# ---- block 1 ----
Figure 1. PDN straps and rails (block 1).
Scale bar: 20 um. Pins as bars on the die edge.
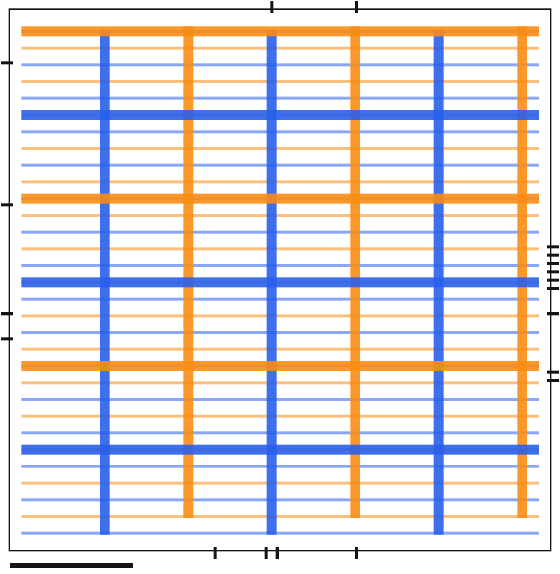
Figure 2. Placement by cell class (block 1).
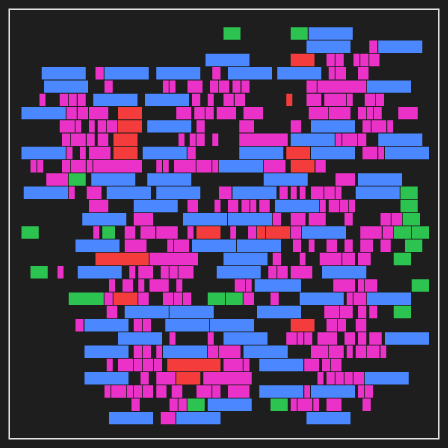
Figure 3. Clock wires, drivers and flops (block 1).
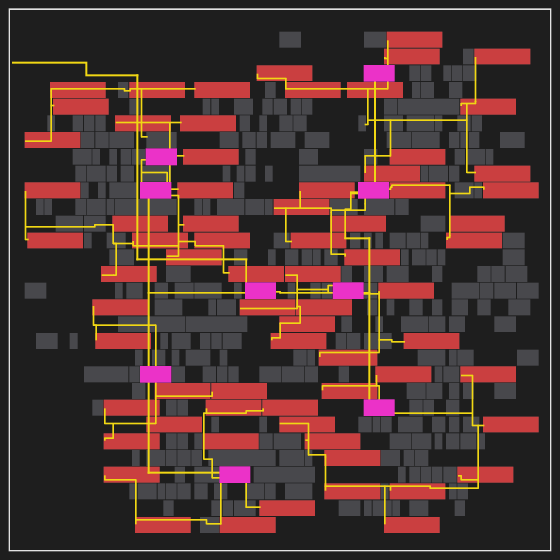
### config.mk
export PLATFORM = sky130hd
export DESIGN_NAME = parking_sensor_encoder_flat
export DESIGN_NICKNAME = d
export VERILOG_FILES = /design/src/rtl/parking_sensor_encoder_if.sv /design/src/rtl/parking_sensor_encoder.sv /design/src/flat_wrapper.sv
export SDC_FILE = /design/constraint.sdc
export NUM_CORES = 1
export LEC_CHECK = 0
export CELL_PAD_IN_SITES_DETAIL_PLACEMENT = 0
export CELL_PAD_IN_SITES_GLOBAL_PLACEMENT = 1
export CORE_MARGIN = 1.5
export CORE_UTILIZATION = 47
export CTS_CLUSTER_DIAMETER = 50
export DETAILED_ROUTE_END_ITERATION = 16
export PLACE_DENSITY = 0.88
export SLEW_MARGIN = 15
export SYNTH_ARGS = -nofsm -noshare
export SYNTH_HDL_FRONTEND = slang
export SYNTH_SLANG_ARGS = --single-unit
### constraint.sdc
create_clock -name clk -period 2.8 [get_ports clk]
set_clock_uncertainty 0.05 [all_clocks]
set_input_delay 0.56 -clock clk [delete_from_list [all_inputs] [get_ports clk]]
set_output_delay 0.56 -clock clk [all_outputs]
set_load 0.01 [all_outputs]
### src/rtl/parking_sensor_encoder_if.sv
// Sensor inputs and command/ack bundle between the encoder
// and the parking-state FSM.
interface parking_sensor_encoder_if;
  logic       enter_raw;
  logic [3:0] leave_raw;
  logic       door_open_pulse;
  logic [3:0] cmd;
  logic       busy;
  logic       drop_err;
  logic [4:0] pending;

  modport master (
    input  enter_raw,
    input  leave_raw,
    input  door_open_pulse,
    output cmd,
    output busy,
    output drop_err,
    output pending
  );

  modport slave (
    output enter_raw,
    output leave_raw,
    output door_open_pulse,
    input  cmd,
    input  busy,
    input  drop_err,
    input  pending
  );
endinterface

### src/rtl/parking_sensor_encoder.sv
// Debounces gate/spot sensors and issues one-cycle commands with ack timeout.
// Optional: define PARKING_ENC_RETRY_EN to reissue a command once on timeout.
module parking_sensor_encoder #(
  parameter int DEBOUNCE_CYCLES = 4,
  parameter int ACK_TIMEOUT     = 8
) (
  input logic clk,
  input logic reset,
  parking_sensor_encoder_if.master bus
);

  localparam logic [7:0] DB_LAST = 8'(DEBOUNCE_CYCLES - 1);
  localparam logic [7:0] TO_LAST = 8'(ACK_TIMEOUT - 1);

  typedef enum logic [1:0] {
    IDLE,
    ISSUE,
    WAIT_ACK
  } state_t;

  state_t state, state_nx;

  logic [4:0]      raw;
  logic [4:0]      deb;
  logic [4:0]      deb_q;
  logic [4:0]      rise;
  logic [4:0][7:0] db_cnt;

  logic [4:0] pending;
  logic       sel_enter;
  logic [1:0] sel_spot;
  logic       exit_next;
  logic [7:0] to_cnt;
  logic       drop_q;

  logic       exit_pend;
  logic       pick_enter;
  logic [1:0] pick_spot;
  logic       served_done;
  logic       drop;
  logic       retry_ok;
  logic [4:0] served_mask;
  logic [4:0] clr;

  assign raw  = {bus.enter_raw, bus.leave_raw};
  assign rise = deb & ~deb_q;

  always_ff @(posedge clk or posedge reset) begin
    if (reset) begin
      deb    <= '0;
      deb_q  <= '0;
      db_cnt <= '0;
    end else begin
      deb_q <= deb;
      for (int i = 0; i < 5; i++) begin
        if (raw[i] == deb[i]) begin
          db_cnt[i] <= '0;
        end else if (db_cnt[i] == DB_LAST) begin
          deb[i]    <= raw[i];
          db_cnt[i] <= '0;
        end else begin
          db_cnt[i] <= db_cnt[i] + 8'd1;
        end
      end
    end
  end

  // Exits and enter alternate only when both classes are waiting.
  assign exit_pend  = |pending[3:0];
  assign pick_enter = pending[4] & (~exit_pend | ~exit_next);

  always_comb begin
    pick_spot = 2'd0;
    unique casez (pending[3:0])
      4'b???1: pick_spot = 2'd0;
      4'b??10: pick_spot = 2'd1;
      4'b?100: pick_spot = 2'd2;
      4'b1000: pick_spot = 2'd3;
      default: pick_spot = 2'd0;
    endcase
  end

`ifdef PARKING_ENC_RETRY_EN
  logic retried;
  assign retry_ok = ~retried;

  always_ff @(posedge clk or posedge reset) begin
    if (reset) begin
      retried <= 1'b0;
    end else if (state == IDLE) begin
      retried <= 1'b0;
    end else if (state == WAIT_ACK && state_nx == ISSUE) begin
      retried <= 1'b1;
    end
  end
`else
  assign retry_ok = 1'b0;
`endif

  always_ff @(posedge clk or posedge reset) begin
    if (reset) begin
      state <= IDLE;
    end else begin
      state <= state_nx;
    end
  end

  always_comb begin
    state_nx    = state;
    served_done = 1'b0;
    drop        = 1'b0;
    unique case (state)
      IDLE: begin
        if (|pending) state_nx = ISSUE;
      end
      ISSUE: begin
        state_nx = WAIT_ACK;
      end
      WAIT_ACK: begin
        if (bus.door_open_pulse) begin
          state_nx    = IDLE;
          served_done = 1'b1;
        end else if (to_cnt == TO_LAST) begin
          if (retry_ok) begin
            state_nx = ISSUE;
          end else begin
            state_nx    = IDLE;
            served_done = 1'b1;
            drop        = 1'b1;
          end
        end
      end
      default: state_nx = IDLE;
    endcase
  end

  assign served_mask = sel_enter ? 5'b10000
                                 : {1'b0, 4'b0001 << sel_spot};
  assign clr = served_done ? served_mask : 5'b00000;

  // Set beats clear: a fresh edge on the served input survives.
  always_ff @(posedge clk or posedge reset) begin
    if (reset) begin
      pending   <= '0;
      sel_enter <= 1'b0;
      sel_spot  <= 2'd0;
      exit_next <= 1'b1;
      to_cnt    <= '0;
      drop_q    <= 1'b0;
    end else begin
      pending <= (pending & ~clr) | rise;
      drop_q  <= drop;
      if (state == IDLE && |pending) begin
        sel_enter <= pick_enter;
        sel_spot  <= pick_spot;
        exit_next <= pick_enter;
      end
      if (state == WAIT_ACK) begin
        to_cnt <= to_cnt + 8'd1;
      end else begin
        to_cnt <= '0;
      end
    end
  end

  always_comb begin
    bus.cmd  = 4'b0000;
    bus.busy = 1'b0;
    unique case (state)
      ISSUE: begin
        bus.cmd  = sel_enter ? 4'b1000 : {2'b01, sel_spot};
        bus.busy = 1'b1;
      end
      WAIT_ACK: bus.busy = 1'b1;
      default: ;
    endcase
  end

  assign bus.pending  = pending;
  assign bus.drop_err = drop_q;

endmodule

### src/flat_wrapper.sv
// flat-port wrapper written by rule: the top's interface ports become plain ports
module parking_sensor_encoder_flat 
#(
  parameter int DEBOUNCE_CYCLES = 4,
  parameter int ACK_TIMEOUT     = 8
)
  (clk, reset, bus_enter_raw, bus_leave_raw, bus_door_open_pulse, bus_cmd, bus_busy, bus_drop_err, bus_pending);
  parking_sensor_encoder_if bus_i ();
  input logic clk;
  input logic reset;
  input wire logic [$bits(bus_i.enter_raw)-1:0] bus_enter_raw;
  input wire logic [$bits(bus_i.leave_raw)-1:0] bus_leave_raw;
  input wire logic [$bits(bus_i.door_open_pulse)-1:0] bus_door_open_pulse;
  output wire logic [$bits(bus_i.cmd)-1:0] bus_cmd;
  output wire logic [$bits(bus_i.busy)-1:0] bus_busy;
  output wire logic [$bits(bus_i.drop_err)-1:0] bus_drop_err;
  output wire logic [$bits(bus_i.pending)-1:0] bus_pending;
  assign bus_i.enter_raw = bus_enter_raw;
  assign bus_i.leave_raw = bus_leave_raw;
  assign bus_i.door_open_pulse = bus_door_open_pulse;
  assign bus_cmd = bus_i.cmd;
  assign bus_busy = bus_i.busy;
  assign bus_drop_err = bus_i.drop_err;
  assign bus_pending = bus_i.pending;
  parking_sensor_encoder #(.DEBOUNCE_CYCLES(DEBOUNCE_CYCLES), .ACK_TIMEOUT(ACK_TIMEOUT)) u_core (.clk(clk), .reset(reset), .bus(bus_i));
endmodule
==> impl_metrics.json <==
{
  "track_usage_pct": 17.6,
  "first_iter_violations": 103,
  "pwr-share-seq_pct": 44.4,
  "leakage_nw": 1.61,
  "fillers": 592,
  "syn_to_final_growth_pct": 16.5,
  "post_cts_buffers": 0,
  "fin_cells": 445,
  "worst_path_largest_cell_delay_ns": 0.53,
  "use_met3_pct": 3.11,
  "finalWirelength_mm": 5.97,
  "tritoncts": "done",
  "met2_usage_pct": 27.8,
  "hold_viol": 0,
  "status": "finished clean",
  "area_dominant_class": "sequential cells",
  "top_usage_layer": "met2"
}
Notes on Figure 1 above:
VSS -> blue
VDD -> orange
signal pins = 19
met1 rails = 31
met4 straps = 6
rows = 30
core footprint: 6870 um2
Die Y: 87.8 um
Max VDD drop: 0.000349 V
Die X: 87.8 um

Notes on Figure 2 above:
registers -> blue  # cells 70, share of their area 46%
clock drivers and dummy loads -> red  # cells 16, share of their area 6.1%
remaining logic cells -> magenta  # cells 243, share of their area 43%
remaining buffers and delay cells -> green  # cells 20, share of their area 5.4%
design area: 3940 um2
Seq/total area: 44.5%
Cell Rows: 30
Util after Layout: 57.3%

Notes on Figure 3 above:
clock-net drivers -> magenta  # count 9
flip-flops -> red  # count 70
clock wires -> yellow  # length 856 um
routed clock nets = 10
clk pwr: 0.938 mW
Clock Power Share: 28.7%

-- cell usage after synthesis, types with 5 or more instances --
master and instances:
and2_1 7, nand4_1 6, nand3_1 18, nor2b_1 6, a21oi_1 26, o41ai_4 5, nor2_1 32, dfrtp_1 69
nand2_1 14, mux2_2 6, or3_1 19, o21ai_0 19, xnor2_1 6, ha_1 9, inv_1 15, nor4_2 5
or4_4 5, xor2_1 17
-- layer usage --
metal / vias to the layer above / routed length, um / share of wire [%]
li1: 1193 / - / -
met4: 0 / 175 / 2.9
met1: 1200 / 2840 / 48
met2: 43 / 2780 / 47
met3: 15 / 163 / 2.7
met5: - / 0 / 0

# ---- block 2 ----
Figure 4. PDN straps and rails (block 2).
Scale bar: 20 um. Pins as bars on the die edge.
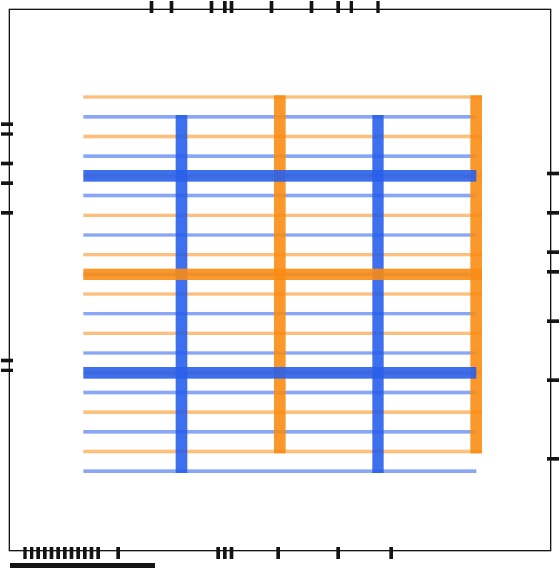
$ cat config.mk
export PLATFORM = sky130hd
export DESIGN_NAME = tt_um_serial_subtractor
export DESIGN_NICKNAME = d
export VERILOG_FILES = /design/src/rtl/tt_um_serial_subtractor.sv
export SDC_FILE = /design/constraint.sdc
export NUM_CORES = 1
export LEC_CHECK = 0
export CORE_MARGIN = 10
export CORE_UTILIZATION = 50
export DETAILED_ROUTE_END_ITERATION = 6
export GPL_ROUTABILITY_DRIVEN = 0
export PLACE_DENSITY = 0.92
export SYNTH_ARGS = -nofsm -noshare
export SYNTH_HDL_FRONTEND = slang
export SYNTH_SLANG_ARGS = --single-unit
$ cat constraint.sdc
create_clock -name clk -period 4.82 [get_ports clk]
set_input_delay 0.964 -clock clk [delete_from_list [all_inputs] [get_ports clk]]
set_output_delay 0.964 -clock clk [all_outputs]
set_load 0.005 [all_outputs]
$ cat src/rtl/tt_um_serial_subtractor.sv
// Bit-serial subtractor tile: LSB-first A/B streams on ui_in, D = A - B streamed on uo_out[0], frame
// result byte on uio_out. Optional SUB_ADD_MODE_EN: uio_in[0] picks add (1) or subtract (0) per frame.
module tt_um_serial_subtractor #(
    parameter int WIDTH = 8,
    parameter int CNT_W = 4
) (
    input  logic       clk,
    input  logic       rst_n,
    input  logic       ena,
    input  logic [7:0] ui_in,
    input  logic [7:0] uio_in,
    output logic [7:0] uo_out,
    output logic [7:0] uio_out,
    output logic [7:0] uio_oe
);
    localparam logic [CNT_W-1:0] CNT_MAX = CNT_W'(WIDTH);

    logic a_bit;
    logic b_bit;
    logic beat;
    logic last_bit;

    assign a_bit    = ui_in[0];
    assign b_bit    = ui_in[1];
    assign beat     = ui_in[2] & ena;
    assign last_bit = ui_in[3];

    // Frame accumulation state
    logic             br_reg;
    logic [CNT_W-1:0] cnt_reg;
    logic [WIDTH-1:0] part_reg;
    logic             ovf_acc_reg;

    // Registered outputs
    logic             diff_reg;
    logic             valid_out_reg;
    logic             last_out_reg;
    logic             borrow_reg;
    logic             zero_reg;
    logic             ovf_reg;
    logic [1:0]       frame_cnt_reg;
    logic [WIDTH-1:0] result_reg;

    logic             frame_start;
    logic             add_mode;
    logic             d_bit;
    logic             br_next;
    logic             ovf_next;
    logic [CNT_W-1:0] cnt_next;
    logic [WIDTH-1:0] part_next;

    assign frame_start = (cnt_reg == '0);

`ifdef SUB_ADD_MODE_EN
    logic mode_reg;
    logic unused_inputs;

    // The mode bit is taken live on the first beat so that beat already uses it.
    assign add_mode      = frame_start ? uio_in[0] : mode_reg;
    assign unused_inputs = &{1'b0, ui_in[7:4], uio_in[7:1]};

    always_ff @(posedge clk) begin
        if (!rst_n) begin
            mode_reg <= 1'b0;
        end else if (beat && frame_start) begin
            mode_reg <= uio_in[0];
        end
    end
`else
    logic unused_inputs;

    assign add_mode      = 1'b0;
    assign unused_inputs = &{1'b0, ui_in[7:4], uio_in};
`endif

    assign d_bit = a_bit ^ b_bit ^ br_reg;

    always_comb begin
        br_next = 1'b0;
        if (add_mode) begin
            br_next = (a_bit & b_bit) | (br_reg & (a_bit ^ b_bit));
        end else begin
            br_next = (~a_bit & b_bit) | (~(a_bit ^ b_bit) & br_reg);
        end
    end

    assign cnt_next = (cnt_reg == CNT_MAX) ? cnt_reg : cnt_reg + 1'b1;
    assign ovf_next = ovf_acc_reg | (cnt_reg == CNT_MAX);

    // Per-bit capture: the beat index selects the bit; a new frame wipes the stale upper bits.
    generate
        for (genvar gi = 0; gi < WIDTH; gi++) begin : g_part
            always_comb begin
                part_next[gi] = part_reg[gi];
                if (cnt_reg == CNT_W'(gi)) begin
                    part_next[gi] = d_bit;
                end else if (frame_start) begin
                    part_next[gi] = 1'b0;
                end
            end
        end
    endgenerate

    always_ff @(posedge clk) begin
        if (!rst_n) begin
            br_reg        <= 1'b0;
            cnt_reg       <= '0;
            part_reg      <= '0;
            ovf_acc_reg   <= 1'b0;
            diff_reg      <= 1'b0;
            valid_out_reg <= 1'b0;
            last_out_reg  <= 1'b0;
            borrow_reg    <= 1'b0;
            zero_reg      <= 1'b0;
            ovf_reg       <= 1'b0;
            frame_cnt_reg <= 2'd0;
            result_reg    <= '0;
        end else begin
            diff_reg      <= beat & d_bit;
            valid_out_reg <= beat;
            last_out_reg  <= beat & last_bit;
            if (beat) begin
                part_reg <= part_next;
                if (last_bit) begin
                    result_reg    <= part_next;
                    borrow_reg    <= br_next;
                    zero_reg      <= (part_next == '0);
                    ovf_reg       <= ovf_next;
                    frame_cnt_reg <= frame_cnt_reg + 2'd1;
                    br_reg        <= 1'b0;
                    cnt_reg       <= '0;
                    ovf_acc_reg   <= 1'b0;
                end else begin
                    br_reg      <= br_next;
                    cnt_reg     <= cnt_next;
                    ovf_acc_reg <= ovf_next;
                end
            end
        end
    end

    assign uo_out  = {frame_cnt_reg, ovf_reg, zero_reg, last_out_reg,
                      valid_out_reg, borrow_reg, diff_reg};
    assign uio_out = 8'(result_reg);
    assign uio_oe  = 8'hFF;

endmodule

==> impl_metrics.json <==
{
  "placed_area_um2": 1630,
  "worstSetupStartpointType": "primary input",
  "wl_per_cell_um": 14.6,
  "first_iter_violations": 51,
  "port_buffers": 22,
  "clkSinkCount": 30,
  "ant_nets": 0,
  "max_freq_mhz": 345,
  "tns_ns": 0,
  "required_ns": 5.07,
  "slew_headroom_pct": 52.0,
  "tritoncts": "done",
  "syn_to_final_growth_pct": 12.6,
  "yosysCellCount": 168,
  "min-delay-start": "part_reg[0]",
  "pg_comb_mw": 0.0619,
  "cts_inserted_buffers": 5,
  "crit_slowest_cell": "fa_1",
  "fillers": 247,
  "power_clock_mw": 0.140,
  "yosysTopAreaCellShare_pct": 40.3,
  "die_area_um2": 5560,
  "synth-edff-count": 0,
  "powerSeq_mw": 0.265,
  "status": "finished clean"
}
## Picture notes: Figure 4
VSS -> blue
VDD -> orange
met5 straps = 3
signal pins = 43
met1 rails = 20
Max VDD drop: 0.000199 V
Die X: 74.6 um

## Yosys cell counts (all sizes together), types with 2 or more instances
cell,number
and2,6
a32oi,2
nand3,4
ha,4
o21ai,7
dfxtp,30
nand2,2
buf,16
and3b,4
a211oi,15
nor3,5
nand4,3
clkbuf,7
a21oi,6
a32o,2
and3,2
a221oi,4
inv,5
nor2,26
## critical path: cells and delay by family
kind	cells	cell delay [ns]
compound gates	2	0.67
fa+ha+maj	1	0.61
buf+inv	2	0.50
simple gates	2	0.40
## metal layers
layer	up-vias	wire length [um]
met4	0	72
met3	7	204
met5	-	0
met1	567	1300
met2	30	1520
li1	606	-

# ---- block 3 ----
Figure 5. PDN straps and rails (block 3).
Scale bar: 20 um. Pins as bars on the die edge.
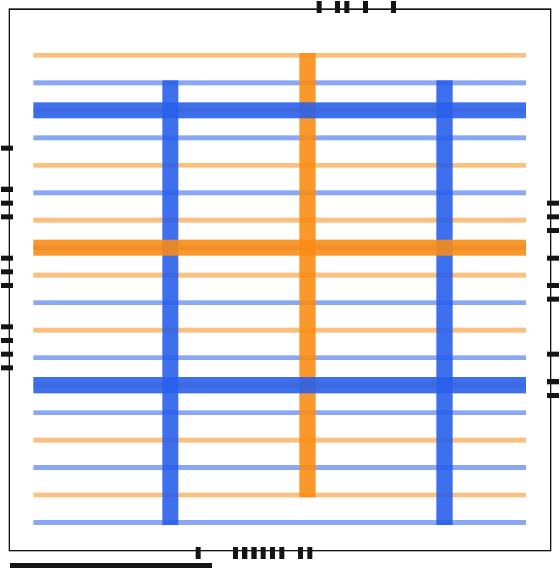
Figure 6. Placement by cell class (block 3).
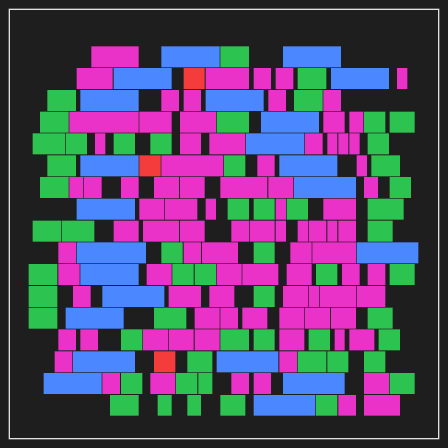
## src/rtl/fwd_ctrl_unit_pkg.sv

```systemverilog
// -----------------------------------------------------------------------------
// fwd_pkg
// Shared definitions for the forwarding/hazard controller:
//   - source-select codes driven to reg_bank on mux_sel_A / mux_sel_B
//   - default register address width and track-entry field widths
// -----------------------------------------------------------------------------
package fwd_pkg;

    localparam int REG_AW_DEF = 5;

    typedef logic [1:0] sel_t;

    localparam sel_t SEL_RF = 2'b00;  // register file
    localparam sel_t SEL_EX = 2'b01;  // ans_ex
    localparam sel_t SEL_DM = 2'b10;  // ans_dm
    localparam sel_t SEL_WB = 2'b11;  // ans_wb

    // Track entry layout: {valid, rd[REG_AW], we, ld}
    localparam int VALID_W = 1;
    localparam int WE_W    = 1;
    localparam int LD_W    = 1;
    localparam int ENTRY_W = VALID_W + REG_AW_DEF + WE_W + LD_W;

endpackage

```

## src/rtl/fwd_ctrl_unit_if.sv

```systemverilog
// -----------------------------------------------------------------------------
// fwd_ctrl_unit_if
// Decode-stage handshake between the decoder, the forwarding controller and
// reg_bank.
//   Decode side : RA, RB, use_ra, use_rb, RW_id, we_id, ld_id, flush
//   Select side : mux_sel_A, mux_sel_B, imm_sel, RW_dm, we_dm, stall
// modport master : the forwarding controller (consumes decode, drives selects)
// modport slave  : the decoder / reg_bank side (drives decode, consumes selects)
// -----------------------------------------------------------------------------
interface fwd_ctrl_unit_if
    import fwd_pkg::*;
#(
    parameter int REG_AW = REG_AW_DEF
);
    logic [REG_AW-1:0] RA;
    logic [REG_AW-1:0] RB;
    logic              use_ra;
    logic              use_rb;
    logic [REG_AW-1:0] RW_id;
    logic              we_id;
    logic              ld_id;
    logic              flush;

    sel_t              mux_sel_A;
    sel_t              mux_sel_B;
    logic              imm_sel;
    logic [REG_AW-1:0] RW_dm;
    logic              we_dm;
    logic              stall;

    modport master (
        input  RA, RB, use_ra, use_rb, RW_id, we_id, ld_id, flush,
        output mux_sel_A, mux_sel_B, imm_sel, RW_dm, we_dm, stall
    );

    modport slave (
        output RA, RB, use_ra, use_rb, RW_id, we_id, ld_id, flush,
        input  mux_sel_A, mux_sel_B, imm_sel, RW_dm, we_dm, stall
    );

endinterface

```

## src/rtl/fwd_track_stage.sv

```systemverilog
// -----------------------------------------------------------------------------
// fwd_track_stage
// One pipeline track entry {valid, rd, we, ld}. Loads its input every clock;
// a bubble clears valid and we so the slot can never match or write back.
//   clk, rst          : clock, synchronous active-high reset (clears entry)
//   bubble            : insert an empty slot instead of the incoming entry
//   valid_in .. ld_in : incoming entry
//   valid_q  .. ld_q  : registered entry
// -----------------------------------------------------------------------------
module fwd_track_stage #(
    parameter int REG_AW = 5
) (
    input  logic              clk,
    input  logic              rst,
    input  logic              bubble,
    input  logic              valid_in,
    input  logic [REG_AW-1:0] rd_in,
    input  logic              we_in,
    input  logic              ld_in,
    output logic              valid_q,
    output logic [REG_AW-1:0] rd_q,
    output logic              we_q,
    output logic              ld_q
);

    // NOTE: state registers use non-blocking assignments so every stage samples
    // its neighbour's pre-edge value; blocking here would collapse the shift.
    always_ff @(posedge clk) begin
        if (rst) begin
            valid_q <= 1'b0;
            rd_q    <= '0;
            we_q    <= 1'b0;
            ld_q    <= 1'b0;
        end else begin
            valid_q <= valid_in & ~bubble;
            rd_q    <= rd_in;
            we_q    <= we_in & ~bubble;
            ld_q    <= ld_in;
        end
    end

endmodule

```

## src/rtl/fwd_ctrl_unit.sv

```systemverilog
// -----------------------------------------------------------------------------
// fwd_ctrl_unit
// Forwarding and load-use hazard controller for the decode stage. Tracks the
// destination of in-flight instructions in EX, DM and WB, and selects the
// youngest producer of each decode source operand for reg_bank.
//   clk : system clock, rising edge
//   rst : synchronous active-high reset (drops all in-flight entries)
//   bus : fwd_ctrl_unit_if.master
//         in : RA, RB, use_ra, use_rb, RW_id, we_id, ld_id, flush
//         out: mux_sel_A, mux_sel_B (00 RF, 01 EX, 10 DM, 11 WB), imm_sel,
//              RW_dm, we_dm (write-back port), stall (load-use hold)
// -----------------------------------------------------------------------------
module fwd_ctrl_unit
    import fwd_pkg::*;
#(
    parameter int REG_AW = REG_AW_DEF
) (
    input  logic           clk,
    input  logic           rst,
    fwd_ctrl_unit_if.master bus
);

    logic              ex_valid, dm_valid, wb_valid;
    logic [REG_AW-1:0] ex_rd,    dm_rd,    wb_rd;
    logic              ex_we,    dm_we,    wb_we;
    logic              ex_ld,    dm_ld,    wb_ld;

    // Only the EX entry's load flag drives the hazard; DM/WB copies just ride along.
    logic unused_ld;
    assign unused_ld = dm_ld ^ wb_ld;

    // Writes to R0 are dropped at capture so R0 can never be forwarded.
    logic id_we;
    assign id_we = bus.we_id & (bus.RW_id != '0);

    fwd_track_stage #(.REG_AW(REG_AW)) u_ex (
        .clk      (clk),
        .rst      (rst),
        .bubble   (bus.stall | bus.flush),
        .valid_in (1'b1),
        .rd_in    (bus.RW_id),
        .we_in    (id_we),
        .ld_in    (bus.ld_id),
        .valid_q  (ex_valid),
        .rd_q     (ex_rd),
        .we_q     (ex_we),
        .ld_q     (ex_ld)
    );

    fwd_track_stage #(.REG_AW(REG_AW)) u_dm (
        .clk      (clk),
        .rst      (rst),
        .bubble   (1'b0),
        .valid_in (ex_valid),
        .rd_in    (ex_rd),
        .we_in    (ex_we),
        .ld_in    (ex_ld),
        .valid_q  (dm_valid),
        .rd_q     (dm_rd),
        .we_q     (dm_we),
        .ld_q     (dm_ld)
    );

    fwd_track_stage #(.REG_AW(REG_AW)) u_wb (
        .clk      (clk),
        .rst      (rst),
        .bubble   (1'b0),
        .valid_in (dm_valid),
        .rd_in    (dm_rd),
        .we_in    (dm_we),
        .ld_in    (dm_ld),
        .valid_q  (wb_valid),
        .rd_q     (wb_rd),
        .we_q     (wb_we),
        .ld_q     (wb_ld)
    );

    function automatic logic stage_hit(
        input logic              valid,
        input logic              we,
        input logic [REG_AW-1:0] rd,
        input logic [REG_AW-1:0] r
    );
        return valid & we & (rd == r) & (r != '0);
    endfunction

    // Youngest producer wins: EX holds the newest result, WB the oldest.
    function automatic sel_t pick_src(
        input logic              use_r,
        input logic [REG_AW-1:0] r
    );
        sel_t sel;
        sel = SEL_RF;
        if (use_r) begin
            if (stage_hit(ex_valid, ex_we, ex_rd, r))      sel = SEL_EX;
            else if (stage_hit(dm_valid, dm_we, dm_rd, r)) sel = SEL_DM;
            else if (stage_hit(wb_valid, wb_we, wb_rd, r)) sel = SEL_WB;
        end
        return sel;
    endfunction

    // NOTE: every output of this block is assigned a default before any branch,
    // so no path leaves a value held and no latch is inferred.
    always_comb begin
        bus.mux_sel_A = SEL_RF;
        bus.mux_sel_B = SEL_RF;
        bus.stall     = 1'b0;

        bus.mux_sel_A = pick_src(bus.use_ra, bus.RA);
        bus.mux_sel_B = pick_src(bus.use_rb, bus.RB);

        // A load in EX has no data until DM, so a dependent decode waits one cycle.
        if (ex_ld) begin
            bus.stall = (bus.use_ra & stage_hit(ex_valid, ex_we, ex_rd, bus.RA)) |
                        (bus.use_rb & stage_hit(ex_valid, ex_we, ex_rd, bus.RB));
        end
    end

    assign bus.imm_sel = ~bus.use_rb;
    assign bus.RW_dm   = dm_rd;
    assign bus.we_dm   = dm_valid & dm_we;

endmodule

```

## src/flat_wrapper.sv

```systemverilog
// flat-port wrapper written by rule: the top's interface ports become plain ports
module fwd_ctrl_unit_flat import fwd_pkg::*;
#(
    parameter int REG_AW = REG_AW_DEF
)
  (clk, rst, bus_RA, bus_RB, bus_use_ra, bus_use_rb, bus_RW_id, bus_we_id, bus_ld_id, bus_flush, bus_mux_sel_A, bus_mux_sel_B, bus_imm_sel, bus_RW_dm, bus_we_dm, bus_stall);
  fwd_ctrl_unit_if #(.REG_AW(REG_AW)) bus_i ();
  input  logic clk;
  input  logic rst;
  input wire logic [$bits(bus_i.RA)-1:0] bus_RA;
  input wire logic [$bits(bus_i.RB)-1:0] bus_RB;
  input wire logic [$bits(bus_i.use_ra)-1:0] bus_use_ra;
  input wire logic [$bits(bus_i.use_rb)-1:0] bus_use_rb;
  input wire logic [$bits(bus_i.RW_id)-1:0] bus_RW_id;
  input wire logic [$bits(bus_i.we_id)-1:0] bus_we_id;
  input wire logic [$bits(bus_i.ld_id)-1:0] bus_ld_id;
  input wire logic [$bits(bus_i.flush)-1:0] bus_flush;
  output wire logic [$bits(bus_i.mux_sel_A)-1:0] bus_mux_sel_A;
  output wire logic [$bits(bus_i.mux_sel_B)-1:0] bus_mux_sel_B;
  output wire logic [$bits(bus_i.imm_sel)-1:0] bus_imm_sel;
  output wire logic [$bits(bus_i.RW_dm)-1:0] bus_RW_dm;
  output wire logic [$bits(bus_i.we_dm)-1:0] bus_we_dm;
  output wire logic [$bits(bus_i.stall)-1:0] bus_stall;
  assign bus_i.RA = bus_RA;
  assign bus_i.RB = bus_RB;
  assign bus_i.use_ra = bus_use_ra;
  assign bus_i.use_rb = bus_use_rb;
  assign bus_i.RW_id = bus_RW_id;
  assign bus_i.we_id = bus_we_id;
  assign bus_i.ld_id = bus_ld_id;
  assign bus_i.flush = bus_flush;
  assign bus_mux_sel_A = bus_i.mux_sel_A;
  assign bus_mux_sel_B = bus_i.mux_sel_B;
  assign bus_imm_sel = bus_i.imm_sel;
  assign bus_RW_dm = bus_i.RW_dm;
  assign bus_we_dm = bus_i.we_dm;
  assign bus_stall = bus_i.stall;
  fwd_ctrl_unit #(.REG_AW(REG_AW)) u_core (.clk(clk), .rst(rst), .bus(bus_i));
endmodule
```

## config.mk

```make
export PLATFORM = sky130hd
export DESIGN_NAME = fwd_ctrl_unit_flat
export DESIGN_NICKNAME = d
export VERILOG_FILES = /design/src/rtl/fwd_ctrl_unit_pkg.sv /design/src/rtl/fwd_ctrl_unit_if.sv /design/src/rtl/fwd_track_stage.sv /design/src/rtl/fwd_ctrl_unit.sv /design/src/flat_wrapper.sv
export SDC_FILE = /design/constraint.sdc
export NUM_CORES = 1
export LEC_CHECK = 0
export CORE_MARGIN = 2
export CORE_UTILIZATION = 46
export CTS_CLUSTER_SIZE = 20
export DETAILED_ROUTE_END_ITERATION = 10
export GPL_ROUTABILITY_DRIVEN = 0
export GPL_TIMING_DRIVEN = 1
export PLACE_DENSITY = 0.79
export SYNTH_ARGS = -nofsm -noshare
export SYNTH_HDL_FRONTEND = slang
export SYNTH_SLANG_ARGS = --single-unit
export TNS_END_PERCENT = 20
```

## constraint.sdc

```tcl
create_clock -name clk -period 1.88 [get_ports clk]
set_input_delay 0.376 -clock clk [delete_from_list [all_inputs] [get_ports clk]]
set_output_delay 0.376 -clock clk [all_outputs]
set_load 0.02 [all_outputs]
```

==> impl_metrics.json <==
{
  "via_per_inst": 5.08,
  "synthAdderAreaFrac_pct": 0,
  "setup_slack_ns": -0.286,
  "wl_per_cell_um": 14.6,
  "final_common_cell": "buf_4",
  "power-top-group": "registers",
  "grt_start_max_net_pins": 23,
  "place_inst": 194,
  "tap_cells": 28,
  "yosysTopAreaCellShare_pct": 39.2,
  "critPathKind": "in -> out",
  "use_met3_pct": 3.11,
  "status": "finished with violations",
  "arrival_ns": 1.79,
  "violations": "setup timing",
  "final-setup-viol-count": 5,
  "required_ns": 1.50,
  "skew_ns": 0.00282,
  "regToRegSetupSlack_ns": 0.25,
  "tns_ns": -1.07,
  "reg.largest.list": "u_core.u_dm.rd_q x5, u_core.u_ex.rd_q x5, u_core.u_wb.rd_q x5",
  "combPwrFrac_pct": 21.4,
  "grt_overflow_total": 0,
  "ys_sh_xor_pct": 20.2,
  "hold_viol": 0,
  "internal_power_mw": 0.669,
  "postSynthSeqShare_pct": 39.2,
  "p_per_area_nw_per_um2": 530,
  "syn_to_final_growth_pct": 52.7
}
## Picture notes: Figure 5
VSS -> blue
VDD -> orange
met4 straps = 3
signal pins = 34
met1 rails = 18
core footprint: 2250 um2
Die Y: 53.5 um
Die X: 53.5 um
Max VDD drop: 0.000483 V

## Picture notes: Figure 6
clock-net drivers -> red  # cells 3, share of their area 1.3%
remaining logic cells -> magenta  # cells 90, share of their area 44%
remaining buffers and delay cells -> green  # cells 55, share of their area 28%
registers -> blue  # cells 22, share of their area 27%
design area: 1720 um2
Util after Layout: 76.2%
Seq/total area: 26.4%

how the worst min path moves through the flow:
stage                           to  slack, ns  cells past startpoint
2_1_floorplan     u_core.u_wb.we_q       0.43                      1
3_5_place_dp   u_core.u_wb.valid_q       0.45                      1
3_3_place_gp   u_core.u_wb.valid_q       0.44                      1
6_report       u_core.u_wb.valid_q       0.47                      1
5_1_grt        u_core.u_wb.valid_q       0.48                      1
4_1_cts        u_core.u_wb.valid_q       0.47                      1
kinds of logic after synthesis:
group | count (synthesis)
compound gates | 10
xor+xnor | 26
buf+inv | 7
simple gates | 49
flops | 22

# ---- block 4 ----
Figure 7. PDN straps and rails (block 4).
Scale bar: 200 um. Pins as bars on the die edge.
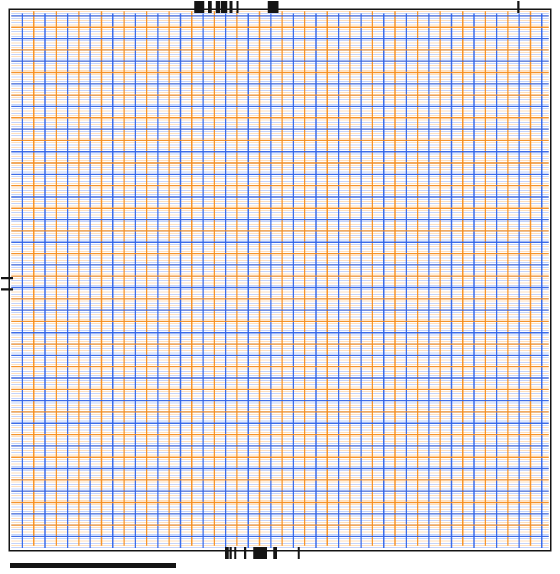
Figure 8. Placement by cell class (block 4).
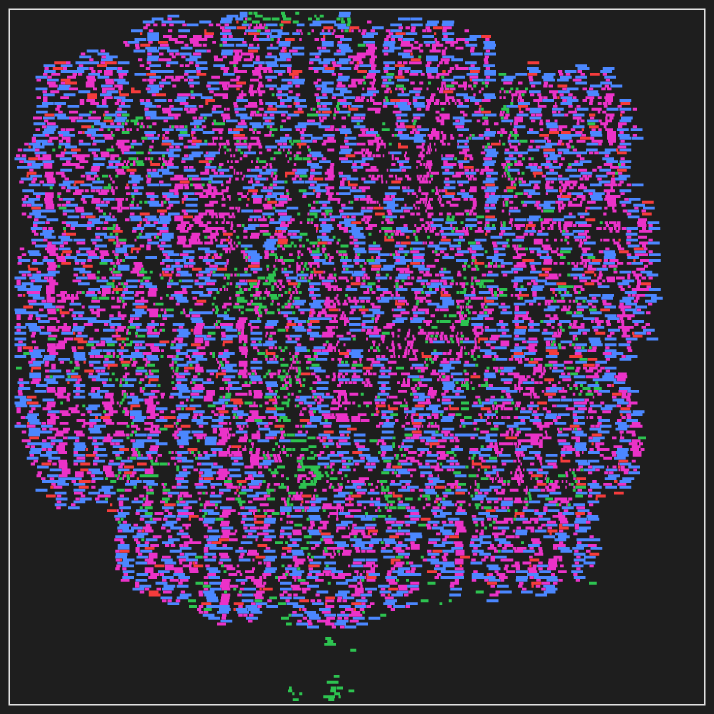
File: src/rtl/dual_port_sync_sram.sv
// ---------------------------------------------------------------------------
// dual_port_sync_sram
//
// True dual-port synchronous SRAM with byte-enabled writes, a configurable
// read latency and same-address conflict reporting. Both ports share one
// clock and each port can issue one read or one write every cycle.
//
// Timing: a read request sampled at edge N captures the array contents at
// that same edge. The captured {valid, data} pair then moves through a
// READ_LATENCY-deep shift pipeline, so rvalid and rdata change at edge
// N+READ_LATENCY. rdata holds its last delivered word between pulses.
//
// Parameters
//   ADDR_WIDTH    address bits per port, depth is 2**ADDR_WIDTH words
//   DATA_WIDTH    word width, multiple of 8
//   READ_LATENCY  edges from read issue to rvalid, 1..3
//   WRITE_FIRST   same-port read-during-write selection, reserved (0 or 1)
//
// Ports
//   clk_i                 single clock, rising edge
//   rst_i                 synchronous active-high reset (memory is kept)
//   a_req_i / b_req_i     request valid
//   a_we_i / b_we_i       1 = write, 0 = read
//   a_be_i / b_be_i       byte enables for writes
//   a_addr_i / b_addr_i   word address
//   a_wdata_i / b_wdata_i write data
//   a_rdata_o / b_rdata_o read data, meaningful while rvalid is high
//   a_rvalid_o/b_rvalid_o one pulse per accepted read
//   collision_o           one-cycle pulse for a same-address conflict
// ---------------------------------------------------------------------------
module dual_port_sync_sram #(
    parameter int ADDR_WIDTH   = 8,
    parameter int DATA_WIDTH   = 8,
    parameter int READ_LATENCY = 1,
    parameter int WRITE_FIRST  = 0
) (
    input  logic                    clk_i,
    input  logic                    rst_i,

    input  logic                    a_req_i,
    input  logic                    a_we_i,
    input  logic [DATA_WIDTH/8-1:0] a_be_i,
    input  logic [ADDR_WIDTH-1:0]   a_addr_i,
    input  logic [DATA_WIDTH-1:0]   a_wdata_i,
    output logic [DATA_WIDTH-1:0]   a_rdata_o,
    output logic                    a_rvalid_o,

    input  logic                    b_req_i,
    input  logic                    b_we_i,
    input  logic [DATA_WIDTH/8-1:0] b_be_i,
    input  logic [ADDR_WIDTH-1:0]   b_addr_i,
    input  logic [DATA_WIDTH-1:0]   b_wdata_i,
    output logic [DATA_WIDTH-1:0]   b_rdata_o,
    output logic                    b_rvalid_o,

    output logic                    collision_o
);

    localparam int DEPTH     = 2 ** ADDR_WIDTH;
    localparam int NUM_BYTES = DATA_WIDTH / 8;

    // Reject configurations the pipeline and byte lanes cannot support.
    if (READ_LATENCY < 1 || READ_LATENCY > 3) begin : g_bad_latency
        $fatal(1, "dual_port_sync_sram: READ_LATENCY must be 1..3, got %0d", READ_LATENCY);
    end
    if (DATA_WIDTH < 8 || (DATA_WIDTH % 8) != 0) begin : g_bad_width
        $fatal(1, "dual_port_sync_sram: DATA_WIDTH must be a multiple of 8, got %0d", DATA_WIDTH);
    end
    if (WRITE_FIRST != 0 && WRITE_FIRST != 1) begin : g_bad_write_first
        $fatal(1, "dual_port_sync_sram: WRITE_FIRST must be 0 or 1, got %0d", WRITE_FIRST);
    end

    logic [DATA_WIDTH-1:0] r_mem [DEPTH];

    logic                  w_a_wr;
    logic                  w_b_wr;
    logic                  w_a_wr_eff;
    logic                  w_b_wr_eff;
    logic                  w_same_addr;
    logic                  w_conflict;
    logic [NUM_BYTES-1:0]  w_b_be_eff;

    logic                  w_rd     [2];
    logic [ADDR_WIDTH-1:0] w_raddr  [2];
    logic                  w_rvalid [2];
    logic [DATA_WIDTH-1:0] w_rdata  [2];

    logic                  r_conflict_seen;
    logic                  r_collision;

    assign w_a_wr      = a_req_i & a_we_i;
    assign w_b_wr      = b_req_i & b_we_i;
    assign w_same_addr = (a_addr_i == b_addr_i);

    // A write with no byte enabled changes nothing, so it cannot conflict.
    assign w_a_wr_eff  = w_a_wr & (|a_be_i);
    assign w_b_wr_eff  = w_b_wr & (|b_be_i);

    // Any same-address pair involving at least one real write is a conflict;
    // two reads of one word are harmless.
    assign w_conflict  = a_req_i & b_req_i & w_same_addr & (w_a_wr_eff | w_b_wr_eff);

    // On a same-address double write port A owns every byte it enables;
    // port B only lands in the bytes A leaves alone.
    assign w_b_be_eff  = (w_a_wr && w_same_addr) ? (b_be_i & ~a_be_i) : b_be_i;

    assign w_rd[0]     = a_req_i & ~a_we_i;
    assign w_rd[1]     = b_req_i & ~b_we_i;
    assign w_raddr[0]  = a_addr_i;
    assign w_raddr[1]  = b_addr_i;

    // Byte-lane writes. Memory is deliberately not cleared by reset, but
    // requests presented during reset are dropped.
    always_ff @(posedge clk_i) begin
        if (!rst_i) begin
            for (int i = 0; i < NUM_BYTES; i++) begin
                if (w_a_wr && a_be_i[i]) begin
                    r_mem[a_addr_i][i*8 +: 8] <= a_wdata_i[i*8 +: 8];
                end
                if (w_b_wr && w_b_be_eff[i]) begin
                    r_mem[b_addr_i][i*8 +: 8] <= b_wdata_i[i*8 +: 8];
                end
            end
        end
    end

    // Per-port read path. Stage 0 captures the array at the issuing edge, so
    // later writes cannot disturb a read already in flight. Data only moves
    // along with a valid bit, which makes the last stage hold its previous
    // word between pulses.
    for (genvar p = 0; p < 2; p++) begin : g_port
        logic [READ_LATENCY:0] r_vld;
        logic [DATA_WIDTH-1:0] r_data [READ_LATENCY+1];

        always_ff @(posedge clk_i) begin
            if (rst_i) begin
                r_vld <= '0;
                for (int k = 0; k <= READ_LATENCY; k++) begin
                    r_data[k] <= '0;
                end
            end else begin
                r_vld[0] <= w_rd[p];
                if (w_rd[p]) begin
                    r_data[0] <= r_mem[w_raddr[p]];
                end
                for (int k = 1; k <= READ_LATENCY; k++) begin
                    r_vld[k] <= r_vld[k-1];
                    if (r_vld[k-1]) begin
                        r_data[k] <= r_data[k-1];
                    end
                end
            end
        end

        assign w_rvalid[p] = r_vld[READ_LATENCY];
        assign w_rdata[p]  = r_data[READ_LATENCY];
    end

    // The conflict is noted at the edge that samples it and reported on the
    // following edge as a single-cycle pulse.
    always_ff @(posedge clk_i) begin
        if (rst_i) begin
            r_conflict_seen <= 1'b0;
            r_collision     <= 1'b0;
        end else begin
            r_conflict_seen <= w_conflict;
            r_collision     <= r_conflict_seen;
        end
    end

    assign a_rvalid_o  = w_rvalid[0];
    assign a_rdata_o   = w_rdata[0];
    assign b_rvalid_o  = w_rvalid[1];
    assign b_rdata_o   = w_rdata[1];
    assign collision_o = r_collision;

endmodule
File: config.mk
export PLATFORM = sky130hd
export DESIGN_NAME = dual_port_sync_sram
export DESIGN_NICKNAME = d
export VERILOG_FILES = /design/src/rtl/dual_port_sync_sram.sv
export SDC_FILE = /design/constraint.sdc
export NUM_CORES = 2
export LEC_CHECK = 0
export CAP_MARGIN = 10
export CORE_UTILIZATION = 30
export CTS_CLUSTER_SIZE = 16
export DETAILED_ROUTE_END_ITERATION = 8
export PLACE_DENSITY_LB_ADDON = 0.2
export SLEW_MARGIN = 20
export SYNTH_ARGS = -nofsm -noshare
export SYNTH_HDL_FRONTEND = slang
export SYNTH_SLANG_ARGS = --single-unit
File: constraint.sdc
create_clock -name clk_i -period 4.3 [get_ports clk_i]
set_input_delay 0.43 -clock clk_i [delete_from_list [all_inputs] [get_ports clk_i]]
set_output_delay 0.43 -clock clk_i [all_outputs]
set_load 0.02 [all_outputs]
==> impl_metrics.json <==
{
  "synth.distinct_cells": 72,
  "sh_seq_area_pct": 42.4,
  "synth_top_cell_by_count": "edfxtp_1",
  "met2_usage_pct": 40.7,
  "logic_area_um2": 58600,
  "regToRegSetupSlack_ns": 0.87,
  "via_per_inst": 6.07,
  "met2RoutedLength_mm": 257,
  "flop_area_um2": 62600,
  "final_cell_mix": "edfxtp_1 (2080), mux2_2 (2076), mux4_2 (875)",
  "cts_root_buffer": "clkbuf_16",
  "dr_total_vias": 86900,
  "ir_drop_v": 0.000293,
  "reg.largest.list": "r_mem x2048, g_port.r_data x32, g_port.r_vld x4",
  "worst_pin_slew_ns": 1.27,
  "clk_share_pct": 5.56,
  "status": "finished clean",
  "grt_start_max_net_pins": 95
}
## Picture notes: Figure 7
VSS -> blue
VDD -> orange
rows = 237
signal pins = 59
Die X: 649 um
Die Y: 649 um

## Picture notes: Figure 8
clock drivers and dummy loads -> red  # cells 460, share of their area 5.8%
remaining logic cells -> magenta  # cells 5176, share of their area 42%
remaining buffers and delay cells -> green  # cells 1088, share of their area 7.9%
registers -> blue  # cells 2086, share of their area 45%
Cell Rows: 237
core footprint: 417000 um2

[metrics by stage]
| step | util, % | hold slack (ns) | cells |
|---|---|---|---|
| after detailed placement | 33.4 | 0.447 | 13800 |
| after floorplan | - | 0.414 | 8231 |
| after global placement | 33.4 | 0.441 | 13800 |
| after global routing | 35.4 | 0.0668 | 14300 |
| after CTS | 35.4 | 0.0406 | 14300 |
| final | 35.4 | 0.0665 | 14300 |
[power by group]
group	internal, mW	switching (mW)	total, mW
combinational	2.33	3.63	5.95
clock	12.6	9.40	22.0
sequential	22.4	0.0443	22.4
total	37.3	13.1	50.4

# ---- block 5 ----
Figure 9. PDN straps and rails (block 5).
Scale bar: 20 um. Pins as bars on the die edge.
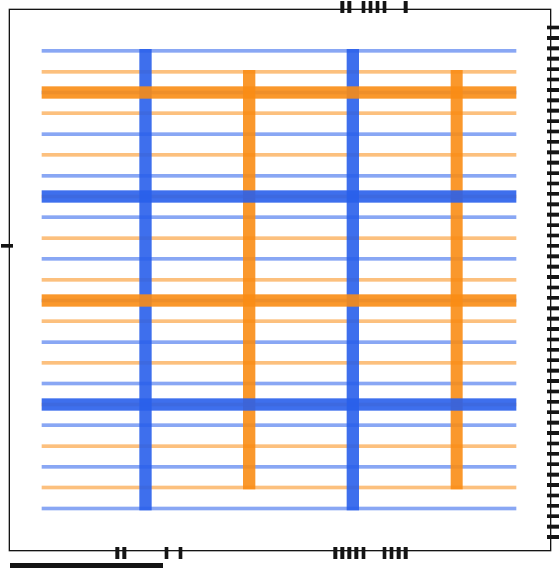
Figure 10. Placement by cell class (block 5).
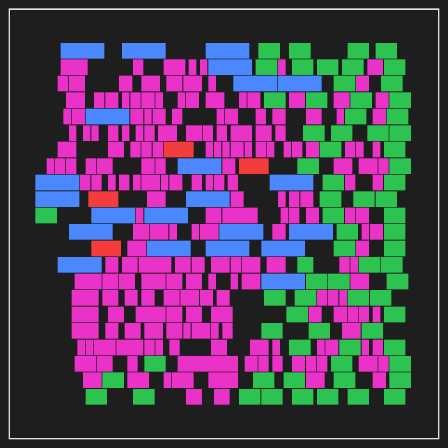
===== config.mk =====
export PLATFORM = sky130hd
export DESIGN_NAME = dbg_tx_sched_flat
export DESIGN_NICKNAME = d
export VERILOG_FILES = /design/src/rtl/dbg_tx_pkg.sv /design/src/rtl/dbg_tx_sched_if.sv /design/src/rtl/dbg_rr_pick.sv /design/src/rtl/dbg_tx_sched.sv /design/src/flat_wrapper.sv
export SDC_FILE = /design/constraint.sdc
export NUM_CORES = 1
export LEC_CHECK = 0
export CAP_MARGIN = 5
export CORE_MARGIN = 4
export CORE_UTILIZATION = 48
export DETAILED_ROUTE_END_ITERATION = 8
export PLACE_DENSITY = 0.85
export SYNTH_ARGS = -nofsm -noshare
export SYNTH_HDL_FRONTEND = slang
export SYNTH_SLANG_ARGS = --single-unit

===== constraint.sdc =====
create_clock -name AClkH -period 4.5 [get_ports AClkH]
set_input_delay 0.45 -clock AClkH [delete_from_list [all_inputs] [get_ports AClkH]]
set_output_delay 0.45 -clock AClkH [all_outputs]
set_load 0.02 [all_outputs]

===== src/rtl/dbg_tx_pkg.sv =====
// Shared types and constants for the debug UART transmit scheduler.
// Holds the FSM state encoding, the default source count and the stall timer width.
package dbg_tx_pkg;

    typedef enum logic [1:0] {
        ST_IDLE = 2'd0,
        ST_XFER = 2'd1,
        ST_REL  = 2'd2
    } tx_state_e;

    localparam int CSrcCntDef = 4;
    localparam int TimerW     = 10;

endpackage


===== src/rtl/dbg_tx_sched_if.sv =====
// Bundle between the byte-stream sources, the scheduler and the send FIFO.
// master: scheduler side (drives AAck/AGnt/AAbort/ASend*/ABusy); slave: sources + FIFO.
interface dbg_tx_sched_if
    import dbg_tx_pkg::*;
#(
    parameter int CSrcCnt = CSrcCntDef
);
    logic [CSrcCnt-1:0]   AReq;
    logic [CSrcCnt-1:0]   AValid;
    logic [8*CSrcCnt-1:0] AData;
    logic [CSrcCnt-1:0]   ALast;
    logic [CSrcCnt-1:0]   AAck;
    logic [CSrcCnt-1:0]   AGnt;
    logic [CSrcCnt-1:0]   AAbort;
    logic [7:0]           ASendData;
    logic                 ASendNow;
    logic                 ASendHasSpace;
    logic                 ABusy;

    modport master (
        input  AReq, AValid, AData, ALast, ASendHasSpace,
        output AAck, AGnt, AAbort, ASendData, ASendNow, ABusy
    );

    modport slave (
        output AReq, AValid, AData, ALast, ASendHasSpace,
        input  AAck, AGnt, AAbort, ASendData, ASendNow, ABusy
    );
endinterface


===== src/rtl/dbg_rr_pick.sv =====
// Combinational picker: lowest-index requester in the priority mask wins,
// otherwise first non-priority requester at/after ptr (wrapping). Ports: req, prio, ptr -> win (one-hot), any.
module dbg_rr_pick
    import dbg_tx_pkg::*;
#(
    parameter int N = CSrcCntDef
) (
    input  logic [N-1:0]         req,
    input  logic [N-1:0]         prio,
    input  logic [$clog2(N)-1:0] ptr,
    output logic [N-1:0]         win,
    output logic                 any
);
    logic [N-1:0] pr;
    logic [N-1:0] rr;
    logic         found;
    int           idx;

    assign pr  = req & prio;
    assign rr  = req & ~prio;
    assign any = |req;

    always_comb begin
        win   = '0;
        found = 1'b0;
        idx   = 0;
        if (|pr) begin
            for (int i = 0; i < N; i++) begin
                if (pr[i] && !found) begin
                    win[i] = 1'b1;
                    found  = 1'b1;
                end
            end
        end else begin
            for (int k = 0; k < N; k++) begin
                idx = int'(ptr) + k;
                if (idx >= N) idx = idx - N;
                if (rr[idx] && !found) begin
                    win[idx] = 1'b1;
                    found    = 1'b1;
                end
            end
        end
    end
endmodule


===== src/rtl/dbg_tx_sched.sv =====
// Packet-atomic scheduler sharing one send FIFO among CSrcCnt byte sources, with stall timeout.
// Ports: AClkH, AResetH (sync, high), AClkHEn, ASync1K (1 ms tick), bus (master modport).
module dbg_tx_sched
    import dbg_tx_pkg::*;
#(
    parameter int                 CSrcCnt   = CSrcCntDef,
    parameter logic [CSrcCnt-1:0] CPrioMask = CSrcCnt'(4'b0001),
    parameter int                 CTimeOut  = 10
) (
    input logic            AClkH,
    input logic            AResetH,
    input logic            AClkHEn,
    input logic            ASync1K,
    dbg_tx_sched_if.master bus
);
    localparam int PW = $clog2(CSrcCnt);
    localparam logic [TimerW-1:0] TLoad = TimerW'(CTimeOut);

    tx_state_e           state_q, state_d;
    logic [CSrcCnt-1:0]  gnt_q, gnt_d;
    logic [CSrcCnt-1:0]  abort_q, abort_d;
    logic [PW-1:0]       ptr_q, ptr_d;
    logic [TimerW-1:0]   tmr_q, tmr_d;

    logic [CSrcCnt-1:0]  win;
    logic                any_req;
    logic [PW-1:0]       widx;
    logic [7:0]          gdata;
    logic                g_valid;
    logic                g_last;
    logic                xfer;

    dbg_rr_pick #(.N(CSrcCnt)) u_pick (
        .req  (bus.AReq),
        .prio (CPrioMask),
        .ptr  (ptr_q),
        .win  (win),
        .any  (any_req)
    );

    always_comb begin
        widx  = '0;
        gdata = '0;
        for (int i = 0; i < CSrcCnt; i++) begin
            if (win[i])   widx  = PW'(i);
            if (gnt_q[i]) gdata = bus.AData[8*i +: 8];
        end
    end

    assign g_valid = |(gnt_q & bus.AValid);
    assign g_last  = |(gnt_q & bus.ALast);

    // An expired timer wins over a late byte so an abort never races an ack.
    assign xfer = AClkHEn && (state_q == ST_XFER) && (tmr_q != '0)
                  && g_valid && bus.ASendHasSpace;

    assign bus.ASendNow  = xfer;
    assign bus.ASendData = xfer ? gdata : 8'h00;
    assign bus.AAck      = xfer ? gnt_q : '0;
    assign bus.AGnt      = gnt_q;
    assign bus.AAbort    = abort_q;
    assign bus.ABusy     = (state_q != ST_IDLE);

    always_comb begin
        state_d = state_q;
        gnt_d   = gnt_q;
        abort_d = '0;
        ptr_d   = ptr_q;
        tmr_d   = tmr_q;
        unique case (state_q)
            ST_IDLE: begin
                if (any_req) begin
                    gnt_d   = win;
                    tmr_d   = TLoad;
                    state_d = ST_XFER;
                    if (!(|(win & CPrioMask))) begin
                        ptr_d = (widx == PW'(CSrcCnt - 1)) ? '0 : widx + PW'(1);
                    end
                end
            end
            ST_XFER: begin
                if (xfer) begin
                    tmr_d = TLoad;
                    if (g_last) state_d = ST_REL;
                end else if (tmr_q == '0) begin
                    abort_d = gnt_q;
                    state_d = ST_REL;
                end else if (ASync1K && !g_valid) begin
                    // Only a silent source ages the timer; FIFO-full stalls do not.
                    tmr_d = tmr_q - TimerW'(1);
                end
            end
            ST_REL: begin
                gnt_d   = '0;
                state_d = ST_IDLE;
            end
            default: begin
                gnt_d   = '0;
                state_d = ST_IDLE;
            end
        endcase
    end

    always_ff @(posedge AClkH) begin
        if (AResetH) begin
            state_q <= ST_IDLE;
            gnt_q   <= '0;
            abort_q <= '0;
            ptr_q   <= '0;
            tmr_q   <= '0;
        end else if (AClkHEn) begin
            state_q <= state_d;
            gnt_q   <= gnt_d;
            abort_q <= abort_d;
            ptr_q   <= ptr_d;
            tmr_q   <= tmr_d;
        end
    end
endmodule


===== src/flat_wrapper.sv =====
// flat-port wrapper written by rule: the top's interface ports become plain ports
module dbg_tx_sched_flat import dbg_tx_pkg::*;
#(
    parameter int                 CSrcCnt   = CSrcCntDef,
    parameter logic [CSrcCnt-1:0] CPrioMask = CSrcCnt'(4'b0001),
    parameter int                 CTimeOut  = 10
)
  (AClkH, AResetH, AClkHEn, ASync1K, bus_AReq, bus_AValid, bus_AData, bus_ALast, bus_ASendHasSpace, bus_AAck, bus_AGnt, bus_AAbort, bus_ASendData, bus_ASendNow, bus_ABusy);
  dbg_tx_sched_if #(.CSrcCnt(CSrcCnt)) bus_i ();
  input logic AClkH;
  input logic AResetH;
  input logic AClkHEn;
  input logic ASync1K;
  input wire logic [$bits(bus_i.AReq)-1:0] bus_AReq;
  input wire logic [$bits(bus_i.AValid)-1:0] bus_AValid;
  input wire logic [$bits(bus_i.AData)-1:0] bus_AData;
  input wire logic [$bits(bus_i.ALast)-1:0] bus_ALast;
  input wire logic [$bits(bus_i.ASendHasSpace)-1:0] bus_ASendHasSpace;
  output wire logic [$bits(bus_i.AAck)-1:0] bus_AAck;
  output wire logic [$bits(bus_i.AGnt)-1:0] bus_AGnt;
  output wire logic [$bits(bus_i.AAbort)-1:0] bus_AAbort;
  output wire logic [$bits(bus_i.ASendData)-1:0] bus_ASendData;
  output wire logic [$bits(bus_i.ASendNow)-1:0] bus_ASendNow;
  output wire logic [$bits(bus_i.ABusy)-1:0] bus_ABusy;
  assign bus_i.AReq = bus_AReq;
  assign bus_i.AValid = bus_AValid;
  assign bus_i.AData = bus_AData;
  assign bus_i.ALast = bus_ALast;
  assign bus_i.ASendHasSpace = bus_ASendHasSpace;
  assign bus_AAck = bus_i.AAck;
  assign bus_AGnt = bus_i.AGnt;
  assign bus_AAbort = bus_i.AAbort;
  assign bus_ASendData = bus_i.ASendData;
  assign bus_ASendNow = bus_i.ASendNow;
  assign bus_ABusy = bus_i.ABusy;
  dbg_tx_sched #(.CSrcCnt(CSrcCnt), .CPrioMask(CPrioMask), .CTimeOut(CTimeOut)) u_core (.AClkH(AClkH), .AResetH(AResetH), .AClkHEn(AClkHEn), .ASync1K(ASync1K), .bus(bus_i));
endmodule

==> impl_metrics.json <==
{
  "status": "finished clean",
  "leakage_nw": 0.953,
  "rsz0062_at_grt": "false",
  "max_freq_mhz": 315,
  "min_path_type": "reg -> reg",
  "ant_nets": 0,
  "final-setup-viol-count": 0,
  "ys_warn_count": 0,
  "postSynthSeqShare_pct": 23.4,
  "grt_pass1_vias": 2005,
  "clk_path_buf_depth": 2,
  "final_cell_mix": "clkdlybuf4s50_1 (70), nor2_1 (26), a21oi_1 (24)",
  "cp_top_family": "buffers and inverters",
  "antenna_found_initial": 0,
  "fin_cells": 356,
  "hold_viol": 0,
  "syn_area_per_cell_um2": 7.56,
  "coreArea_um2": 3720
}
Notes on Figure 9 above:
VSS -> blue
VDD -> orange
rows = 22
signal pins = 71
met1 rails = 23
met4 straps = 4
Max VDD drop: 0.000258 V
Die Y: 70.6 um

Notes on Figure 10 above:
remaining buffers and delay cells -> green  # cells 71, share of their area 28%
remaining logic cells -> magenta  # cells 211, share of their area 53%
registers -> blue  # cells 22, share of their area 17%
clock drivers and dummy loads -> red  # cells 4, share of their area 2.1%
Util after Layout: 70.6%
Cell Rows: 22

==> where the power goes <==
group | switching, mW | internal (mW) | total, mW | leakage [nW]
clock network | 0.0608 | 0.0779 | 0.139 | 0.0288
logic | 0.115 | 0.112 | 0.227 | 0.746
registers | 0.0188 | 0.204 | 0.223 | 0.179
==> area by class of cell <==
type	instances	area (um2)
Multi-Input combinational cell	202	1330
Fill cell	316	1090
Timing Repair Buffer	71	708
Sequential cell	22	440
Tap cell	48	60.1
Clock buffer	4	55.1
Inverter	9	33.8

# ---- block 6 ----
[src/rtl/counter_arb_pkg.sv]
// Shared definitions for the counter access arbiter: opcodes, FSM states, flag layout.
package counter_arb_pkg;

    localparam logic [1:0] OP_READ = 2'b00;
    localparam logic [1:0] OP_LOAD = 2'b01;
    localparam logic [1:0] OP_UP   = 2'b10;
    localparam logic [1:0] OP_DOWN = 2'b11;

    // Bit positions inside rsp_flags = {ovf_seen, udf_seen, zero}.
    localparam int unsigned FLAG_OVF  = 2;
    localparam int unsigned FLAG_UDF  = 1;
    localparam int unsigned FLAG_ZERO = 0;

    typedef enum logic [1:0] {
        StIdle,
        StExec,
        StSettle,
        StResp
    } arb_state_e;

endpackage

[src/rtl/rr_arbiter.sv]
// Combinational round-robin picker: first requester at or after ptr_i, wrapping.
module rr_arbiter #(
    parameter int unsigned N    = 4,
    parameter int unsigned IdxW = (N > 1) ? $clog2(N) : 1
) (
    input  logic [N-1:0]    req_i,
    input  logic            advance_i,
    input  logic [IdxW-1:0] ptr_i,
    output logic [N-1:0]    grant_o,
    output logic [IdxW-1:0] grant_idx_o
);

    // Scan from the pointer; the index is reported even when advance_i masks the grant.
    always_comb begin
        logic        found;
        int unsigned idx;
        grant_o     = '0;
        grant_idx_o = '0;
        found       = 1'b0;
        idx         = 0;
        for (int unsigned k = 0; k < N; k++) begin
            idx = (32'(ptr_i) + k) % N;
            if (!found && req_i[idx]) begin
                found        = 1'b1;
                grant_o[idx] = advance_i;
                grant_idx_o  = IdxW'(idx);
            end
        end
    end

endmodule

[src/rtl/counter_access_arbiter.sv]
// Shares one up/down counter between NUM_REQ requesters: arbitrate, drive the
// counter controls for the granted command, wait for the output to settle, respond.
module counter_access_arbiter
    import counter_arb_pkg::*;
#(
    parameter int unsigned NUM_REQ       = 4,
    parameter int unsigned COUNTER_WIDTH = 12,
    parameter int unsigned STEP_WIDTH    = 8,
    localparam int unsigned IdW          = $clog2(NUM_REQ)
) (
    input  logic                             clk,
    input  logic                             rst_n,
    input  logic [NUM_REQ-1:0]               req_valid,
    input  logic [2*NUM_REQ-1:0]             req_op,
    input  logic [COUNTER_WIDTH*NUM_REQ-1:0] req_data,
    output logic [NUM_REQ-1:0]               req_ready,
    output logic                             rsp_valid,
    input  logic                             rsp_ready,
    output logic [IdW-1:0]                   rsp_id,
    output logic [COUNTER_WIDTH-1:0]         rsp_data,
    output logic [2:0]                       rsp_flags,
    output logic                             cnt_enable,
    output logic                             cnt_direction,
    output logic                             cnt_load,
    output logic [COUNTER_WIDTH-1:0]         cnt_load_value,
    input  logic [COUNTER_WIDTH-1:0]         cnt_value,
    input  logic                             cnt_overflow,
    input  logic                             cnt_underflow,
    input  logic                             cnt_zero
);

    arb_state_e                state_q;
    logic [IdW-1:0]            ptr_q;
    logic [1:0]                op_q;
    logic [STEP_WIDTH-1:0]     steps_q;
    logic                      settle_q;
    logic                      ovf_q;
    logic                      udf_q;
    logic                      rsp_valid_q;
    logic [IdW-1:0]            rsp_id_q;
    logic [COUNTER_WIDTH-1:0]  rsp_data_q;
    logic [2:0]                rsp_flags_q;
    logic                      cnt_enable_q;
    logic                      cnt_direction_q;
    logic                      cnt_load_q;
    logic [COUNTER_WIDTH-1:0]  cnt_load_value_q;

    logic [NUM_REQ-1:0]        grant;
    logic [IdW-1:0]            grant_idx;
    logic [1:0]                g_op;
    logic [COUNTER_WIDTH-1:0]  g_data;
    logic [STEP_WIDTH-1:0]     g_steps;
    logic                      advance;

    // Grants only in IDLE; gating with rst_n keeps req_ready low while reset is held.
    assign advance = (state_q == StIdle) && rst_n;

    rr_arbiter #(
        .N    (NUM_REQ),
        .IdxW (IdW)
    ) u_rr (
        .req_i       (req_valid),
        .advance_i   (advance),
        .ptr_i       (ptr_q),
        .grant_o     (grant),
        .grant_idx_o (grant_idx)
    );

    assign g_op    = req_op[int'(grant_idx)*2 +: 2];
    assign g_data  = req_data[int'(grant_idx)*COUNTER_WIDTH +: COUNTER_WIDTH];
    assign g_steps = g_data[STEP_WIDTH-1:0];

    assign req_ready      = grant;
    assign rsp_valid      = rsp_valid_q;
    assign rsp_id         = rsp_id_q;
    assign rsp_data       = rsp_data_q;
    assign rsp_flags      = rsp_flags_q;
    assign cnt_enable     = cnt_enable_q;
    assign cnt_direction  = cnt_direction_q;
    assign cnt_load       = cnt_load_q;
    assign cnt_load_value = cnt_load_value_q;

    // Command sequencer with registered counter controls and response outputs.
    always_ff @(posedge clk or negedge rst_n) begin
        if (!rst_n) begin
            state_q          <= StIdle;
            ptr_q            <= '0;
            op_q             <= OP_READ;
            steps_q          <= '0;
            settle_q         <= 1'b0;
            ovf_q            <= 1'b0;
            udf_q            <= 1'b0;
            rsp_valid_q      <= 1'b0;
            rsp_id_q         <= '0;
            rsp_data_q       <= '0;
            rsp_flags_q      <= '0;
            cnt_enable_q     <= 1'b0;
            cnt_direction_q  <= 1'b0;
            cnt_load_q       <= 1'b0;
            cnt_load_value_q <= '0;
        end else begin
            unique case (state_q)
                StIdle: begin
                    if (|grant) begin
                        op_q     <= g_op;
                        steps_q  <= g_steps;
                        rsp_id_q <= grant_idx;
                        ptr_q    <= (32'(grant_idx) == NUM_REQ - 1) ? '0 : grant_idx + IdW'(1);
                        ovf_q    <= 1'b0;
                        udf_q    <= 1'b0;
                        settle_q <= 1'b0;
                        if (g_op == OP_LOAD) begin
                            cnt_load_q       <= 1'b1;
                            cnt_load_value_q <= g_data;
                            state_q          <= StExec;
                        end else if (g_op != OP_READ && g_steps != '0) begin
                            cnt_enable_q    <= 1'b1;
                            cnt_direction_q <= g_op[0];
                            state_q         <= StExec;
                        end else begin
                            state_q <= StSettle;
                        end
                    end
                end
                StExec: begin
                    ovf_q <= ovf_q | cnt_overflow;
                    udf_q <= udf_q | cnt_underflow;
                    if (op_q == OP_LOAD) begin
                        cnt_load_q       <= 1'b0;
                        cnt_load_value_q <= '0;
                        state_q          <= StSettle;
                    end else begin
                        steps_q <= steps_q - STEP_WIDTH'(1);
                        if (steps_q == STEP_WIDTH'(1)) begin
                            cnt_enable_q    <= 1'b0;
                            cnt_direction_q <= 1'b0;
                            state_q         <= StSettle;
                        end
                    end
                end
                StSettle: begin
                    ovf_q <= ovf_q | cnt_overflow;
                    udf_q <= udf_q | cnt_underflow;
                    if (!settle_q) begin
                        settle_q <= 1'b1;
                    end else begin
                        // Last settle cycle: the counter's output register now reflects the command.
                        rsp_data_q            <= cnt_value;
                        rsp_flags_q[FLAG_OVF] <= ovf_q | cnt_overflow;
                        rsp_flags_q[FLAG_UDF] <= udf_q | cnt_underflow;
                        rsp_flags_q[FLAG_ZERO] <= cnt_zero;
                        rsp_valid_q           <= 1'b1;
                        state_q               <= StResp;
                    end
                end
                StResp: begin
                    if (rsp_ready) begin
                        rsp_valid_q <= 1'b0;
                        state_q     <= StIdle;
                    end
                end
                default: state_q <= StIdle;
            endcase
        end
    end

endmodule

[config.mk]
export PLATFORM = sky130hd
export DESIGN_NAME = counter_access_arbiter
export DESIGN_NICKNAME = d
export VERILOG_FILES = /design/src/rtl/counter_arb_pkg.sv /design/src/rtl/rr_arbiter.sv /design/src/rtl/counter_access_arbiter.sv
export SDC_FILE = /design/constraint.sdc
export NUM_CORES = 1
export LEC_CHECK = 0
export CAP_MARGIN = 20
export CORE_UTILIZATION = 45
export CTS_CLUSTER_SIZE = 30
export DETAILED_ROUTE_END_ITERATION = 10
export PLACE_DENSITY_LB_ADDON = 0.12
export SKIP_CTS_REPAIR_TIMING = 1
export SYNTH_ARGS = -nofsm -noshare
export SYNTH_HDL_FRONTEND = slang
export SYNTH_HIERARCHICAL = 1
export SYNTH_SLANG_ARGS = --single-unit
[constraint.sdc]
create_clock -name clk -period 4.9 [get_ports clk]
set_input_delay 0.49 -clock clk [delete_from_list [all_inputs] [get_ports clk]]
set_output_delay 0.49 -clock clk [all_outputs]
set_load 0.03 [all_outputs]
Figure 11. PDN straps and rails (block 6).
Scale bar: 20 um. Pins as bars on the die edge.
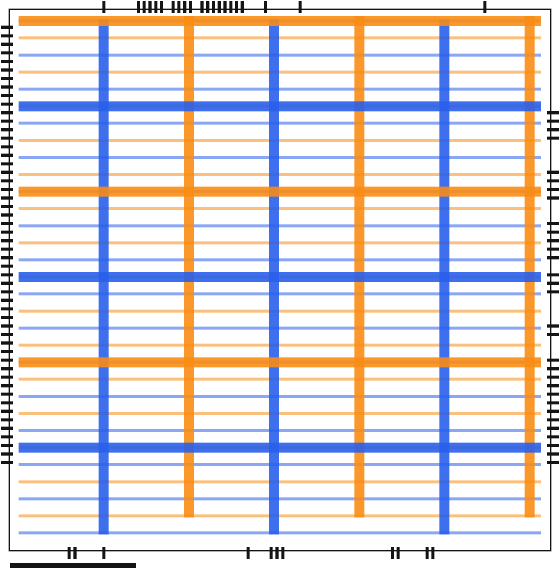
VSS -> blue
VDD -> orange
signal pins = 115
rows = 30
core footprint: 6790 um2
Die X: 86.1 um
Max VDD drop: 0.000290 V
Die Y: 86.1 um

Figure 12. Placement by cell class (block 6).
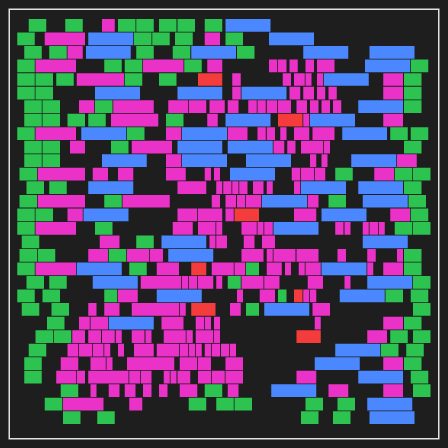
remaining buffers and delay cells -> green  # cells 118, share of their area 27%
registers -> blue  # cells 50, share of their area 29%
clock drivers and dummy loads -> red  # cells 7, share of their area 1.9%
remaining logic cells -> magenta  # cells 213, share of their area 42%
Cell Rows: 30
Seq/total area: 28.2%

Figure 13. Clock wires, drivers and flops (block 6).
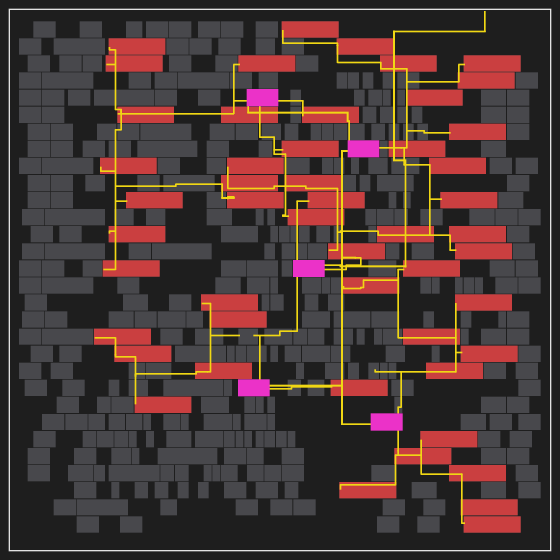
flip-flops -> red  # count 50
clock-net drivers -> magenta  # count 5
clock wires -> yellow  # length 658 um
flops lie = spread over the die
routed clock nets = 6
Clock Power Share: 8.9%
Worst Clk Skew: 0.00983 ns
clk pwr: 0.241 mW

==> impl_metrics.json <==
{
  "arrival_ns": 4.13,
  "setup_slack_ns": 0.968,
  "ys_warn_count": 6,
  "drc_errors": 0,
  "synth-simple-area-share_pct": 12.5,
  "tritoncts": "done",
  "antenna_found_initial": 0,
  "min_path_type": "in -> async",
  "grt_overflow_total": 0,
  "n_sequential_cell": 50,
  "warnings": 34,
  "dr.pass1.iters": 5,
  "nNonClkInverters": 14,
  "worst_pin_slew_ns": 0.873,
  "status": "finished clean",
  "met1_usage_pct": 28.0,
  "ant_nets": 0,
  "required_ns": 5.10,
  "ys_sh_mux_pct": 21.6,
  "combPwrFrac_pct": 63.2,
  "syn_to_final_growth_pct": 39.5,
  "synth.distinct_cells": 52
}
## worst min path at each step
stage	from	endpoint	slack (ns)	cells after the start
floorplan	rst_n	cnt_direction	0.19	0
global placement	rsp_flags[1]	rsp_flags[1]	0.46	2
detailed placement	rsp_flags[2]	rsp_flags[2]	0.47	2
CTS	rst_n	rsp_data[1]	0.32	2
global route	rst_n	cnt_enable	0.35	2
finish	rst_n	settle_q	0.29	2
## state kept, by name, indices dropped and copies added, names as in the netlist, 2 cells and up
register / flops
rsp_flags: 3
steps_q: 8
rsp_data: 12
op_q: 2
cnt_load_value: 12
rsp_id: 2
ptr_q: 2
state_q: 2

# ---- block 7 ----
File: config.mk
export PLATFORM = sky130hd
export DESIGN_NAME = wb_arbiter
export DESIGN_NICKNAME = d
export VERILOG_FILES = /design/src/rtl/wb_arbiter.sv
export SDC_FILE = /design/constraint.sdc
export NUM_CORES = 1
export LEC_CHECK = 0
export CAP_MARGIN = 20
export CORE_MARGIN = 2
export CORE_UTILIZATION = 49
export CTS_BUF_LIST = sky130_fd_sc_hd__clkbuf_4 sky130_fd_sc_hd__clkbuf_8
export DETAILED_ROUTE_END_ITERATION = 10
export MAX_ROUTING_LAYER = met4
export PLACE_DENSITY = 0.9
export SETUP_SLACK_MARGIN = 0.15
export SLEW_MARGIN = 0
export SYNTH_ARGS = -nofsm -noshare
export SYNTH_HDL_FRONTEND = slang
export SYNTH_SLANG_ARGS = --single-unit
File: constraint.sdc
create_clock -name clk_i -period 12.2 [get_ports clk_i]
set_clock_uncertainty 0.15 [all_clocks]
set_input_delay 1.22 -clock clk_i [delete_from_list [all_inputs] [get_ports clk_i]]
set_output_delay 1.22 -clock clk_i [all_outputs]
set_load 0.02 [all_outputs]
File: src/rtl/wb_arbiter.sv
// Round-robin arbiter granting up to NR_WB functional-unit results per cycle onto registered writeback ports.
// Optional macro WB_ARB_EX_PRIO_EN: results carrying an exception are granted ahead of normal ones.
module wb_arbiter #(
    parameter int NR_FU   = 4,
    parameter int NR_WB   = 2,
    parameter int DATA_W  = 32,
    parameter int IDX_W   = 3,
    parameter int RD_W    = 5,
    parameter int CAUSE_W = 4,
    parameter int RES_W   = IDX_W + RD_W + DATA_W + CAUSE_W + 1,
    parameter int PTR_W   = (NR_FU > 1) ? $clog2(NR_FU) : 1
) (
    input  logic                   clk_i,
    input  logic                   rst_i,
    input  logic                   flush_i,
    input  logic [NR_FU-1:0]       fu_valid_i,
    input  logic [NR_FU*RES_W-1:0] fu_result_i,
    output logic [NR_FU-1:0]       fu_ready_o,
    output logic [NR_WB-1:0]       wb_valid_o,
    output logic [NR_WB*RES_W-1:0] wb_result_o,
    output logic [PTR_W-1:0]       rr_ptr_o
);

    // Result layout, MSB first: {index, rd, result, ex.cause, ex.valid}
    logic [RES_W-1:0] fu_res_p0 [NR_FU];
    logic [NR_FU-1:0] grant_p0;
    logic [PTR_W-1:0] sel_p0 [NR_WB];
    logic [NR_WB-1:0] port_vld_p0;
    logic [PTR_W-1:0] ptr_nxt_p0;
    logic             any_grant_p0;

    logic [NR_WB-1:0] vld_p1;
    logic [RES_W-1:0] res_p1 [NR_WB];
    logic [PTR_W-1:0] rr_ptr_p1;

    for (genvar i = 0; i < NR_FU; i++) begin : g_unpack
        assign fu_res_p0[i] = fu_result_i[i*RES_W +: RES_W];
    end

`ifdef WB_ARB_EX_PRIO_EN
    logic [NR_FU-1:0] ex_vld_p0;
    for (genvar i = 0; i < NR_FU; i++) begin : g_ex
        assign ex_vld_p0[i] = fu_res_p0[i][0];
    end
`endif

    function automatic logic [PTR_W-1:0] rr_idx(input logic [PTR_W-1:0] base, input int off);
        int sum;
        sum = int'(base) + off;
        if (sum >= NR_FU) sum = sum - NR_FU;
        return PTR_W'(sum);
    endfunction

    // ---- stage p0: combinational grant scan starting at the round-robin pointer
    always_comb begin
        int               cnt;
        int               last_off;
        logic [PTR_W-1:0] idx;
        grant_p0     = '0;
        port_vld_p0  = '0;
        any_grant_p0 = 1'b0;
        ptr_nxt_p0   = rr_ptr_p1;
        for (int j = 0; j < NR_WB; j++) sel_p0[j] = '0;
        cnt      = 0;
        last_off = 0;
        idx      = '0;
        if (!rst_i && !flush_i) begin
`ifdef WB_ARB_EX_PRIO_EN
            for (int off = 0; off < NR_FU; off++) begin
                idx = rr_idx(rr_ptr_p1, off);
                if (fu_valid_i[idx] && ex_vld_p0[idx] && cnt < NR_WB) begin
                    grant_p0[idx] = 1'b1;
                    for (int j = 0; j < NR_WB; j++) begin
                        if (j == cnt) begin
                            sel_p0[j]      = idx;
                            port_vld_p0[j] = 1'b1;
                        end
                    end
                    cnt = cnt + 1;
                    if (off > last_off) last_off = off;
                end
            end
`endif
            for (int off = 0; off < NR_FU; off++) begin
                idx = rr_idx(rr_ptr_p1, off);
                if (fu_valid_i[idx] && !grant_p0[idx] && cnt < NR_WB) begin
                    grant_p0[idx] = 1'b1;
                    for (int j = 0; j < NR_WB; j++) begin
                        if (j == cnt) begin
                            sel_p0[j]      = idx;
                            port_vld_p0[j] = 1'b1;
                        end
                    end
                    cnt = cnt + 1;
                    if (off > last_off) last_off = off;
                end
            end
            if (cnt > 0) begin
                any_grant_p0 = 1'b1;
                ptr_nxt_p0   = rr_idx(rr_ptr_p1, last_off + 1);
            end
        end
    end

    assign fu_ready_o = grant_p0;

    // ---- stage p1: registered writeback ports and pointer
    always_ff @(posedge clk_i or posedge rst_i) begin
        if (rst_i) begin
            vld_p1    <= '0;
            rr_ptr_p1 <= '0;
            for (int j = 0; j < NR_WB; j++) res_p1[j] <= '0;
        end else if (flush_i) begin
            vld_p1    <= '0;
            rr_ptr_p1 <= '0;
        end else begin
            vld_p1 <= port_vld_p0;
            if (any_grant_p0) rr_ptr_p1 <= ptr_nxt_p0;
            for (int j = 0; j < NR_WB; j++) begin
                if (port_vld_p0[j]) res_p1[j] <= fu_res_p0[sel_p0[j]];
            end
        end
    end

    for (genvar j = 0; j < NR_WB; j++) begin : g_pack
        assign wb_result_o[j*RES_W +: RES_W] = res_p1[j];
    end

    assign wb_valid_o = vld_p1;
    assign rr_ptr_o   = rr_ptr_p1;

endmodule

Figure 14. PDN straps and rails (block 7).
Scale bar: 20 um. Pins as bars on the die edge.
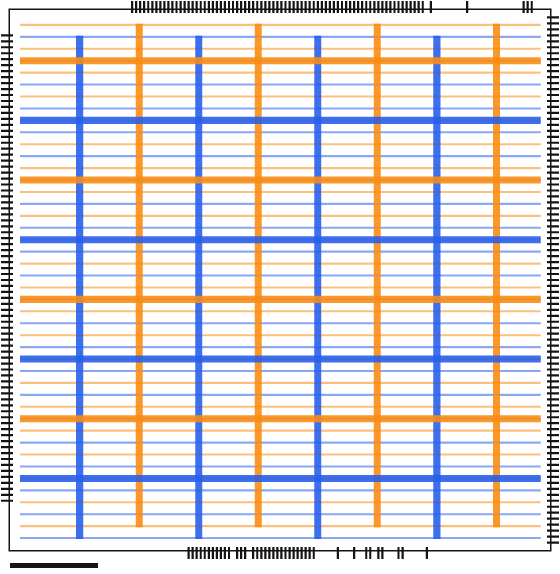
VDD -> orange
VSS -> blue
rows = 43
met4 straps = 8
core footprint: 13900 um2
Max VDD drop: 0.000116 V

Figure 15. Placement by cell class (block 7).
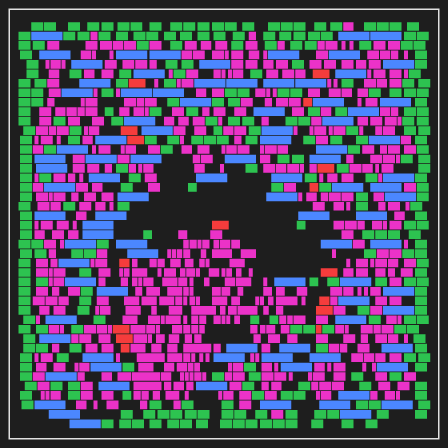
clock drivers and dummy loads -> red  # cells 16, share of their area 1.9%
remaining buffers and delay cells -> green  # cells 293, share of their area 30%
registers -> blue  # cells 94, share of their area 24%
remaining logic cells -> magenta  # cells 550, share of their area 44%
Seq/total area: 23.6%
Util after Layout: 71.8%
Cell Rows: 43
design area: 9970 um2

worst max-delay path, cell delays in order:
cell and delay [ns]:
clkdlybuf4s50_1 0.51, mux4_2 0.64, and3b_1 0.26, a221oi_1 0.07, mux4_2 0.60, nand2_1 0.24
fa_1 0.23, nor2b_1 0.17, nand4_1 0.11, a31oi_1 0.26, nor2_1 0.08, nand2_1 0.21
nand2_1 0.09, a31oi_1 0.21, clkdlybuf4s50_1 0.64
power breakdown:
| group | internal [mW] | switching [mW] |
|---|---|---|
| registers | 0.455 | 0.0947 |
| logic | 0.699 | 0.840 |
| clock network | 0.0858 | 0.122 |
| total | 1.24 | 1.06 |
==> impl_metrics.json <==
{
  "slew_headroom_pct": 21.8,
  "post_cts_buffers": 0,
  "synth-simple-area-share_pct": 13.3,
  "area_dominant_class": "logic gates",
  "antenna_cells": 0,
  "synth_top_cell_by_count": "mux2i_1",
  "status": "finished clean",
  "nNonClkInverters": 10,
  "routabilityCongestion": 0.952,
  "synth.distinct_cells": 45,
  "layout-drive-gt1-share_pct": 4.93,
  "ys_top_logic_family": "multiplexers",
  "cts_inserted_buffers": 9,
  "fin_cells": 1133,
  "grt_pass1_wl_mm": 38.2,
  "ys_sh_mux_pct": 27.9,
  "min_path_type": "reg -> reg",
  "max_freq_mhz": 144
}

# ---- block 8 ----
Figure 16. PDN straps and rails (block 8).
Scale bar: 20 um. Pins as bars on the die edge.
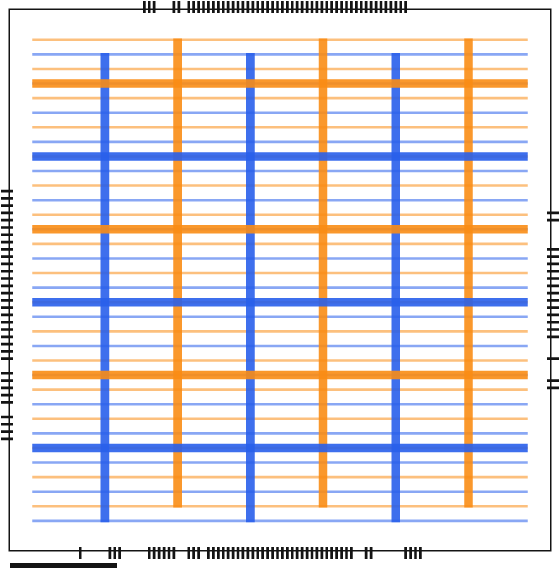
`src/rtl/qx1_id_ex_stage.sv`:
```
// qx1_id_ex_stage: ID/EX register with EX/MEM and MEM/WB forwarding and load-use stall.
module qx1_id_ex_stage #(
  parameter int DATA_W = 16,
  parameter int REG_AW = 3
) (
  input  logic              clk,
  input  logic              rst_n,
  input  logic              in_valid,
  output logic              in_ready,
  input  logic [REG_AW-1:0] in_rs1,
  input  logic [REG_AW-1:0] in_rs2,
  input  logic [REG_AW-1:0] in_rd,
  input  logic [DATA_W-1:0] in_rs1_val,
  input  logic [DATA_W-1:0] in_rs2_val,
  input  logic [DATA_W-1:0] in_imm,
  input  logic              in_use_imm,
  input  logic [2:0]        in_alu_ctrl,
  input  logic              in_reg_write,
  input  logic              in_is_load,
  input  logic              exm_en,
  input  logic [REG_AW-1:0] exm_rd,
  input  logic [DATA_W-1:0] exm_data,
  input  logic              exm_is_load,
  input  logic              wb_en,
  input  logic [REG_AW-1:0] wb_rd,
  input  logic [DATA_W-1:0] wb_data,
  output logic [DATA_W-1:0] src1,
  output logic [DATA_W-1:0] src2,
  output logic [2:0]        alu_ctrl,
  output logic              out_valid,
  input  logic              out_ready,
  output logic [REG_AW-1:0] out_rd,
  output logic              out_reg_write,
  output logic              out_is_load
);
  logic              valid, use_imm;
  logic [REG_AW-1:0] rs1, rs2;
  logic [DATA_W-1:0] v1, v2, imm;
  logic              hz, fire_out, cap;
  logic              exm_f1, exm_f2, wb_m1, wb_m2;
  always_comb begin
    exm_f1    = exm_en && !exm_is_load && exm_rd == rs1;
    exm_f2    = exm_en && !exm_is_load && exm_rd == rs2;
    wb_m1     = wb_en && wb_rd == rs1 && rs1 != '0;
    wb_m2     = wb_en && wb_rd == rs2 && rs2 != '0;
    src1      = rs1 == '0 ? '0 : exm_f1 ? exm_data : wb_m1 ? wb_data : v1;
    src2      = use_imm ? imm : rs2 == '0 ? '0 : exm_f2 ? exm_data : wb_m2 ? wb_data : v2;
    hz        = valid && exm_en && exm_is_load && exm_rd != '0 &&
                (exm_rd == rs1 || (!use_imm && exm_rd == rs2));
    out_valid = valid && !hz;
    fire_out  = out_valid && out_ready;
    in_ready  = !valid || fire_out;
    cap       = in_valid && in_ready;
  end
  // WB bypass on capture covers a register-file write and read in the same cycle
  always_ff @(posedge clk or negedge rst_n) begin
    if (!rst_n) begin
      valid         <= 1'b0;
      rs1           <= '0;
      rs2           <= '0;
      out_rd        <= '0;
      v1            <= '0;
      v2            <= '0;
      imm           <= '0;
      use_imm       <= 1'b0;
      alu_ctrl      <= 3'b000;
      out_reg_write <= 1'b0;
      out_is_load   <= 1'b0;
    end else if (cap) begin
      valid         <= 1'b1;
      rs1           <= in_rs1;
      rs2           <= in_rs2;
      out_rd        <= in_rd;
      v1            <= (wb_en && wb_rd == in_rs1 && in_rs1 != '0) ? wb_data : in_rs1_val;
      v2            <= (wb_en && wb_rd == in_rs2 && in_rs2 != '0) ? wb_data : in_rs2_val;
      imm           <= in_imm;
      use_imm       <= in_use_imm;
      alu_ctrl      <= in_alu_ctrl;
      out_reg_write <= in_reg_write;
      out_is_load   <= in_is_load;
    end else begin
      if (fire_out) valid <= 1'b0;
      if (wb_m1) v1 <= wb_data;
      if (wb_m2) v2 <= wb_data;
    end
  end
endmodule

```
`config.mk`:
```
export PLATFORM = sky130hd
export DESIGN_NAME = qx1_id_ex_stage
export DESIGN_NICKNAME = d
export VERILOG_FILES = /design/src/rtl/qx1_id_ex_stage.sv
export SDC_FILE = /design/constraint.sdc
export NUM_CORES = 1
export LEC_CHECK = 0
export CORE_MARGIN = 4
export CORE_UTILIZATION = 49
export CTS_CLUSTER_SIZE = 12
export DETAILED_ROUTE_END_ITERATION = 8
export GPL_TIMING_DRIVEN = 0
export PLACE_DENSITY = 0.87
export SLEW_MARGIN = 10
export SYNTH_ARGS = -nofsm -noshare
export SYNTH_HDL_FRONTEND = slang
export SYNTH_SLANG_ARGS = --single-unit
```
`constraint.sdc`:
```
create_clock -name clk -period 7.5 [get_ports clk]
set_clock_uncertainty 0.15 [all_clocks]
set_input_delay 1.5 -clock clk [delete_from_list [all_inputs] [get_ports clk]]
set_output_delay 1.5 -clock clk [all_outputs]
set_load 0.01 [all_outputs]
```
==> impl_metrics.json <==
{
  "met1Wirelength_mm": 5.75,
  "tritoncts": "done",
  "nNonClkInverters": 19,
  "top_usage_layer": "met2",
  "leakage_nw": 2.51,
  "rows": 33,
  "cp_common_cell": "clkdlybuf4s50_1",
  "wl_per_cell_um": 20.5,
  "final_max_slew_viol_count": 0,
  "status": "finished clean",
  "netlist_area_um2": 4220,
  "min_path_type": "reg -> reg",
  "pwr-share-seq_pct": 32.9,
  "rr_endpoint": "v2[8]",
  "cts_inserted_buffers": 9,
  "rsz0062_at_grt": "false",
  "path_cells": "clkdlybuf4s50_1, xor2_1, a2111oi_4, buf_6, mux2i_1, o221ai_1, clkdlybuf4s50_1",
  "cts_root_buffer": "clkbuf_8",
  "use_met3_pct": 5.88,
  "fp-utilization_pct": 50.8,
  "ys_sh_xor_pct": 3.09,
  "post_cts_buffers": 0,
  "place_inst": 672,
  "finish.utilization_pct": 73.2
}
Notes on Figure 16 above:
VDD -> orange
VSS -> blue
rows = 33
signal pins = 150
met5 straps = 6
Die X: 101 um
Max VDD drop: 0.000149 V

how the worst max path moves through the flow:
| stage | start | endpoint | slack [ns] | cells past startpoint |
|---|---|---|---|---|
| final | wb_rd[0] | src2[8] | 1.50 | 7 |
| after global routing | wb_rd[0] | src2[7] | 1.46 | 7 |
| after CTS | wb_rd[0] | src2[7] | 1.55 | 7 |
| after detailed placement | wb_rd[0] | src2[15] | 1.57 | 7 |
| after global placement | wb_rd[0] | src2[15] | 1.59 | 7 |
| after floorplan | wb_rd[1] | src2[10] | 2.80 | 6 |

# ---- block 9 ----
$ cat config.mk
export PLATFORM = sky130hd
export DESIGN_NAME = axi_st_d128_half_unpack
export DESIGN_NICKNAME = d
export VERILOG_FILES = /design/src/rtl/axi_st_d128_half_unpack.sv
export SDC_FILE = /design/constraint.sdc
export NUM_CORES = 1
export LEC_CHECK = 0
export ABC_AREA = 1
export CAP_MARGIN = 10
export CORE_AREA = 2 2 191 193
export CTS_CLUSTER_DIAMETER = 50
export CTS_CLUSTER_SIZE = 24
export DETAILED_ROUTE_END_ITERATION = 10
export DIE_AREA = 0 0 193 195
export DONT_BUFFER_PORTS = 1
export HOLD_SLACK_MARGIN = 0.15
export PLACE_DENSITY = 0.64
export SYNTH_ARGS = -nofsm -noshare
export SYNTH_HDL_FRONTEND = slang
export SYNTH_SLANG_ARGS = --single-unit
$ cat constraint.sdc
create_clock -name clk_wr -period 1.9 [get_ports clk_wr]
set_input_delay 0.38 -clock clk_wr [delete_from_list [all_inputs] [get_ports clk_wr]]
set_output_delay 0.38 -clock clk_wr [all_outputs]
set_load 0.1 [all_outputs]
$ cat src/rtl/axi_st_d128_half_unpack.sv
// Re-serialises a two-half wide AXI-ST beat into a full-rate narrow stream.
// Enabled halves are emitted lower first, then upper; beats with no enabled half are counted and dropped.
module axi_st_d128_half_unpack #(
  parameter int HALF_DW = 128,
  parameter int HALF_KW = 16,
  parameter int CNT_W   = 16
) (
  input  logic                 clk_wr,
  input  logic                 rst_wr,
  input  logic [2*HALF_DW-1:0] in_tdata,
  input  logic [2*HALF_KW-1:0] in_tkeep,
  input  logic [1:0]           in_tuser,
  input  logic [1:0]           in_enable,
  input  logic                 in_tvalid,
  output logic                 in_tready,
  output logic [HALF_DW-1:0]   out_tdata,
  output logic [HALF_KW-1:0]   out_tkeep,
  output logic                 out_tuser,
  output logic                 out_tvalid,
  input  logic                 out_tready,
  output logic [CNT_W-1:0]     drop_cnt,
  output logic [31:0]          beat_cnt
);

  typedef enum logic [1:0] {IDLE, LO, HI} state_t;

  state_t               state_p0, state_d;
  logic [2*HALF_DW-1:0] hold_tdata_p0;
  logic [2*HALF_KW-1:0] hold_tkeep_p0;
  logic [1:0]           hold_tuser_p0;
  logic [1:0]           hold_en_p0;
  logic [CNT_W-1:0]     drop_cnt_p0;
  logic [31:0]          beat_cnt_p0;
  logic                 last_half, in_hs, out_hs;

  function automatic logic [CNT_W-1:0] sat_inc(input logic [CNT_W-1:0] v);
    return (&v) ? v : v + {{(CNT_W-1){1'b0}}, 1'b1};
  endfunction

  // The held beat may be replaced only once its final pending half leaves
  assign last_half  = (state_p0 == HI) || ((state_p0 == LO) && !hold_en_p0[1]);
  assign out_tvalid = (state_p0 != IDLE);
  assign in_tready  = !rst_wr && ((state_p0 == IDLE) || (last_half && out_tvalid && out_tready));
  assign in_hs      = in_tvalid && in_tready;
  assign out_hs     = out_tvalid && out_tready;

  always_comb begin
    state_d = state_p0;
    if (in_hs) begin
      case (in_enable)
        2'b00:   state_d = IDLE;
        2'b10:   state_d = HI;
        default: state_d = LO;
      endcase
    end else if (out_hs) begin
      state_d = ((state_p0 == LO) && hold_en_p0[1]) ? HI : IDLE;
    end
  end

  always_comb begin
    out_tdata = '0;
    out_tkeep = '0;
    out_tuser = 1'b0;
    case (state_p0)
      LO: begin
        out_tdata = hold_tdata_p0[HALF_DW-1:0];
        out_tkeep = hold_tkeep_p0[HALF_KW-1:0];
        out_tuser = hold_tuser_p0[0];
      end
      HI: begin
        out_tdata = hold_tdata_p0[2*HALF_DW-1:HALF_DW];
        out_tkeep = hold_tkeep_p0[2*HALF_KW-1:HALF_KW];
        out_tuser = hold_tuser_p0[1];
      end
      default: ;
    endcase
  end

  // Stage p0: holding register, state and counters
  always_ff @(posedge clk_wr) begin
    if (rst_wr) begin
      state_p0      <= IDLE;
      hold_tdata_p0 <= '0;
      hold_tkeep_p0 <= '0;
      hold_tuser_p0 <= '0;
      hold_en_p0    <= '0;
      drop_cnt_p0   <= '0;
      beat_cnt_p0   <= '0;
    end else begin
      state_p0 <= state_d;
      if (in_hs) begin
        hold_tdata_p0 <= in_tdata;
        hold_tkeep_p0 <= in_tkeep;
        hold_tuser_p0 <= in_tuser;
        hold_en_p0    <= in_enable;
        if (in_enable == 2'b00)
          drop_cnt_p0 <= sat_inc(drop_cnt_p0);
      end
      if (out_hs)
        beat_cnt_p0 <= beat_cnt_p0 + 32'd1;
    end
  end

  assign drop_cnt = drop_cnt_p0;
  assign beat_cnt = beat_cnt_p0;

endmodule

==> impl_metrics.json <==
{
  "multi_input_comb_cells": 1666,
  "dr.pass1.iters": 9,
  "final-setup-viol-count": 455,
  "critPathKind": "reg -> out",
  "post-route-min-period_ns": 2.77,
  "synth_top_cell_by_count": "nand2_1",
  "common_cells": "nand2_1 (1013), dfxtp_1 (341), nand3_1 (322)",
  "synth.largest_area_cell": "dfxtp_1",
  "final_max_slew_viol_count": 0,
  "worstHoldEndpoint": "drop_cnt[0]",
  "skew_ns": 0.0141,
  "violations": "setup timing",
  "cp_common_cell": "buf_12",
  "worst_pin_slew_ns": 0.801,
  "routabilityCongestion": 0.907,
  "synthAdderAreaFrac_pct": 0.421,
  "ys_sh_mux_pct": 0,
  "ys.flops": 341,
  "use_met3_pct": 9.58,
  "rr_startpoint": "state_p0[0]",
  "status": "finished with violations",
  "setup_slack_ns": -0.874,
  "crit_fanout": 8,
  "cp_top_family": "buffers and inverters",
  "ff_type": "dfxtp_1",
  "grt_overflow_total": 0,
  "yosysTopAreaCellShare_pct": 46.0
}
==> power by group <==
part           internal (mW)  total [mW]  switching, mW
combinational           1.87        4.63           2.76
sequential              7.75        8.21          0.467
clock                   4.67        8.34           3.67
total                   14.3        21.2           6.89
==> sequential cells by signal, summed over array words and instances, names as in the netlist <==
register	flops
beat_cnt	32
drop_cnt	16
hold_en_p0	1
hold_tdata_p0	256
hold_tkeep_p0	32
hold_tuser_p0	2
state_p0	2
==> metal layers <==
layer / vias up / routed length [um]
li1: 8130 / -
met1: 8662 / 25000
met2: 1381 / 35300
met3: 420 / 8500
met4: 6 / 5540
met5: - / 34
Figure 17. PDN straps and rails (block 9).
Scale bar: 50 um. Pins as bars on the die edge.
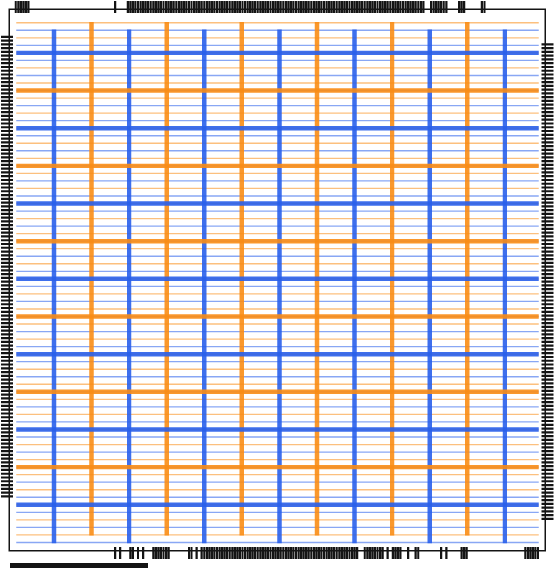
VSS -> blue
VDD -> orange
signal pins = 491
met1 rails = 70
rows = 69
Max VDD drop: 0.000751 V
Die X: 193 um


# ---- block 10 ----
`src/rtl/img_pkg.sv`:
```
// Shared image-pipeline types: byte-phase enum, chroma byte-order constants and
// the YCbCr pixel triple also consumed by the downstream RGB converter.
package img_pkg;

  typedef enum logic [1:0] {
    P0 = 2'd0,
    P1 = 2'd1,
    P2 = 2'd2,
    P3 = 2'd3
  } phase_e;

  localparam int ORDER_UYVY = 0;
  localparam int ORDER_YUYV = 1;

  typedef struct packed {
    logic [7:0] y;
    logic [7:0] cb;
    logic [7:0] cr;
  } ycc_pix_t;

  function automatic ycc_pix_t mk_pix(input logic [7:0] y, input logic [7:0] cb,
                                      input logic [7:0] cr);
    ycc_pix_t p;
    p.y  = y;
    p.cb = cb;
    p.cr = cr;
    return p;
  endfunction

endpackage

```
`src/rtl/yuv422_unpack.sv`:
```
// Byte-serial YCbCr 4:2:2 to parallel 4:4:4 unpacker with chroma duplication
// and per-line length checking (sticky line_err).
module yuv422_unpack
  import img_pkg::*;
#(
  parameter int ORDER    = ORDER_UYVY,
  parameter int H_ACTIVE = 640,
  parameter int CW       = 12
) (
  input  logic       clk,
  input  logic       rst,
  input  logic       in_de,
  input  logic [7:0] in_data,
  output logic       out_valid,
  output logic       out_sol,
  output logic [7:0] out_y,
  output logic [7:0] out_cb,
  output logic [7:0] out_cr,
  output logic       line_err,
  output logic [1:0] dbg_phase
);

  // Stream contract: in_de qualifies in_data every cycle with no ready; out_valid
  // is a one-cycle strobe with no backpressure, the consumer takes every pixel.
  localparam bit IS_UYVY = (ORDER == ORDER_UYVY);

  phase_e        phase_q, phase_d;
  logic [7:0]    cb_h_q, cb_h_d;
  logic [7:0]    y0_h_q, y0_h_d;
  logic [7:0]    cr_h_q, cr_h_d;
  logic [7:0]    y1_h_q, y1_h_d;
  logic          pend_q, pend_d;
  logic [CW-1:0] pix_cnt_q, pix_cnt_d;
  logic          de_prev_q, de_prev_d;
  logic          line_err_q, line_err_d;
  logic          out_valid_q, out_valid_d;
  logic          out_sol_q, out_sol_d;
  ycc_pix_t      out_pix_q, out_pix_d;

  logic          emit;
  ycc_pix_t      emit_pix;
  logic          de_fall;
  logic [CW:0]   line_n;

  always_comb begin
    phase_d     = phase_q;
    cb_h_d      = cb_h_q;
    y0_h_d      = y0_h_q;
    cr_h_d      = cr_h_q;
    y1_h_d      = y1_h_q;
    pend_d      = 1'b0;
    pix_cnt_d   = pix_cnt_q;
    de_prev_d   = in_de;
    line_err_d  = line_err_q;
    out_valid_d = 1'b0;
    out_sol_d   = 1'b0;
    out_pix_d   = out_pix_q;
    emit        = 1'b0;
    // Default candidate is the YUYV pixel 1 deferred from the previous Cr byte.
    emit_pix    = mk_pix(y1_h_q, cb_h_q, cr_h_q);
    de_fall     = de_prev_q & ~in_de;
    line_n      = {1'b0, pix_cnt_q} + {{CW{1'b0}}, pend_q};

    if (pend_q) begin
      emit = 1'b1;
    end

    if (!in_de) begin
      phase_d = P0;
    end else begin
      case (phase_q)
        P0: begin
          phase_d = P1;
          if (IS_UYVY) cb_h_d = in_data;
          else         y0_h_d = in_data;
        end
        P1: begin
          phase_d = P2;
          if (IS_UYVY) y0_h_d = in_data;
          else         cb_h_d = in_data;
        end
        P2: begin
          phase_d = P3;
          if (IS_UYVY) begin
            cr_h_d   = in_data;
            emit     = 1'b1;
            emit_pix = mk_pix(y0_h_q, cb_h_q, in_data);
          end else begin
            y1_h_d = in_data;
          end
        end
        P3: begin
          phase_d = P0;
          emit    = 1'b1;
          if (IS_UYVY) begin
            emit_pix = mk_pix(in_data, cb_h_q, cr_h_q);
          end else begin
            cr_h_d   = in_data;
            pend_d   = 1'b1;
            emit_pix = mk_pix(y0_h_q, cb_h_q, in_data);
          end
        end
        default: phase_d = P0;
      endcase
    end

    if (emit) begin
      out_valid_d = 1'b1;
      out_sol_d   = (pix_cnt_q == '0);
      out_pix_d   = emit_pix;
      if (pix_cnt_q != '1) begin
        pix_cnt_d = pix_cnt_q + CW'(1);
      end
    end

    // End of line: the deferred YUYV pixel 1 still counts toward the length.
    if (de_fall) begin
      if ((line_n != (CW + 1)'(H_ACTIVE)) || (phase_q != P0)) begin
        line_err_d = 1'b1;
      end
      pix_cnt_d = '0;
    end
  end

  always_ff @(posedge clk) begin
    if (rst) begin
      phase_q     <= P0;
      cb_h_q      <= '0;
      y0_h_q      <= '0;
      cr_h_q      <= '0;
      y1_h_q      <= '0;
      pend_q      <= 1'b0;
      pix_cnt_q   <= '0;
      de_prev_q   <= 1'b0;
      line_err_q  <= 1'b0;
      out_valid_q <= 1'b0;
      out_sol_q   <= 1'b0;
      out_pix_q   <= '0;
    end else begin
      phase_q     <= phase_d;
      cb_h_q      <= cb_h_d;
      y0_h_q      <= y0_h_d;
      cr_h_q      <= cr_h_d;
      y1_h_q      <= y1_h_d;
      pend_q      <= pend_d;
      pix_cnt_q   <= pix_cnt_d;
      de_prev_q   <= de_prev_d;
      line_err_q  <= line_err_d;
      out_valid_q <= out_valid_d;
      out_sol_q   <= out_sol_d;
      out_pix_q   <= out_pix_d;
    end
  end

  assign out_valid = out_valid_q;
  assign out_sol   = out_sol_q;
  assign out_y     = out_pix_q.y;
  assign out_cb    = out_pix_q.cb;
  assign out_cr    = out_pix_q.cr;
  assign line_err  = line_err_q;
  assign dbg_phase = phase_q;

endmodule

```
`config.mk`:
```
export PLATFORM = sky130hd
export DESIGN_NAME = yuv422_unpack
export DESIGN_NICKNAME = d
export VERILOG_FILES = /design/src/rtl/img_pkg.sv /design/src/rtl/yuv422_unpack.sv
export SDC_FILE = /design/constraint.sdc
export NUM_CORES = 1
export LEC_CHECK = 0
export CAP_MARGIN = 20
export CORE_MARGIN = 2
export CORE_UTILIZATION = 40
export DETAILED_ROUTE_END_ITERATION = 8
export GPL_TIMING_DRIVEN = 0
export RECOVER_POWER = 50
export SYNTH_ARGS = -nofsm -noshare
export SYNTH_HDL_FRONTEND = slang
export SYNTH_SLANG_ARGS = --single-unit
```
`constraint.sdc`:
```
create_clock -name clk -period 4.75 [get_ports clk]
set_input_delay 1.425 -clock clk [delete_from_list [all_inputs] [get_ports clk]]
set_output_delay 1.425 -clock clk [all_outputs]
set_load 0.03 [all_outputs]
```
Figure 18. PDN straps and rails (block 10).
Scale bar: 20 um. Pins as bars on the die edge.
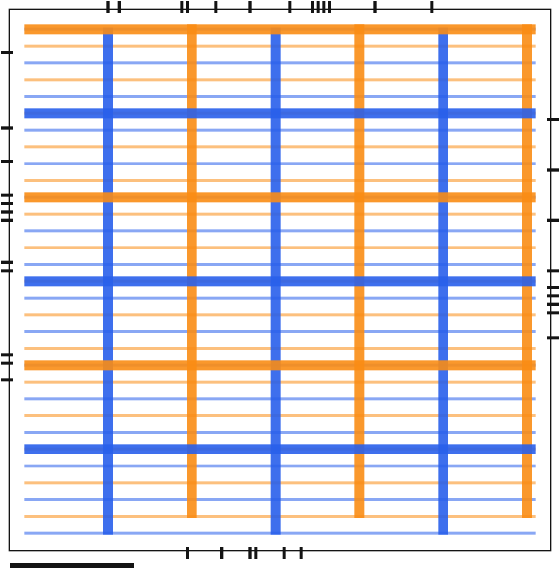
VDD -> orange
VSS -> blue
signal pins = 40
met5 straps = 6
met4 straps = 6
met1 rails = 31
rows = 30
Max VDD drop: 0.000165 V
Die X: 87.4 um

Figure 19. Placement by cell class (block 10).
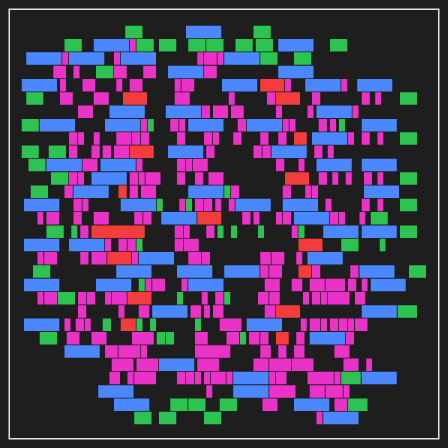
registers -> blue  # cells 66, share of their area 39%
clock drivers and dummy loads -> red  # cells 16, share of their area 6.1%
remaining logic cells -> magenta  # cells 228, share of their area 40%
remaining buffers and delay cells -> green  # cells 63, share of their area 15%
Cell Rows: 30
core footprint: 6760 um2
design area: 3450 um2
Seq/total area: 38.2%
Util after Layout: 51.1%

==> impl_metrics.json <==
{
  "rr_startpoint": "dbg_phase[0]",
  "worstHoldEndpoint": "out_cb[5]",
  "netlist_area_um2": 2790,
  "p_switching_mw": 0.283,
  "largest_register": "pix_cnt_q",
  "fin_cells": 453,
  "area_leaders": "dfxtp_1 (47%), a21oi_1 (6.5%), nand2_1 (6.5%), a22o_1 (5.0%), nand3_1 (4.9%)",
  "ys_top_logic_family": "simple AND/OR/NAND/NOR gates",
  "finalHoldWorstSlack_ns": 0.451,
  "finalCritPeriodShare_pct": 71.0,
  "status": "finished clean",
  "clk_share_pct": 5.90,
  "cts_root_buffer": "clkbuf_8",
  "post-route-min-period_ns": 3.37,
  "ys_sh_xor_pct": 1.26,
  "regToRegSetupSlack_ns": 2.20,
  "worst_path_largest_cell_delay_ns": 0.62,
  "switching_share_pct": 25.0,
  "reg2reg_depth": 7,
  "ys_warn_count": 0,
  "cp_num_buf_inv": 2,
  "cts.clk_slew.worst_paths_ns": 0.08,
  "grt_pass1_wl_mm": 11.5,
  "ys_sh_mux_pct": 0,
  "synth_top_cell_by_count": "dfxtp_1",
  "drc_errors": 0
}
-- routing by layer --
layer / GRT usage, % / wire, um / vias to the layer above
li1: - / - / 1232
met1: 26.8 / 3360 / 1188
met2: 29.5 / 3050 / 56
met3: 3.98 / 271 / 14
met4: 7.41 / 129 / 0
met5: 0 / 0 / -

# ---- block 11 ----
Figure 20. PDN straps and rails (block 11).
Scale bar: 50 um. Pins as bars on the die edge.
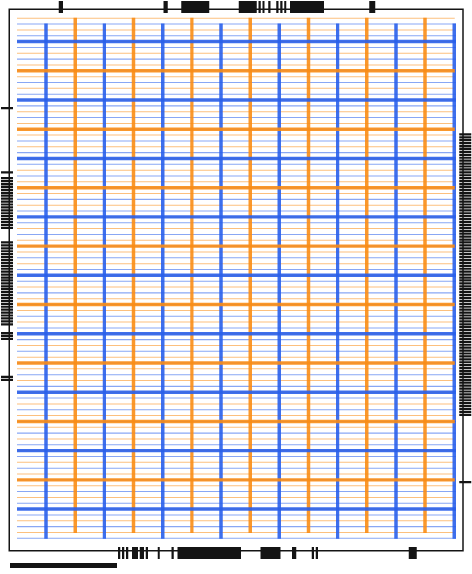
===== config.mk =====
export PLATFORM = sky130hd
export DESIGN_NAME = turbo_lane_perm
export DESIGN_NICKNAME = d
export VERILOG_FILES = /design/src/rtl/turbo_perm_pkg.sv /design/src/rtl/turbo_skid_buf.sv /design/src/rtl/turbo_lane_perm.sv
export SDC_FILE = /design/constraint.sdc
export NUM_CORES = 1
export LEC_CHECK = 0
export ABC_AREA = 1
export CORE_ASPECT_RATIO = 1.2
export CORE_MARGIN = 3
export CORE_UTILIZATION = 30
export CTS_BUF_LIST = sky130_fd_sc_hd__clkbuf_16
export CTS_CLUSTER_SIZE = 16
export DETAILED_ROUTE_END_ITERATION = 6
export PLACE_DENSITY = 0.61
export SYNTH_ARGS = -nofsm -noshare
export SYNTH_HDL_FRONTEND = slang
export SYNTH_HIERARCHICAL = 1
export SYNTH_SLANG_ARGS = --single-unit
export TNS_END_PERCENT = 50

===== constraint.sdc =====
create_clock -name clk -period 3.05 [get_ports clk]
set_input_delay 0.915 -clock clk [delete_from_list [all_inputs] [get_ports clk]]
set_output_delay 0.915 -clock clk [all_outputs]
set_load 0.02 [all_outputs]

===== src/rtl/turbo_perm_pkg.sv =====
// Shared mode encodings, frame-length width and lane-index helper for turbo_lane_perm.
// Table mode support in the top is built only when TURBO_LANE_PERM_TABLE_EN is defined.
package turbo_perm_pkg;

    typedef enum logic [1:0] {
        PERM_IDENT  = 2'd0,
        PERM_BITREV = 2'd1,
        PERM_REV    = 2'd2,
        PERM_TABLE  = 2'd3
    } perm_mode_e;

    localparam int FRAME_LEN_W = 16;
    localparam int MAX_LW      = 4;

    // Bit-reverse the low lw bits of idx: full-width reverse, then drop the unused low bits.
    function automatic logic [MAX_LW-1:0] bitrev(input logic [MAX_LW-1:0] idx, input int lw);
        logic [MAX_LW-1:0] rev;
        for (int i = 0; i < MAX_LW; i++) begin
            rev[MAX_LW-1-i] = idx[i];
        end
        return rev >> (MAX_LW - lw);
    endfunction

endpackage


===== src/rtl/turbo_skid_buf.sv =====
// Two-entry output/skid register pair: in_ready depends only on skid occupancy.
module turbo_skid_buf #(
    parameter int PW = 137
) (
    input  logic          clk,
    input  logic          rst,
    input  logic          in_valid,
    output logic          in_ready,
    input  logic [PW-1:0] in_data,
    output logic          out_valid,
    input  logic          out_ready,
    output logic [PW-1:0] out_data
);

    logic          out_valid_q, out_valid_d;
    logic          skid_valid_q, skid_valid_d;
    logic [PW-1:0] out_data_q, out_data_d;
    logic [PW-1:0] skid_data_q, skid_data_d;
    logic          accept_s;

    assign in_ready  = !skid_valid_q;
    assign accept_s  = in_valid && !skid_valid_q;
    assign out_valid = out_valid_q;
    assign out_data  = out_data_q;

    // Output slot refills from skid first, otherwise from the input; a stalled output diverts to skid.
    always_comb begin
        out_valid_d  = out_valid_q;
        out_data_d   = out_data_q;
        skid_valid_d = skid_valid_q;
        skid_data_d  = skid_data_q;
        if (!out_valid_q || out_ready) begin
            if (skid_valid_q) begin
                out_valid_d  = 1'b1;
                out_data_d   = skid_data_q;
                skid_valid_d = 1'b0;
            end else if (accept_s) begin
                out_valid_d = 1'b1;
                out_data_d  = in_data;
            end else begin
                out_valid_d = 1'b0;
            end
        end else begin
            if (accept_s) begin
                skid_valid_d = 1'b1;
                skid_data_d  = in_data;
            end else begin
                skid_valid_d = skid_valid_q;
            end
        end
    end

    // State registers.
    always_ff @(posedge clk or negedge rst) begin
        if (!rst) begin
            out_valid_q  <= 1'b0;
            skid_valid_q <= 1'b0;
            out_data_q   <= {PW{1'b0}};
            skid_data_q  <= {PW{1'b0}};
        end else begin
            out_valid_q  <= out_valid_d;
            skid_valid_q <= skid_valid_d;
            out_data_q   <= out_data_d;
            skid_data_q  <= skid_data_d;
        end
    end

endmodule


===== src/rtl/turbo_lane_perm.sv =====
// N-lane permutation stage with frame tracking behind a two-entry skid buffer.
// Define TURBO_LANE_PERM_TABLE_EN to build the programmable lane map (cfg_* ports, mode 3).
module turbo_lane_perm
    import turbo_perm_pkg::*;
#(
    parameter  int LANES = 4,
    parameter  int W     = 30,
    localparam int LW    = $clog2(LANES)
) (
    input  logic                   clk,
    input  logic                   rst,
`ifdef TURBO_LANE_PERM_TABLE_EN
    input  logic                   cfg_we,
    input  logic [LW-1:0]          cfg_lane,
    input  logic [LW-1:0]          cfg_src,
`endif
    input  logic                   in_valid,
    output logic                   in_ready,
    input  logic [LANES*W-1:0]     in_data,
    input  logic                   in_last,
    input  logic [1:0]             mode,
    output logic                   out_valid,
    input  logic                   out_ready,
    output logic [LANES*W-1:0]     out_data,
    output logic                   out_last,
    output logic [FRAME_LEN_W-1:0] out_len
);

    localparam int DW = LANES * W;
    localparam int PW = DW + 1 + FRAME_LEN_W;

    localparam logic [0:0] ST_IDLE  = 1'b0;
    localparam logic [0:0] ST_FRAME = 1'b1;

    logic [0:0]             state_q, state_d;
    logic [1:0]             mode_q, mode_d;
    logic [FRAME_LEN_W-1:0] cnt_q, cnt_d;
    logic [1:0]             eff_mode_s;
    logic [FRAME_LEN_W-1:0] beat_len_s;
    logic [DW-1:0]          perm_data_s;
    logic                   accept_s;

    assign accept_s = in_valid && in_ready;

`ifdef TURBO_LANE_PERM_TABLE_EN
    logic [LW-1:0] shadow_q [LANES];
    logic [LW-1:0] active_q [LANES];

    // Shadow takes cfg writes; active snapshots the pre-write shadow at frame start.
    always_ff @(posedge clk or negedge rst) begin
        if (!rst) begin
            for (int i = 0; i < LANES; i++) begin
                shadow_q[i] <= LW'(i);
                active_q[i] <= LW'(i);
            end
        end else begin
            if (accept_s && (state_q == ST_IDLE)) begin
                for (int i = 0; i < LANES; i++) begin
                    active_q[i] <= shadow_q[i];
                end
            end
            if (cfg_we) begin
                shadow_q[cfg_lane] <= cfg_src;
            end
        end
    end
`endif

    // The first beat of a frame uses the live mode input and restarts the length at one.
    always_comb begin
        state_d = state_q;
        mode_d  = mode_q;
        cnt_d   = cnt_q;
        if (state_q == ST_IDLE) begin
            eff_mode_s = mode;
            beat_len_s = 16'd1;
        end else begin
            eff_mode_s = mode_q;
            beat_len_s = (cnt_q == 16'hFFFF) ? cnt_q : cnt_q + 16'd1;
        end
        if (accept_s) begin
            mode_d  = eff_mode_s;
            cnt_d   = beat_len_s;
            state_d = in_last ? ST_IDLE : ST_FRAME;
        end else begin
            state_d = state_q;
        end
    end

    // Output lane d takes input lane src(d).
    always_comb begin : perm_mux
        logic [LW-1:0] src;
        perm_data_s = {DW{1'b0}};
        for (int d = 0; d < LANES; d++) begin
            src = LW'(d);
            case (eff_mode_s)
                PERM_BITREV: src = LW'(bitrev(MAX_LW'(d), LW));
                PERM_REV:    src = LW'(LANES - 1 - d);
`ifdef TURBO_LANE_PERM_TABLE_EN
                PERM_TABLE:  src = (state_q == ST_IDLE) ? shadow_q[d] : active_q[d];
`endif
                default:     src = LW'(d);
            endcase
            perm_data_s[d*W +: W] = in_data[src*W +: W];
        end
    end

    // Frame state registers.
    always_ff @(posedge clk or negedge rst) begin
        if (!rst) begin
            state_q <= ST_IDLE;
            mode_q  <= 2'd0;
            cnt_q   <= 16'd0;
        end else begin
            state_q <= state_d;
            mode_q  <= mode_d;
            cnt_q   <= cnt_d;
        end
    end

    turbo_skid_buf #(
        .PW (PW)
    ) u_skid (
        .clk       (clk),
        .rst       (rst),
        .in_valid  (in_valid),
        .in_ready  (in_ready),
        .in_data   ({perm_data_s, in_last, beat_len_s}),
        .out_valid (out_valid),
        .out_ready (out_ready),
        .out_data  ({out_data, out_last, out_len})
    );

endmodule


==> impl_metrics.json <==
{
  "status": "finished clean",
  "nNonClkInverters": 91,
  "worstSetupStartpointType": "flip-flop",
  "layout-drive-gt1-share_pct": 4.04,
  "port_buffers": 265,
  "synth_top_cell_by_count": "nand2_1",
  "drc_errors": 0,
  "grt_pass1_wl_mm": 77.2,
  "nNetsFinal": 2487,
  "max_freq_mhz": 378,
  "post-route-min-period_ns": 2.64,
  "ff_type": "dfrtp_1",
  "power_clock_mw": 3.97,
  "hold_viol": 0,
  "critPathKind": "reg -> out",
  "rr_startpoint": "state_q",
  "power-top-group": "registers",
  "worst_pin_slew_ns": 0.804
}
## Picture notes: Figure 20
VDD -> orange
VSS -> blue
met4 straps = 15
met5 straps = 17
met1 rails = 90
Max VDD drop: 0.000394 V
Die Y: 251 um
Die X: 210 um
core footprint: 49300 um2

[cell usage in the layout (no fill, tap or decap), types with 5 or more instances in the layout]
master           instances
a21oi_1                 64
buf_12                  18
buf_4                   16
clkbuf_16               37
clkdlybuf4s50_1        264
clkinv_1                 8
dfrtp_1                294
inv_1                   97
nand2_1               1227
nand3_1                161
nand4_1                  5
nor2_1                  78
nor2_4                   5
o21ai_0                 71
[critical path, stage by stage (launching register included)]
cell and delay (ns):
dfrtp_4 0.50, inv_4 0.08, clkdlybuf4s50_1 0.61

# ---- block 12 ----
Figure 21. PDN straps and rails (block 12).
Scale bar: 20 um. Pins as bars on the die edge.
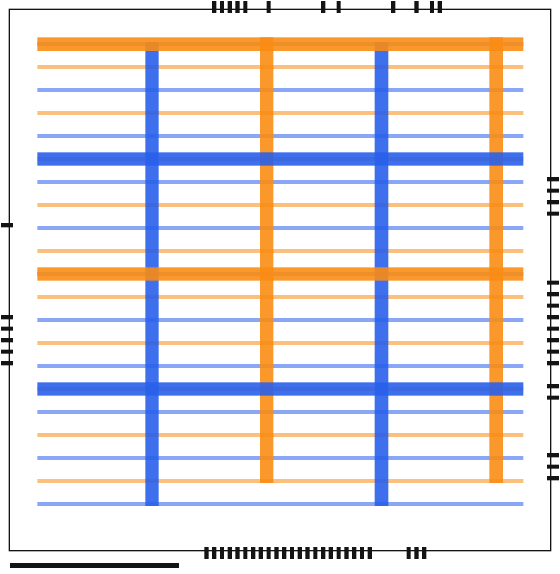
Figure 22. Clock wires, drivers and flops (block 12).
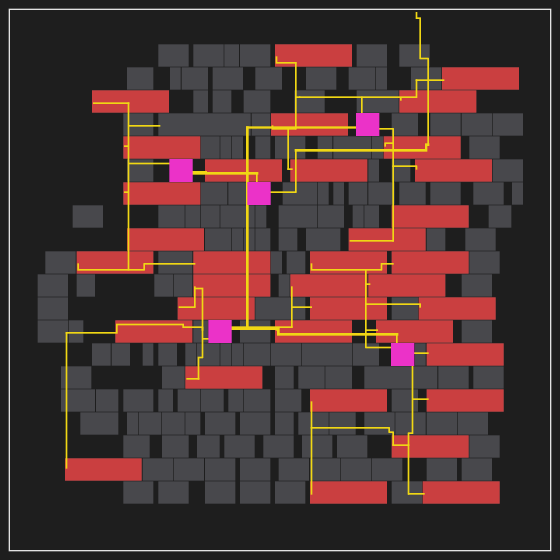
Figure 23. Congestion heat map (block 12).
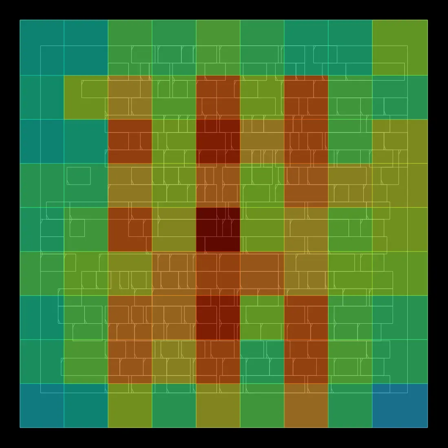
File: config.mk
export PLATFORM = sky130hd
export DESIGN_NAME = hazard_scoreboard
export DESIGN_NICKNAME = d
export VERILOG_FILES = /design/src/rtl/hazard_scoreboard.sv
export SDC_FILE = /design/constraint.sdc
export NUM_CORES = 1
export LEC_CHECK = 0
export ABC_CLOCK_PERIOD_IN_PS = 4200
export CORE_MARGIN = 3
export CORE_UTILIZATION = 47
export CTS_CLUSTER_DIAMETER = 200
export DETAILED_ROUTE_END_ITERATION = 8
export PLACE_DENSITY = 0.88
export SYNTH_ARGS = -nofsm -noshare
export SYNTH_HDL_FRONTEND = slang
export SYNTH_SLANG_ARGS = --single-unit
File: constraint.sdc
create_clock -name clk -period 4.2 [get_ports clk]
set_input_delay 0.42 -clock clk [delete_from_list [all_inputs] [get_ports clk]]
set_output_delay 0.42 -clock clk [all_outputs]
set_load 0.02 [all_outputs]
File: src/rtl/hazard_scoreboard.sv
// hazard_scoreboard: tracks EX/MEM/WB register writers and
// raises a one-cycle load-use stall, with a saturating stall counter.
module hazard_scoreboard (
  input  logic        clk,
  input  logic        rst,
  input  logic        ID_valid,
  input  logic [5:0]  ID_OPcode,
  input  logic [4:0]  ID_rs,
  input  logic [4:0]  ID_rt,
  input  logic [4:0]  ID_rd,
  input  logic        Flush,
  output logic        Stall,
  output logic        ID_EX_RegWrite,
  output logic [4:0]  ID_EX_dst,
  output logic        EX_MEM_RegWrite,
  output logic [4:0]  EX_MEM_dst,
  output logic        MEM_WB_RegWrite,
  output logic [4:0]  MEM_WB_dst,
  output logic [15:0] Stall_count
);

  localparam logic [5:0] OP_R    = 6'b000000;
  localparam logic [5:0] OP_ADDI = 6'b001000;
  localparam logic [5:0] OP_LW   = 6'b100011;
  localparam logic [5:0] OP_SW   = 6'b101011;
  localparam logic [5:0] OP_BEQ  = 6'b000100;

  localparam logic [15:0] CNT_MAX = 16'hFFFF;

  typedef struct packed {
    logic       we;
    logic [4:0] dst;
  } stage_t;

  localparam stage_t BUBBLE = '{we: 1'b0, dst: 5'd0};

  logic is_r;
  logic is_addi;
  logic is_lw;
  logic is_sw;
  logic is_beq;

  logic [4:0] dec_dst;
  logic       dec_wr;
  logic       dec_ld;
  logic       reads_rt;

  stage_t dec;
  logic   dec_load;

  stage_t id_ex_q;
  stage_t ex_mem_q;
  stage_t mem_wb_q;
  logic   id_ex_ld_q;

  logic [15:0] stall_cnt_q;

  logic hit_rs;
  logic hit_rt;
  logic bubble;

  assign is_r    = (ID_OPcode == OP_R);
  assign is_addi = (ID_OPcode == OP_ADDI);
  assign is_lw   = (ID_OPcode == OP_LW);
  assign is_sw   = (ID_OPcode == OP_SW);
  assign is_beq  = (ID_OPcode == OP_BEQ);

  // Opcode decode: destination, write, load and rt-use flags.
  always_comb begin
    dec_dst  = 5'd0;
    dec_wr   = 1'b0;
    dec_ld   = 1'b0;
    reads_rt = 1'b0;
    unique case (1'b1)
      is_r: begin
        dec_dst  = ID_rd;
        dec_wr   = 1'b1;
        reads_rt = 1'b1;
      end
      is_addi: begin
        dec_dst = ID_rt;
        dec_wr  = 1'b1;
      end
      is_lw: begin
        dec_dst = ID_rt;
        dec_wr  = 1'b1;
        dec_ld  = 1'b1;
      end
      is_sw: begin
        reads_rt = 1'b1;
      end
      is_beq: begin
        reads_rt = 1'b1;
      end
      default: begin
        dec_dst  = 5'd0;
      end
    endcase
  end

  // Writes to $0 and empty slots never count as writers.
  always_comb begin
    dec.dst  = dec_dst;
    dec.we   = ID_valid & dec_wr & (|dec_dst);
    dec_load = ID_valid & dec_ld;
  end

  // Load-use detect against the load sitting in EX; Flush wins.
  always_comb begin
    hit_rs = (id_ex_q.dst == ID_rs);
    hit_rt = reads_rt & (id_ex_q.dst == ID_rt);
    Stall  = ID_valid & ~Flush
           & id_ex_ld_q & id_ex_q.we
           & (hit_rs | hit_rt);
    bubble = Stall | Flush;
  end

  // ID/EX entry: decoded instruction or a bubble.
  always_ff @(posedge clk or posedge rst) begin
    if (rst) begin
      id_ex_q    <= BUBBLE;
      id_ex_ld_q <= 1'b0;
    end else if (bubble) begin
      id_ex_q    <= BUBBLE;
      id_ex_ld_q <= 1'b0;
    end else begin
      id_ex_q    <= dec;
      id_ex_ld_q <= dec_load;
    end
  end

  // Downstream stages shift unconditionally, even during a stall.
  always_ff @(posedge clk or posedge rst) begin
    if (rst) begin
      ex_mem_q <= BUBBLE;
      mem_wb_q <= BUBBLE;
    end else begin
      ex_mem_q <= id_ex_q;
      mem_wb_q <= ex_mem_q;
    end
  end

  // Stall-cycle counter, saturating at all ones.
  always_ff @(posedge clk or posedge rst) begin
    if (rst) begin
      stall_cnt_q <= 16'd0;
    end else if (Stall && (stall_cnt_q != CNT_MAX)) begin
      stall_cnt_q <= stall_cnt_q + 16'd1;
    end
  end

  assign ID_EX_RegWrite  = id_ex_q.we;
  assign ID_EX_dst       = id_ex_q.dst;
  assign EX_MEM_RegWrite = ex_mem_q.we;
  assign EX_MEM_dst      = ex_mem_q.dst;
  assign MEM_WB_RegWrite = mem_wb_q.we;
  assign MEM_WB_dst      = mem_wb_q.dst;
  assign Stall_count     = stall_cnt_q;

endmodule

==> impl_metrics.json <==
{
  "comb-cell-share_pct": 29.3,
  "crit_cells": 7,
  "ys_sh_mux_pct": 2.86,
  "regToRegSetupSlack_ns": 1.97,
  "warnings": 26,
  "rr_startpoint": "ID_EX_dst[3]",
  "ys.flops": 35,
  "design_area_um2": 2300,
  "place_inst": 234,
  "port_buffers": 59,
  "path_cells": "clkdlybuf4s50_1, nand4b_4, or4_4, nor3_4, nor2_2, inv_1, clkdlybuf4s50_1",
  "flop_area_um2": 876,
  "arrival_ns": 2.76,
  "switching_share_pct": 21.1,
  "met2_usage_pct": 36.1,
  "dr_total_vias": 1292,
  "required_ns": 3.78,
  "tritoncts": "done",
  "postSynthSeqShare_pct": 55.6,
  "status": "finished clean",
  "met2RoutedLength_mm": 2.06,
  "area_leaders": "dfrtp_1 (56%), xor2_1 (6.7%), xnor2_1 (6.1%), mux2_2 (2.9%), a22oi_1 (2.4%)",
  "p_switching_mw": 0.136
}
## Picture notes: Figure 21
VDD -> orange
VSS -> blue
met5 straps = 4
rows = 20
signal pins = 60
core footprint: 3130 um2
Max VDD drop: 0.000194 V
Die X: 63.9 um

## Picture notes: Figure 22
flip-flops -> red  # count 35
clock wires -> yellow  # length 386 um
clock-net drivers -> magenta  # count 5
routed clock nets = 6
clk latency of the worst-skew pair: 0.34 ns
Clock Power Share: 39.1%
clk pwr: 0.251 mW
Worst Clk Skew: 0.0104 ns

## Picture notes: Figure 23
wire length per cell: 16.1 um
grt peak-use layer: met2
Tot GR Track Use: 20.6%

[power groups by stage]
| stage | registers, mW | clock network (mW) | logic [mW] |
|---|---|---|---|
| after global routing | 0.340 | 0.277 | 0.0564 |
| after floorplan | 0.348 | 0 | 0.0147 |
| after detailed placement | 0.346 | 0 | 0.0526 |
| final | 0.340 | 0.251 | 0.0523 |
| after CTS | 0.340 | 0.258 | 0.0528 |
| after global placement | 0.346 | 0 | 0.0506 |


==> layout pictures side by side <==
Clock wires, drivers and flops.
panel A
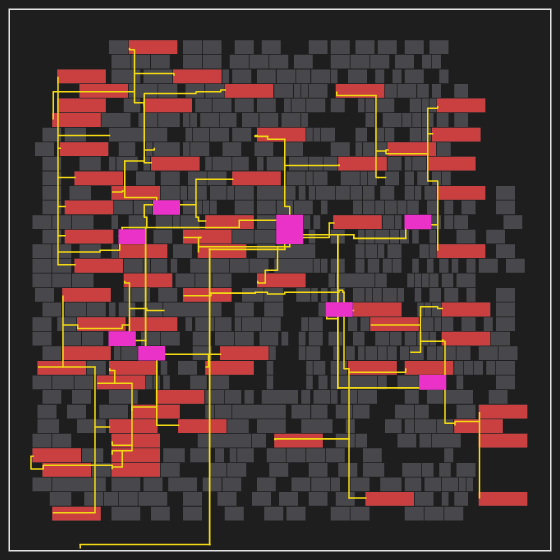
panel B
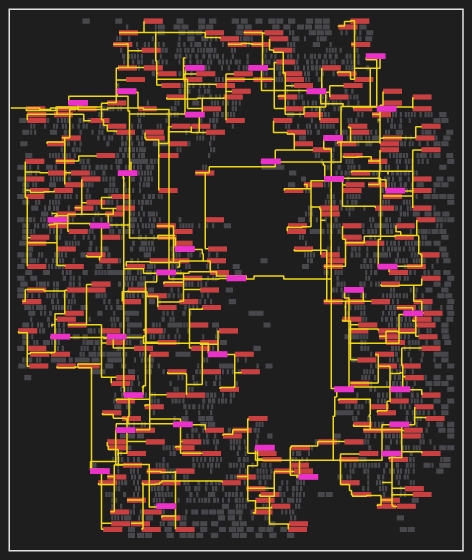
panel C
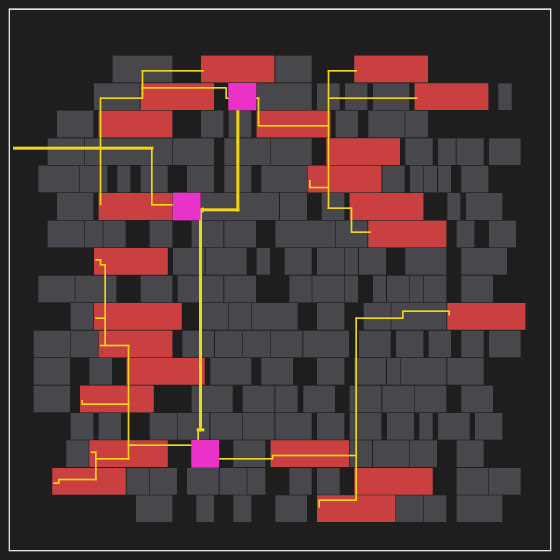
panel D
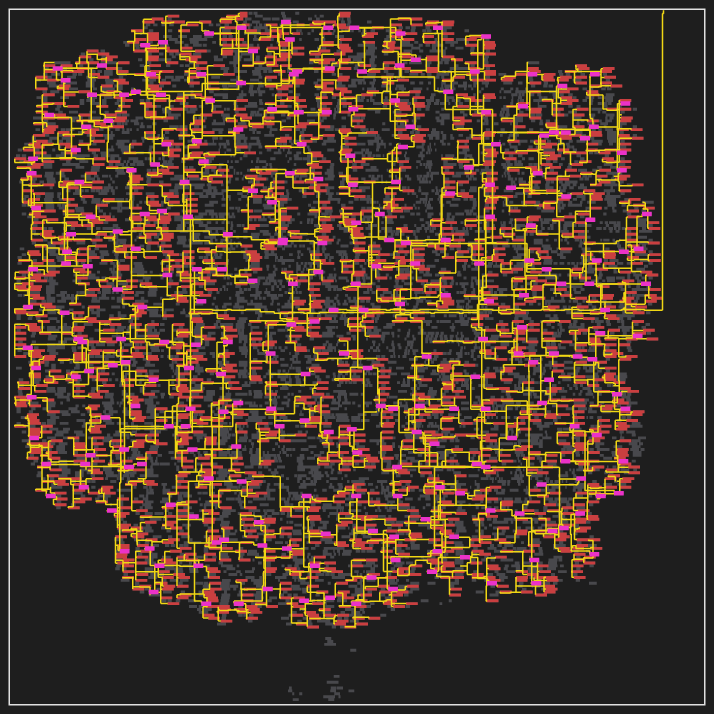
panel E
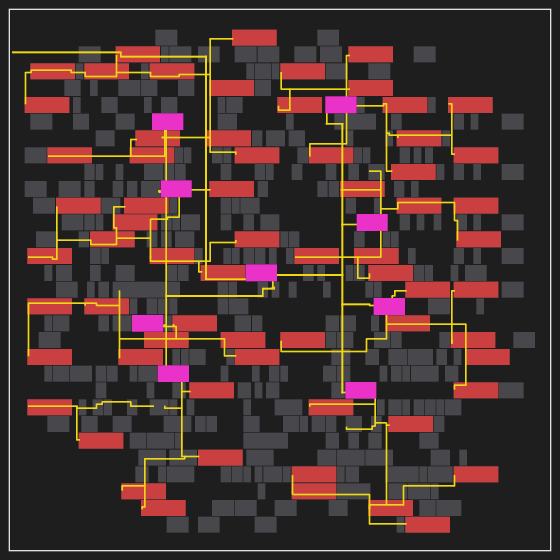
panel F
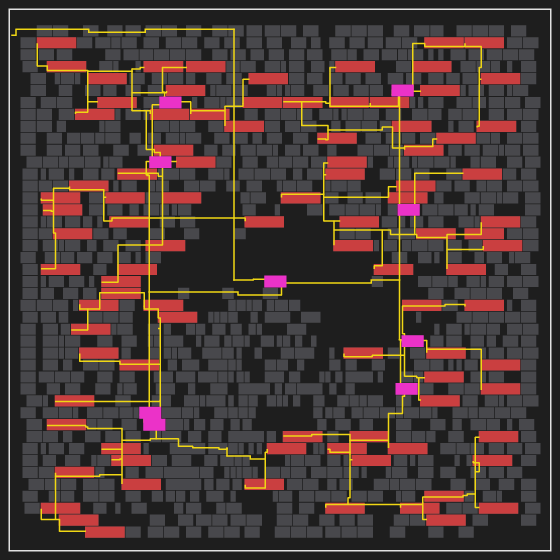
Of these, most sequential cells: panel D
Of these, fewest sequential cells: panel C
| picture | from |
|---|---|
| panel D | block 4 |
| panel E | block 10 |
| panel C | block 3 |
| panel F | block 7 |
| panel A | block 8 |
| panel B | block 11 |


==> screenshots <==
Congestion heat map.
shot_01.png
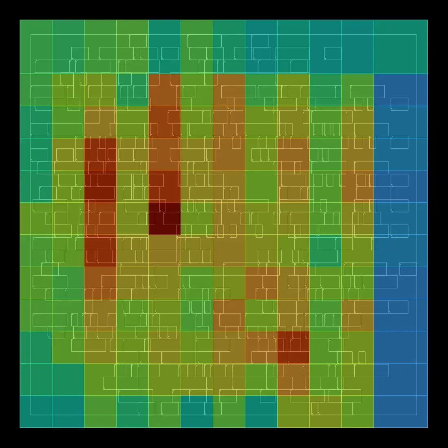
shot_02.png
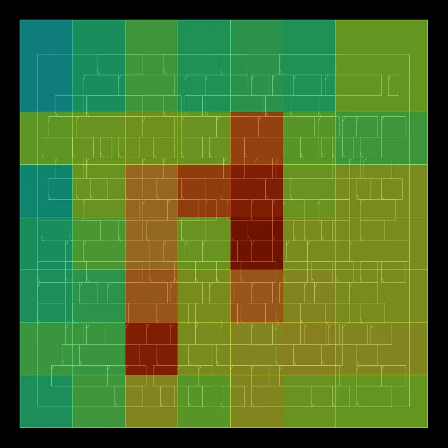
shot_03.png
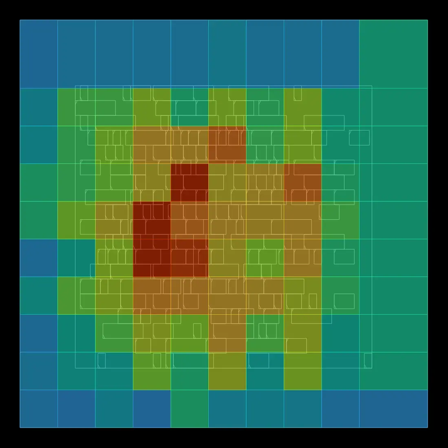
shot_04.png
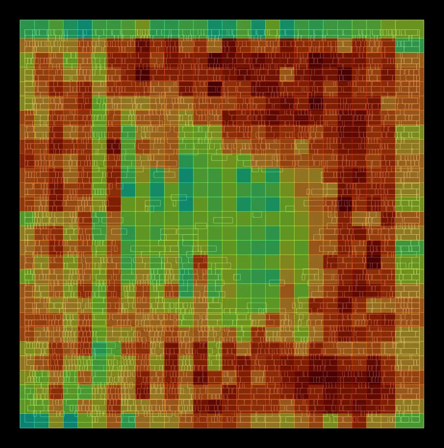
shot_05.png
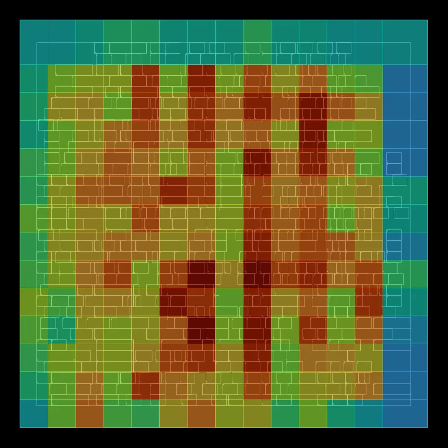
shot_06.png
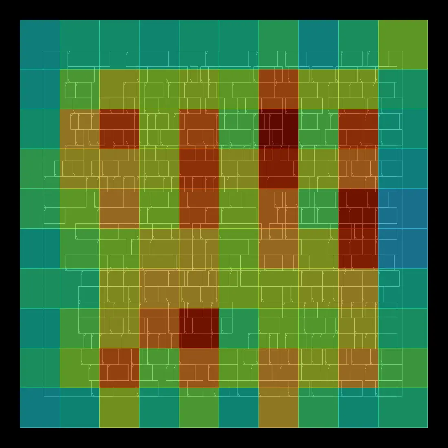
shot_05.png -> block 8
shot_06.png -> block 5
shot_04.png -> block 9
shot_03.png -> block 2
shot_01.png -> block 10
shot_02.png -> block 3
The one with the lowest utilization is shot_01.png.
The one with the highest track usage is shot_04.png.

Power is estimated from default activity; no workload was simulated.
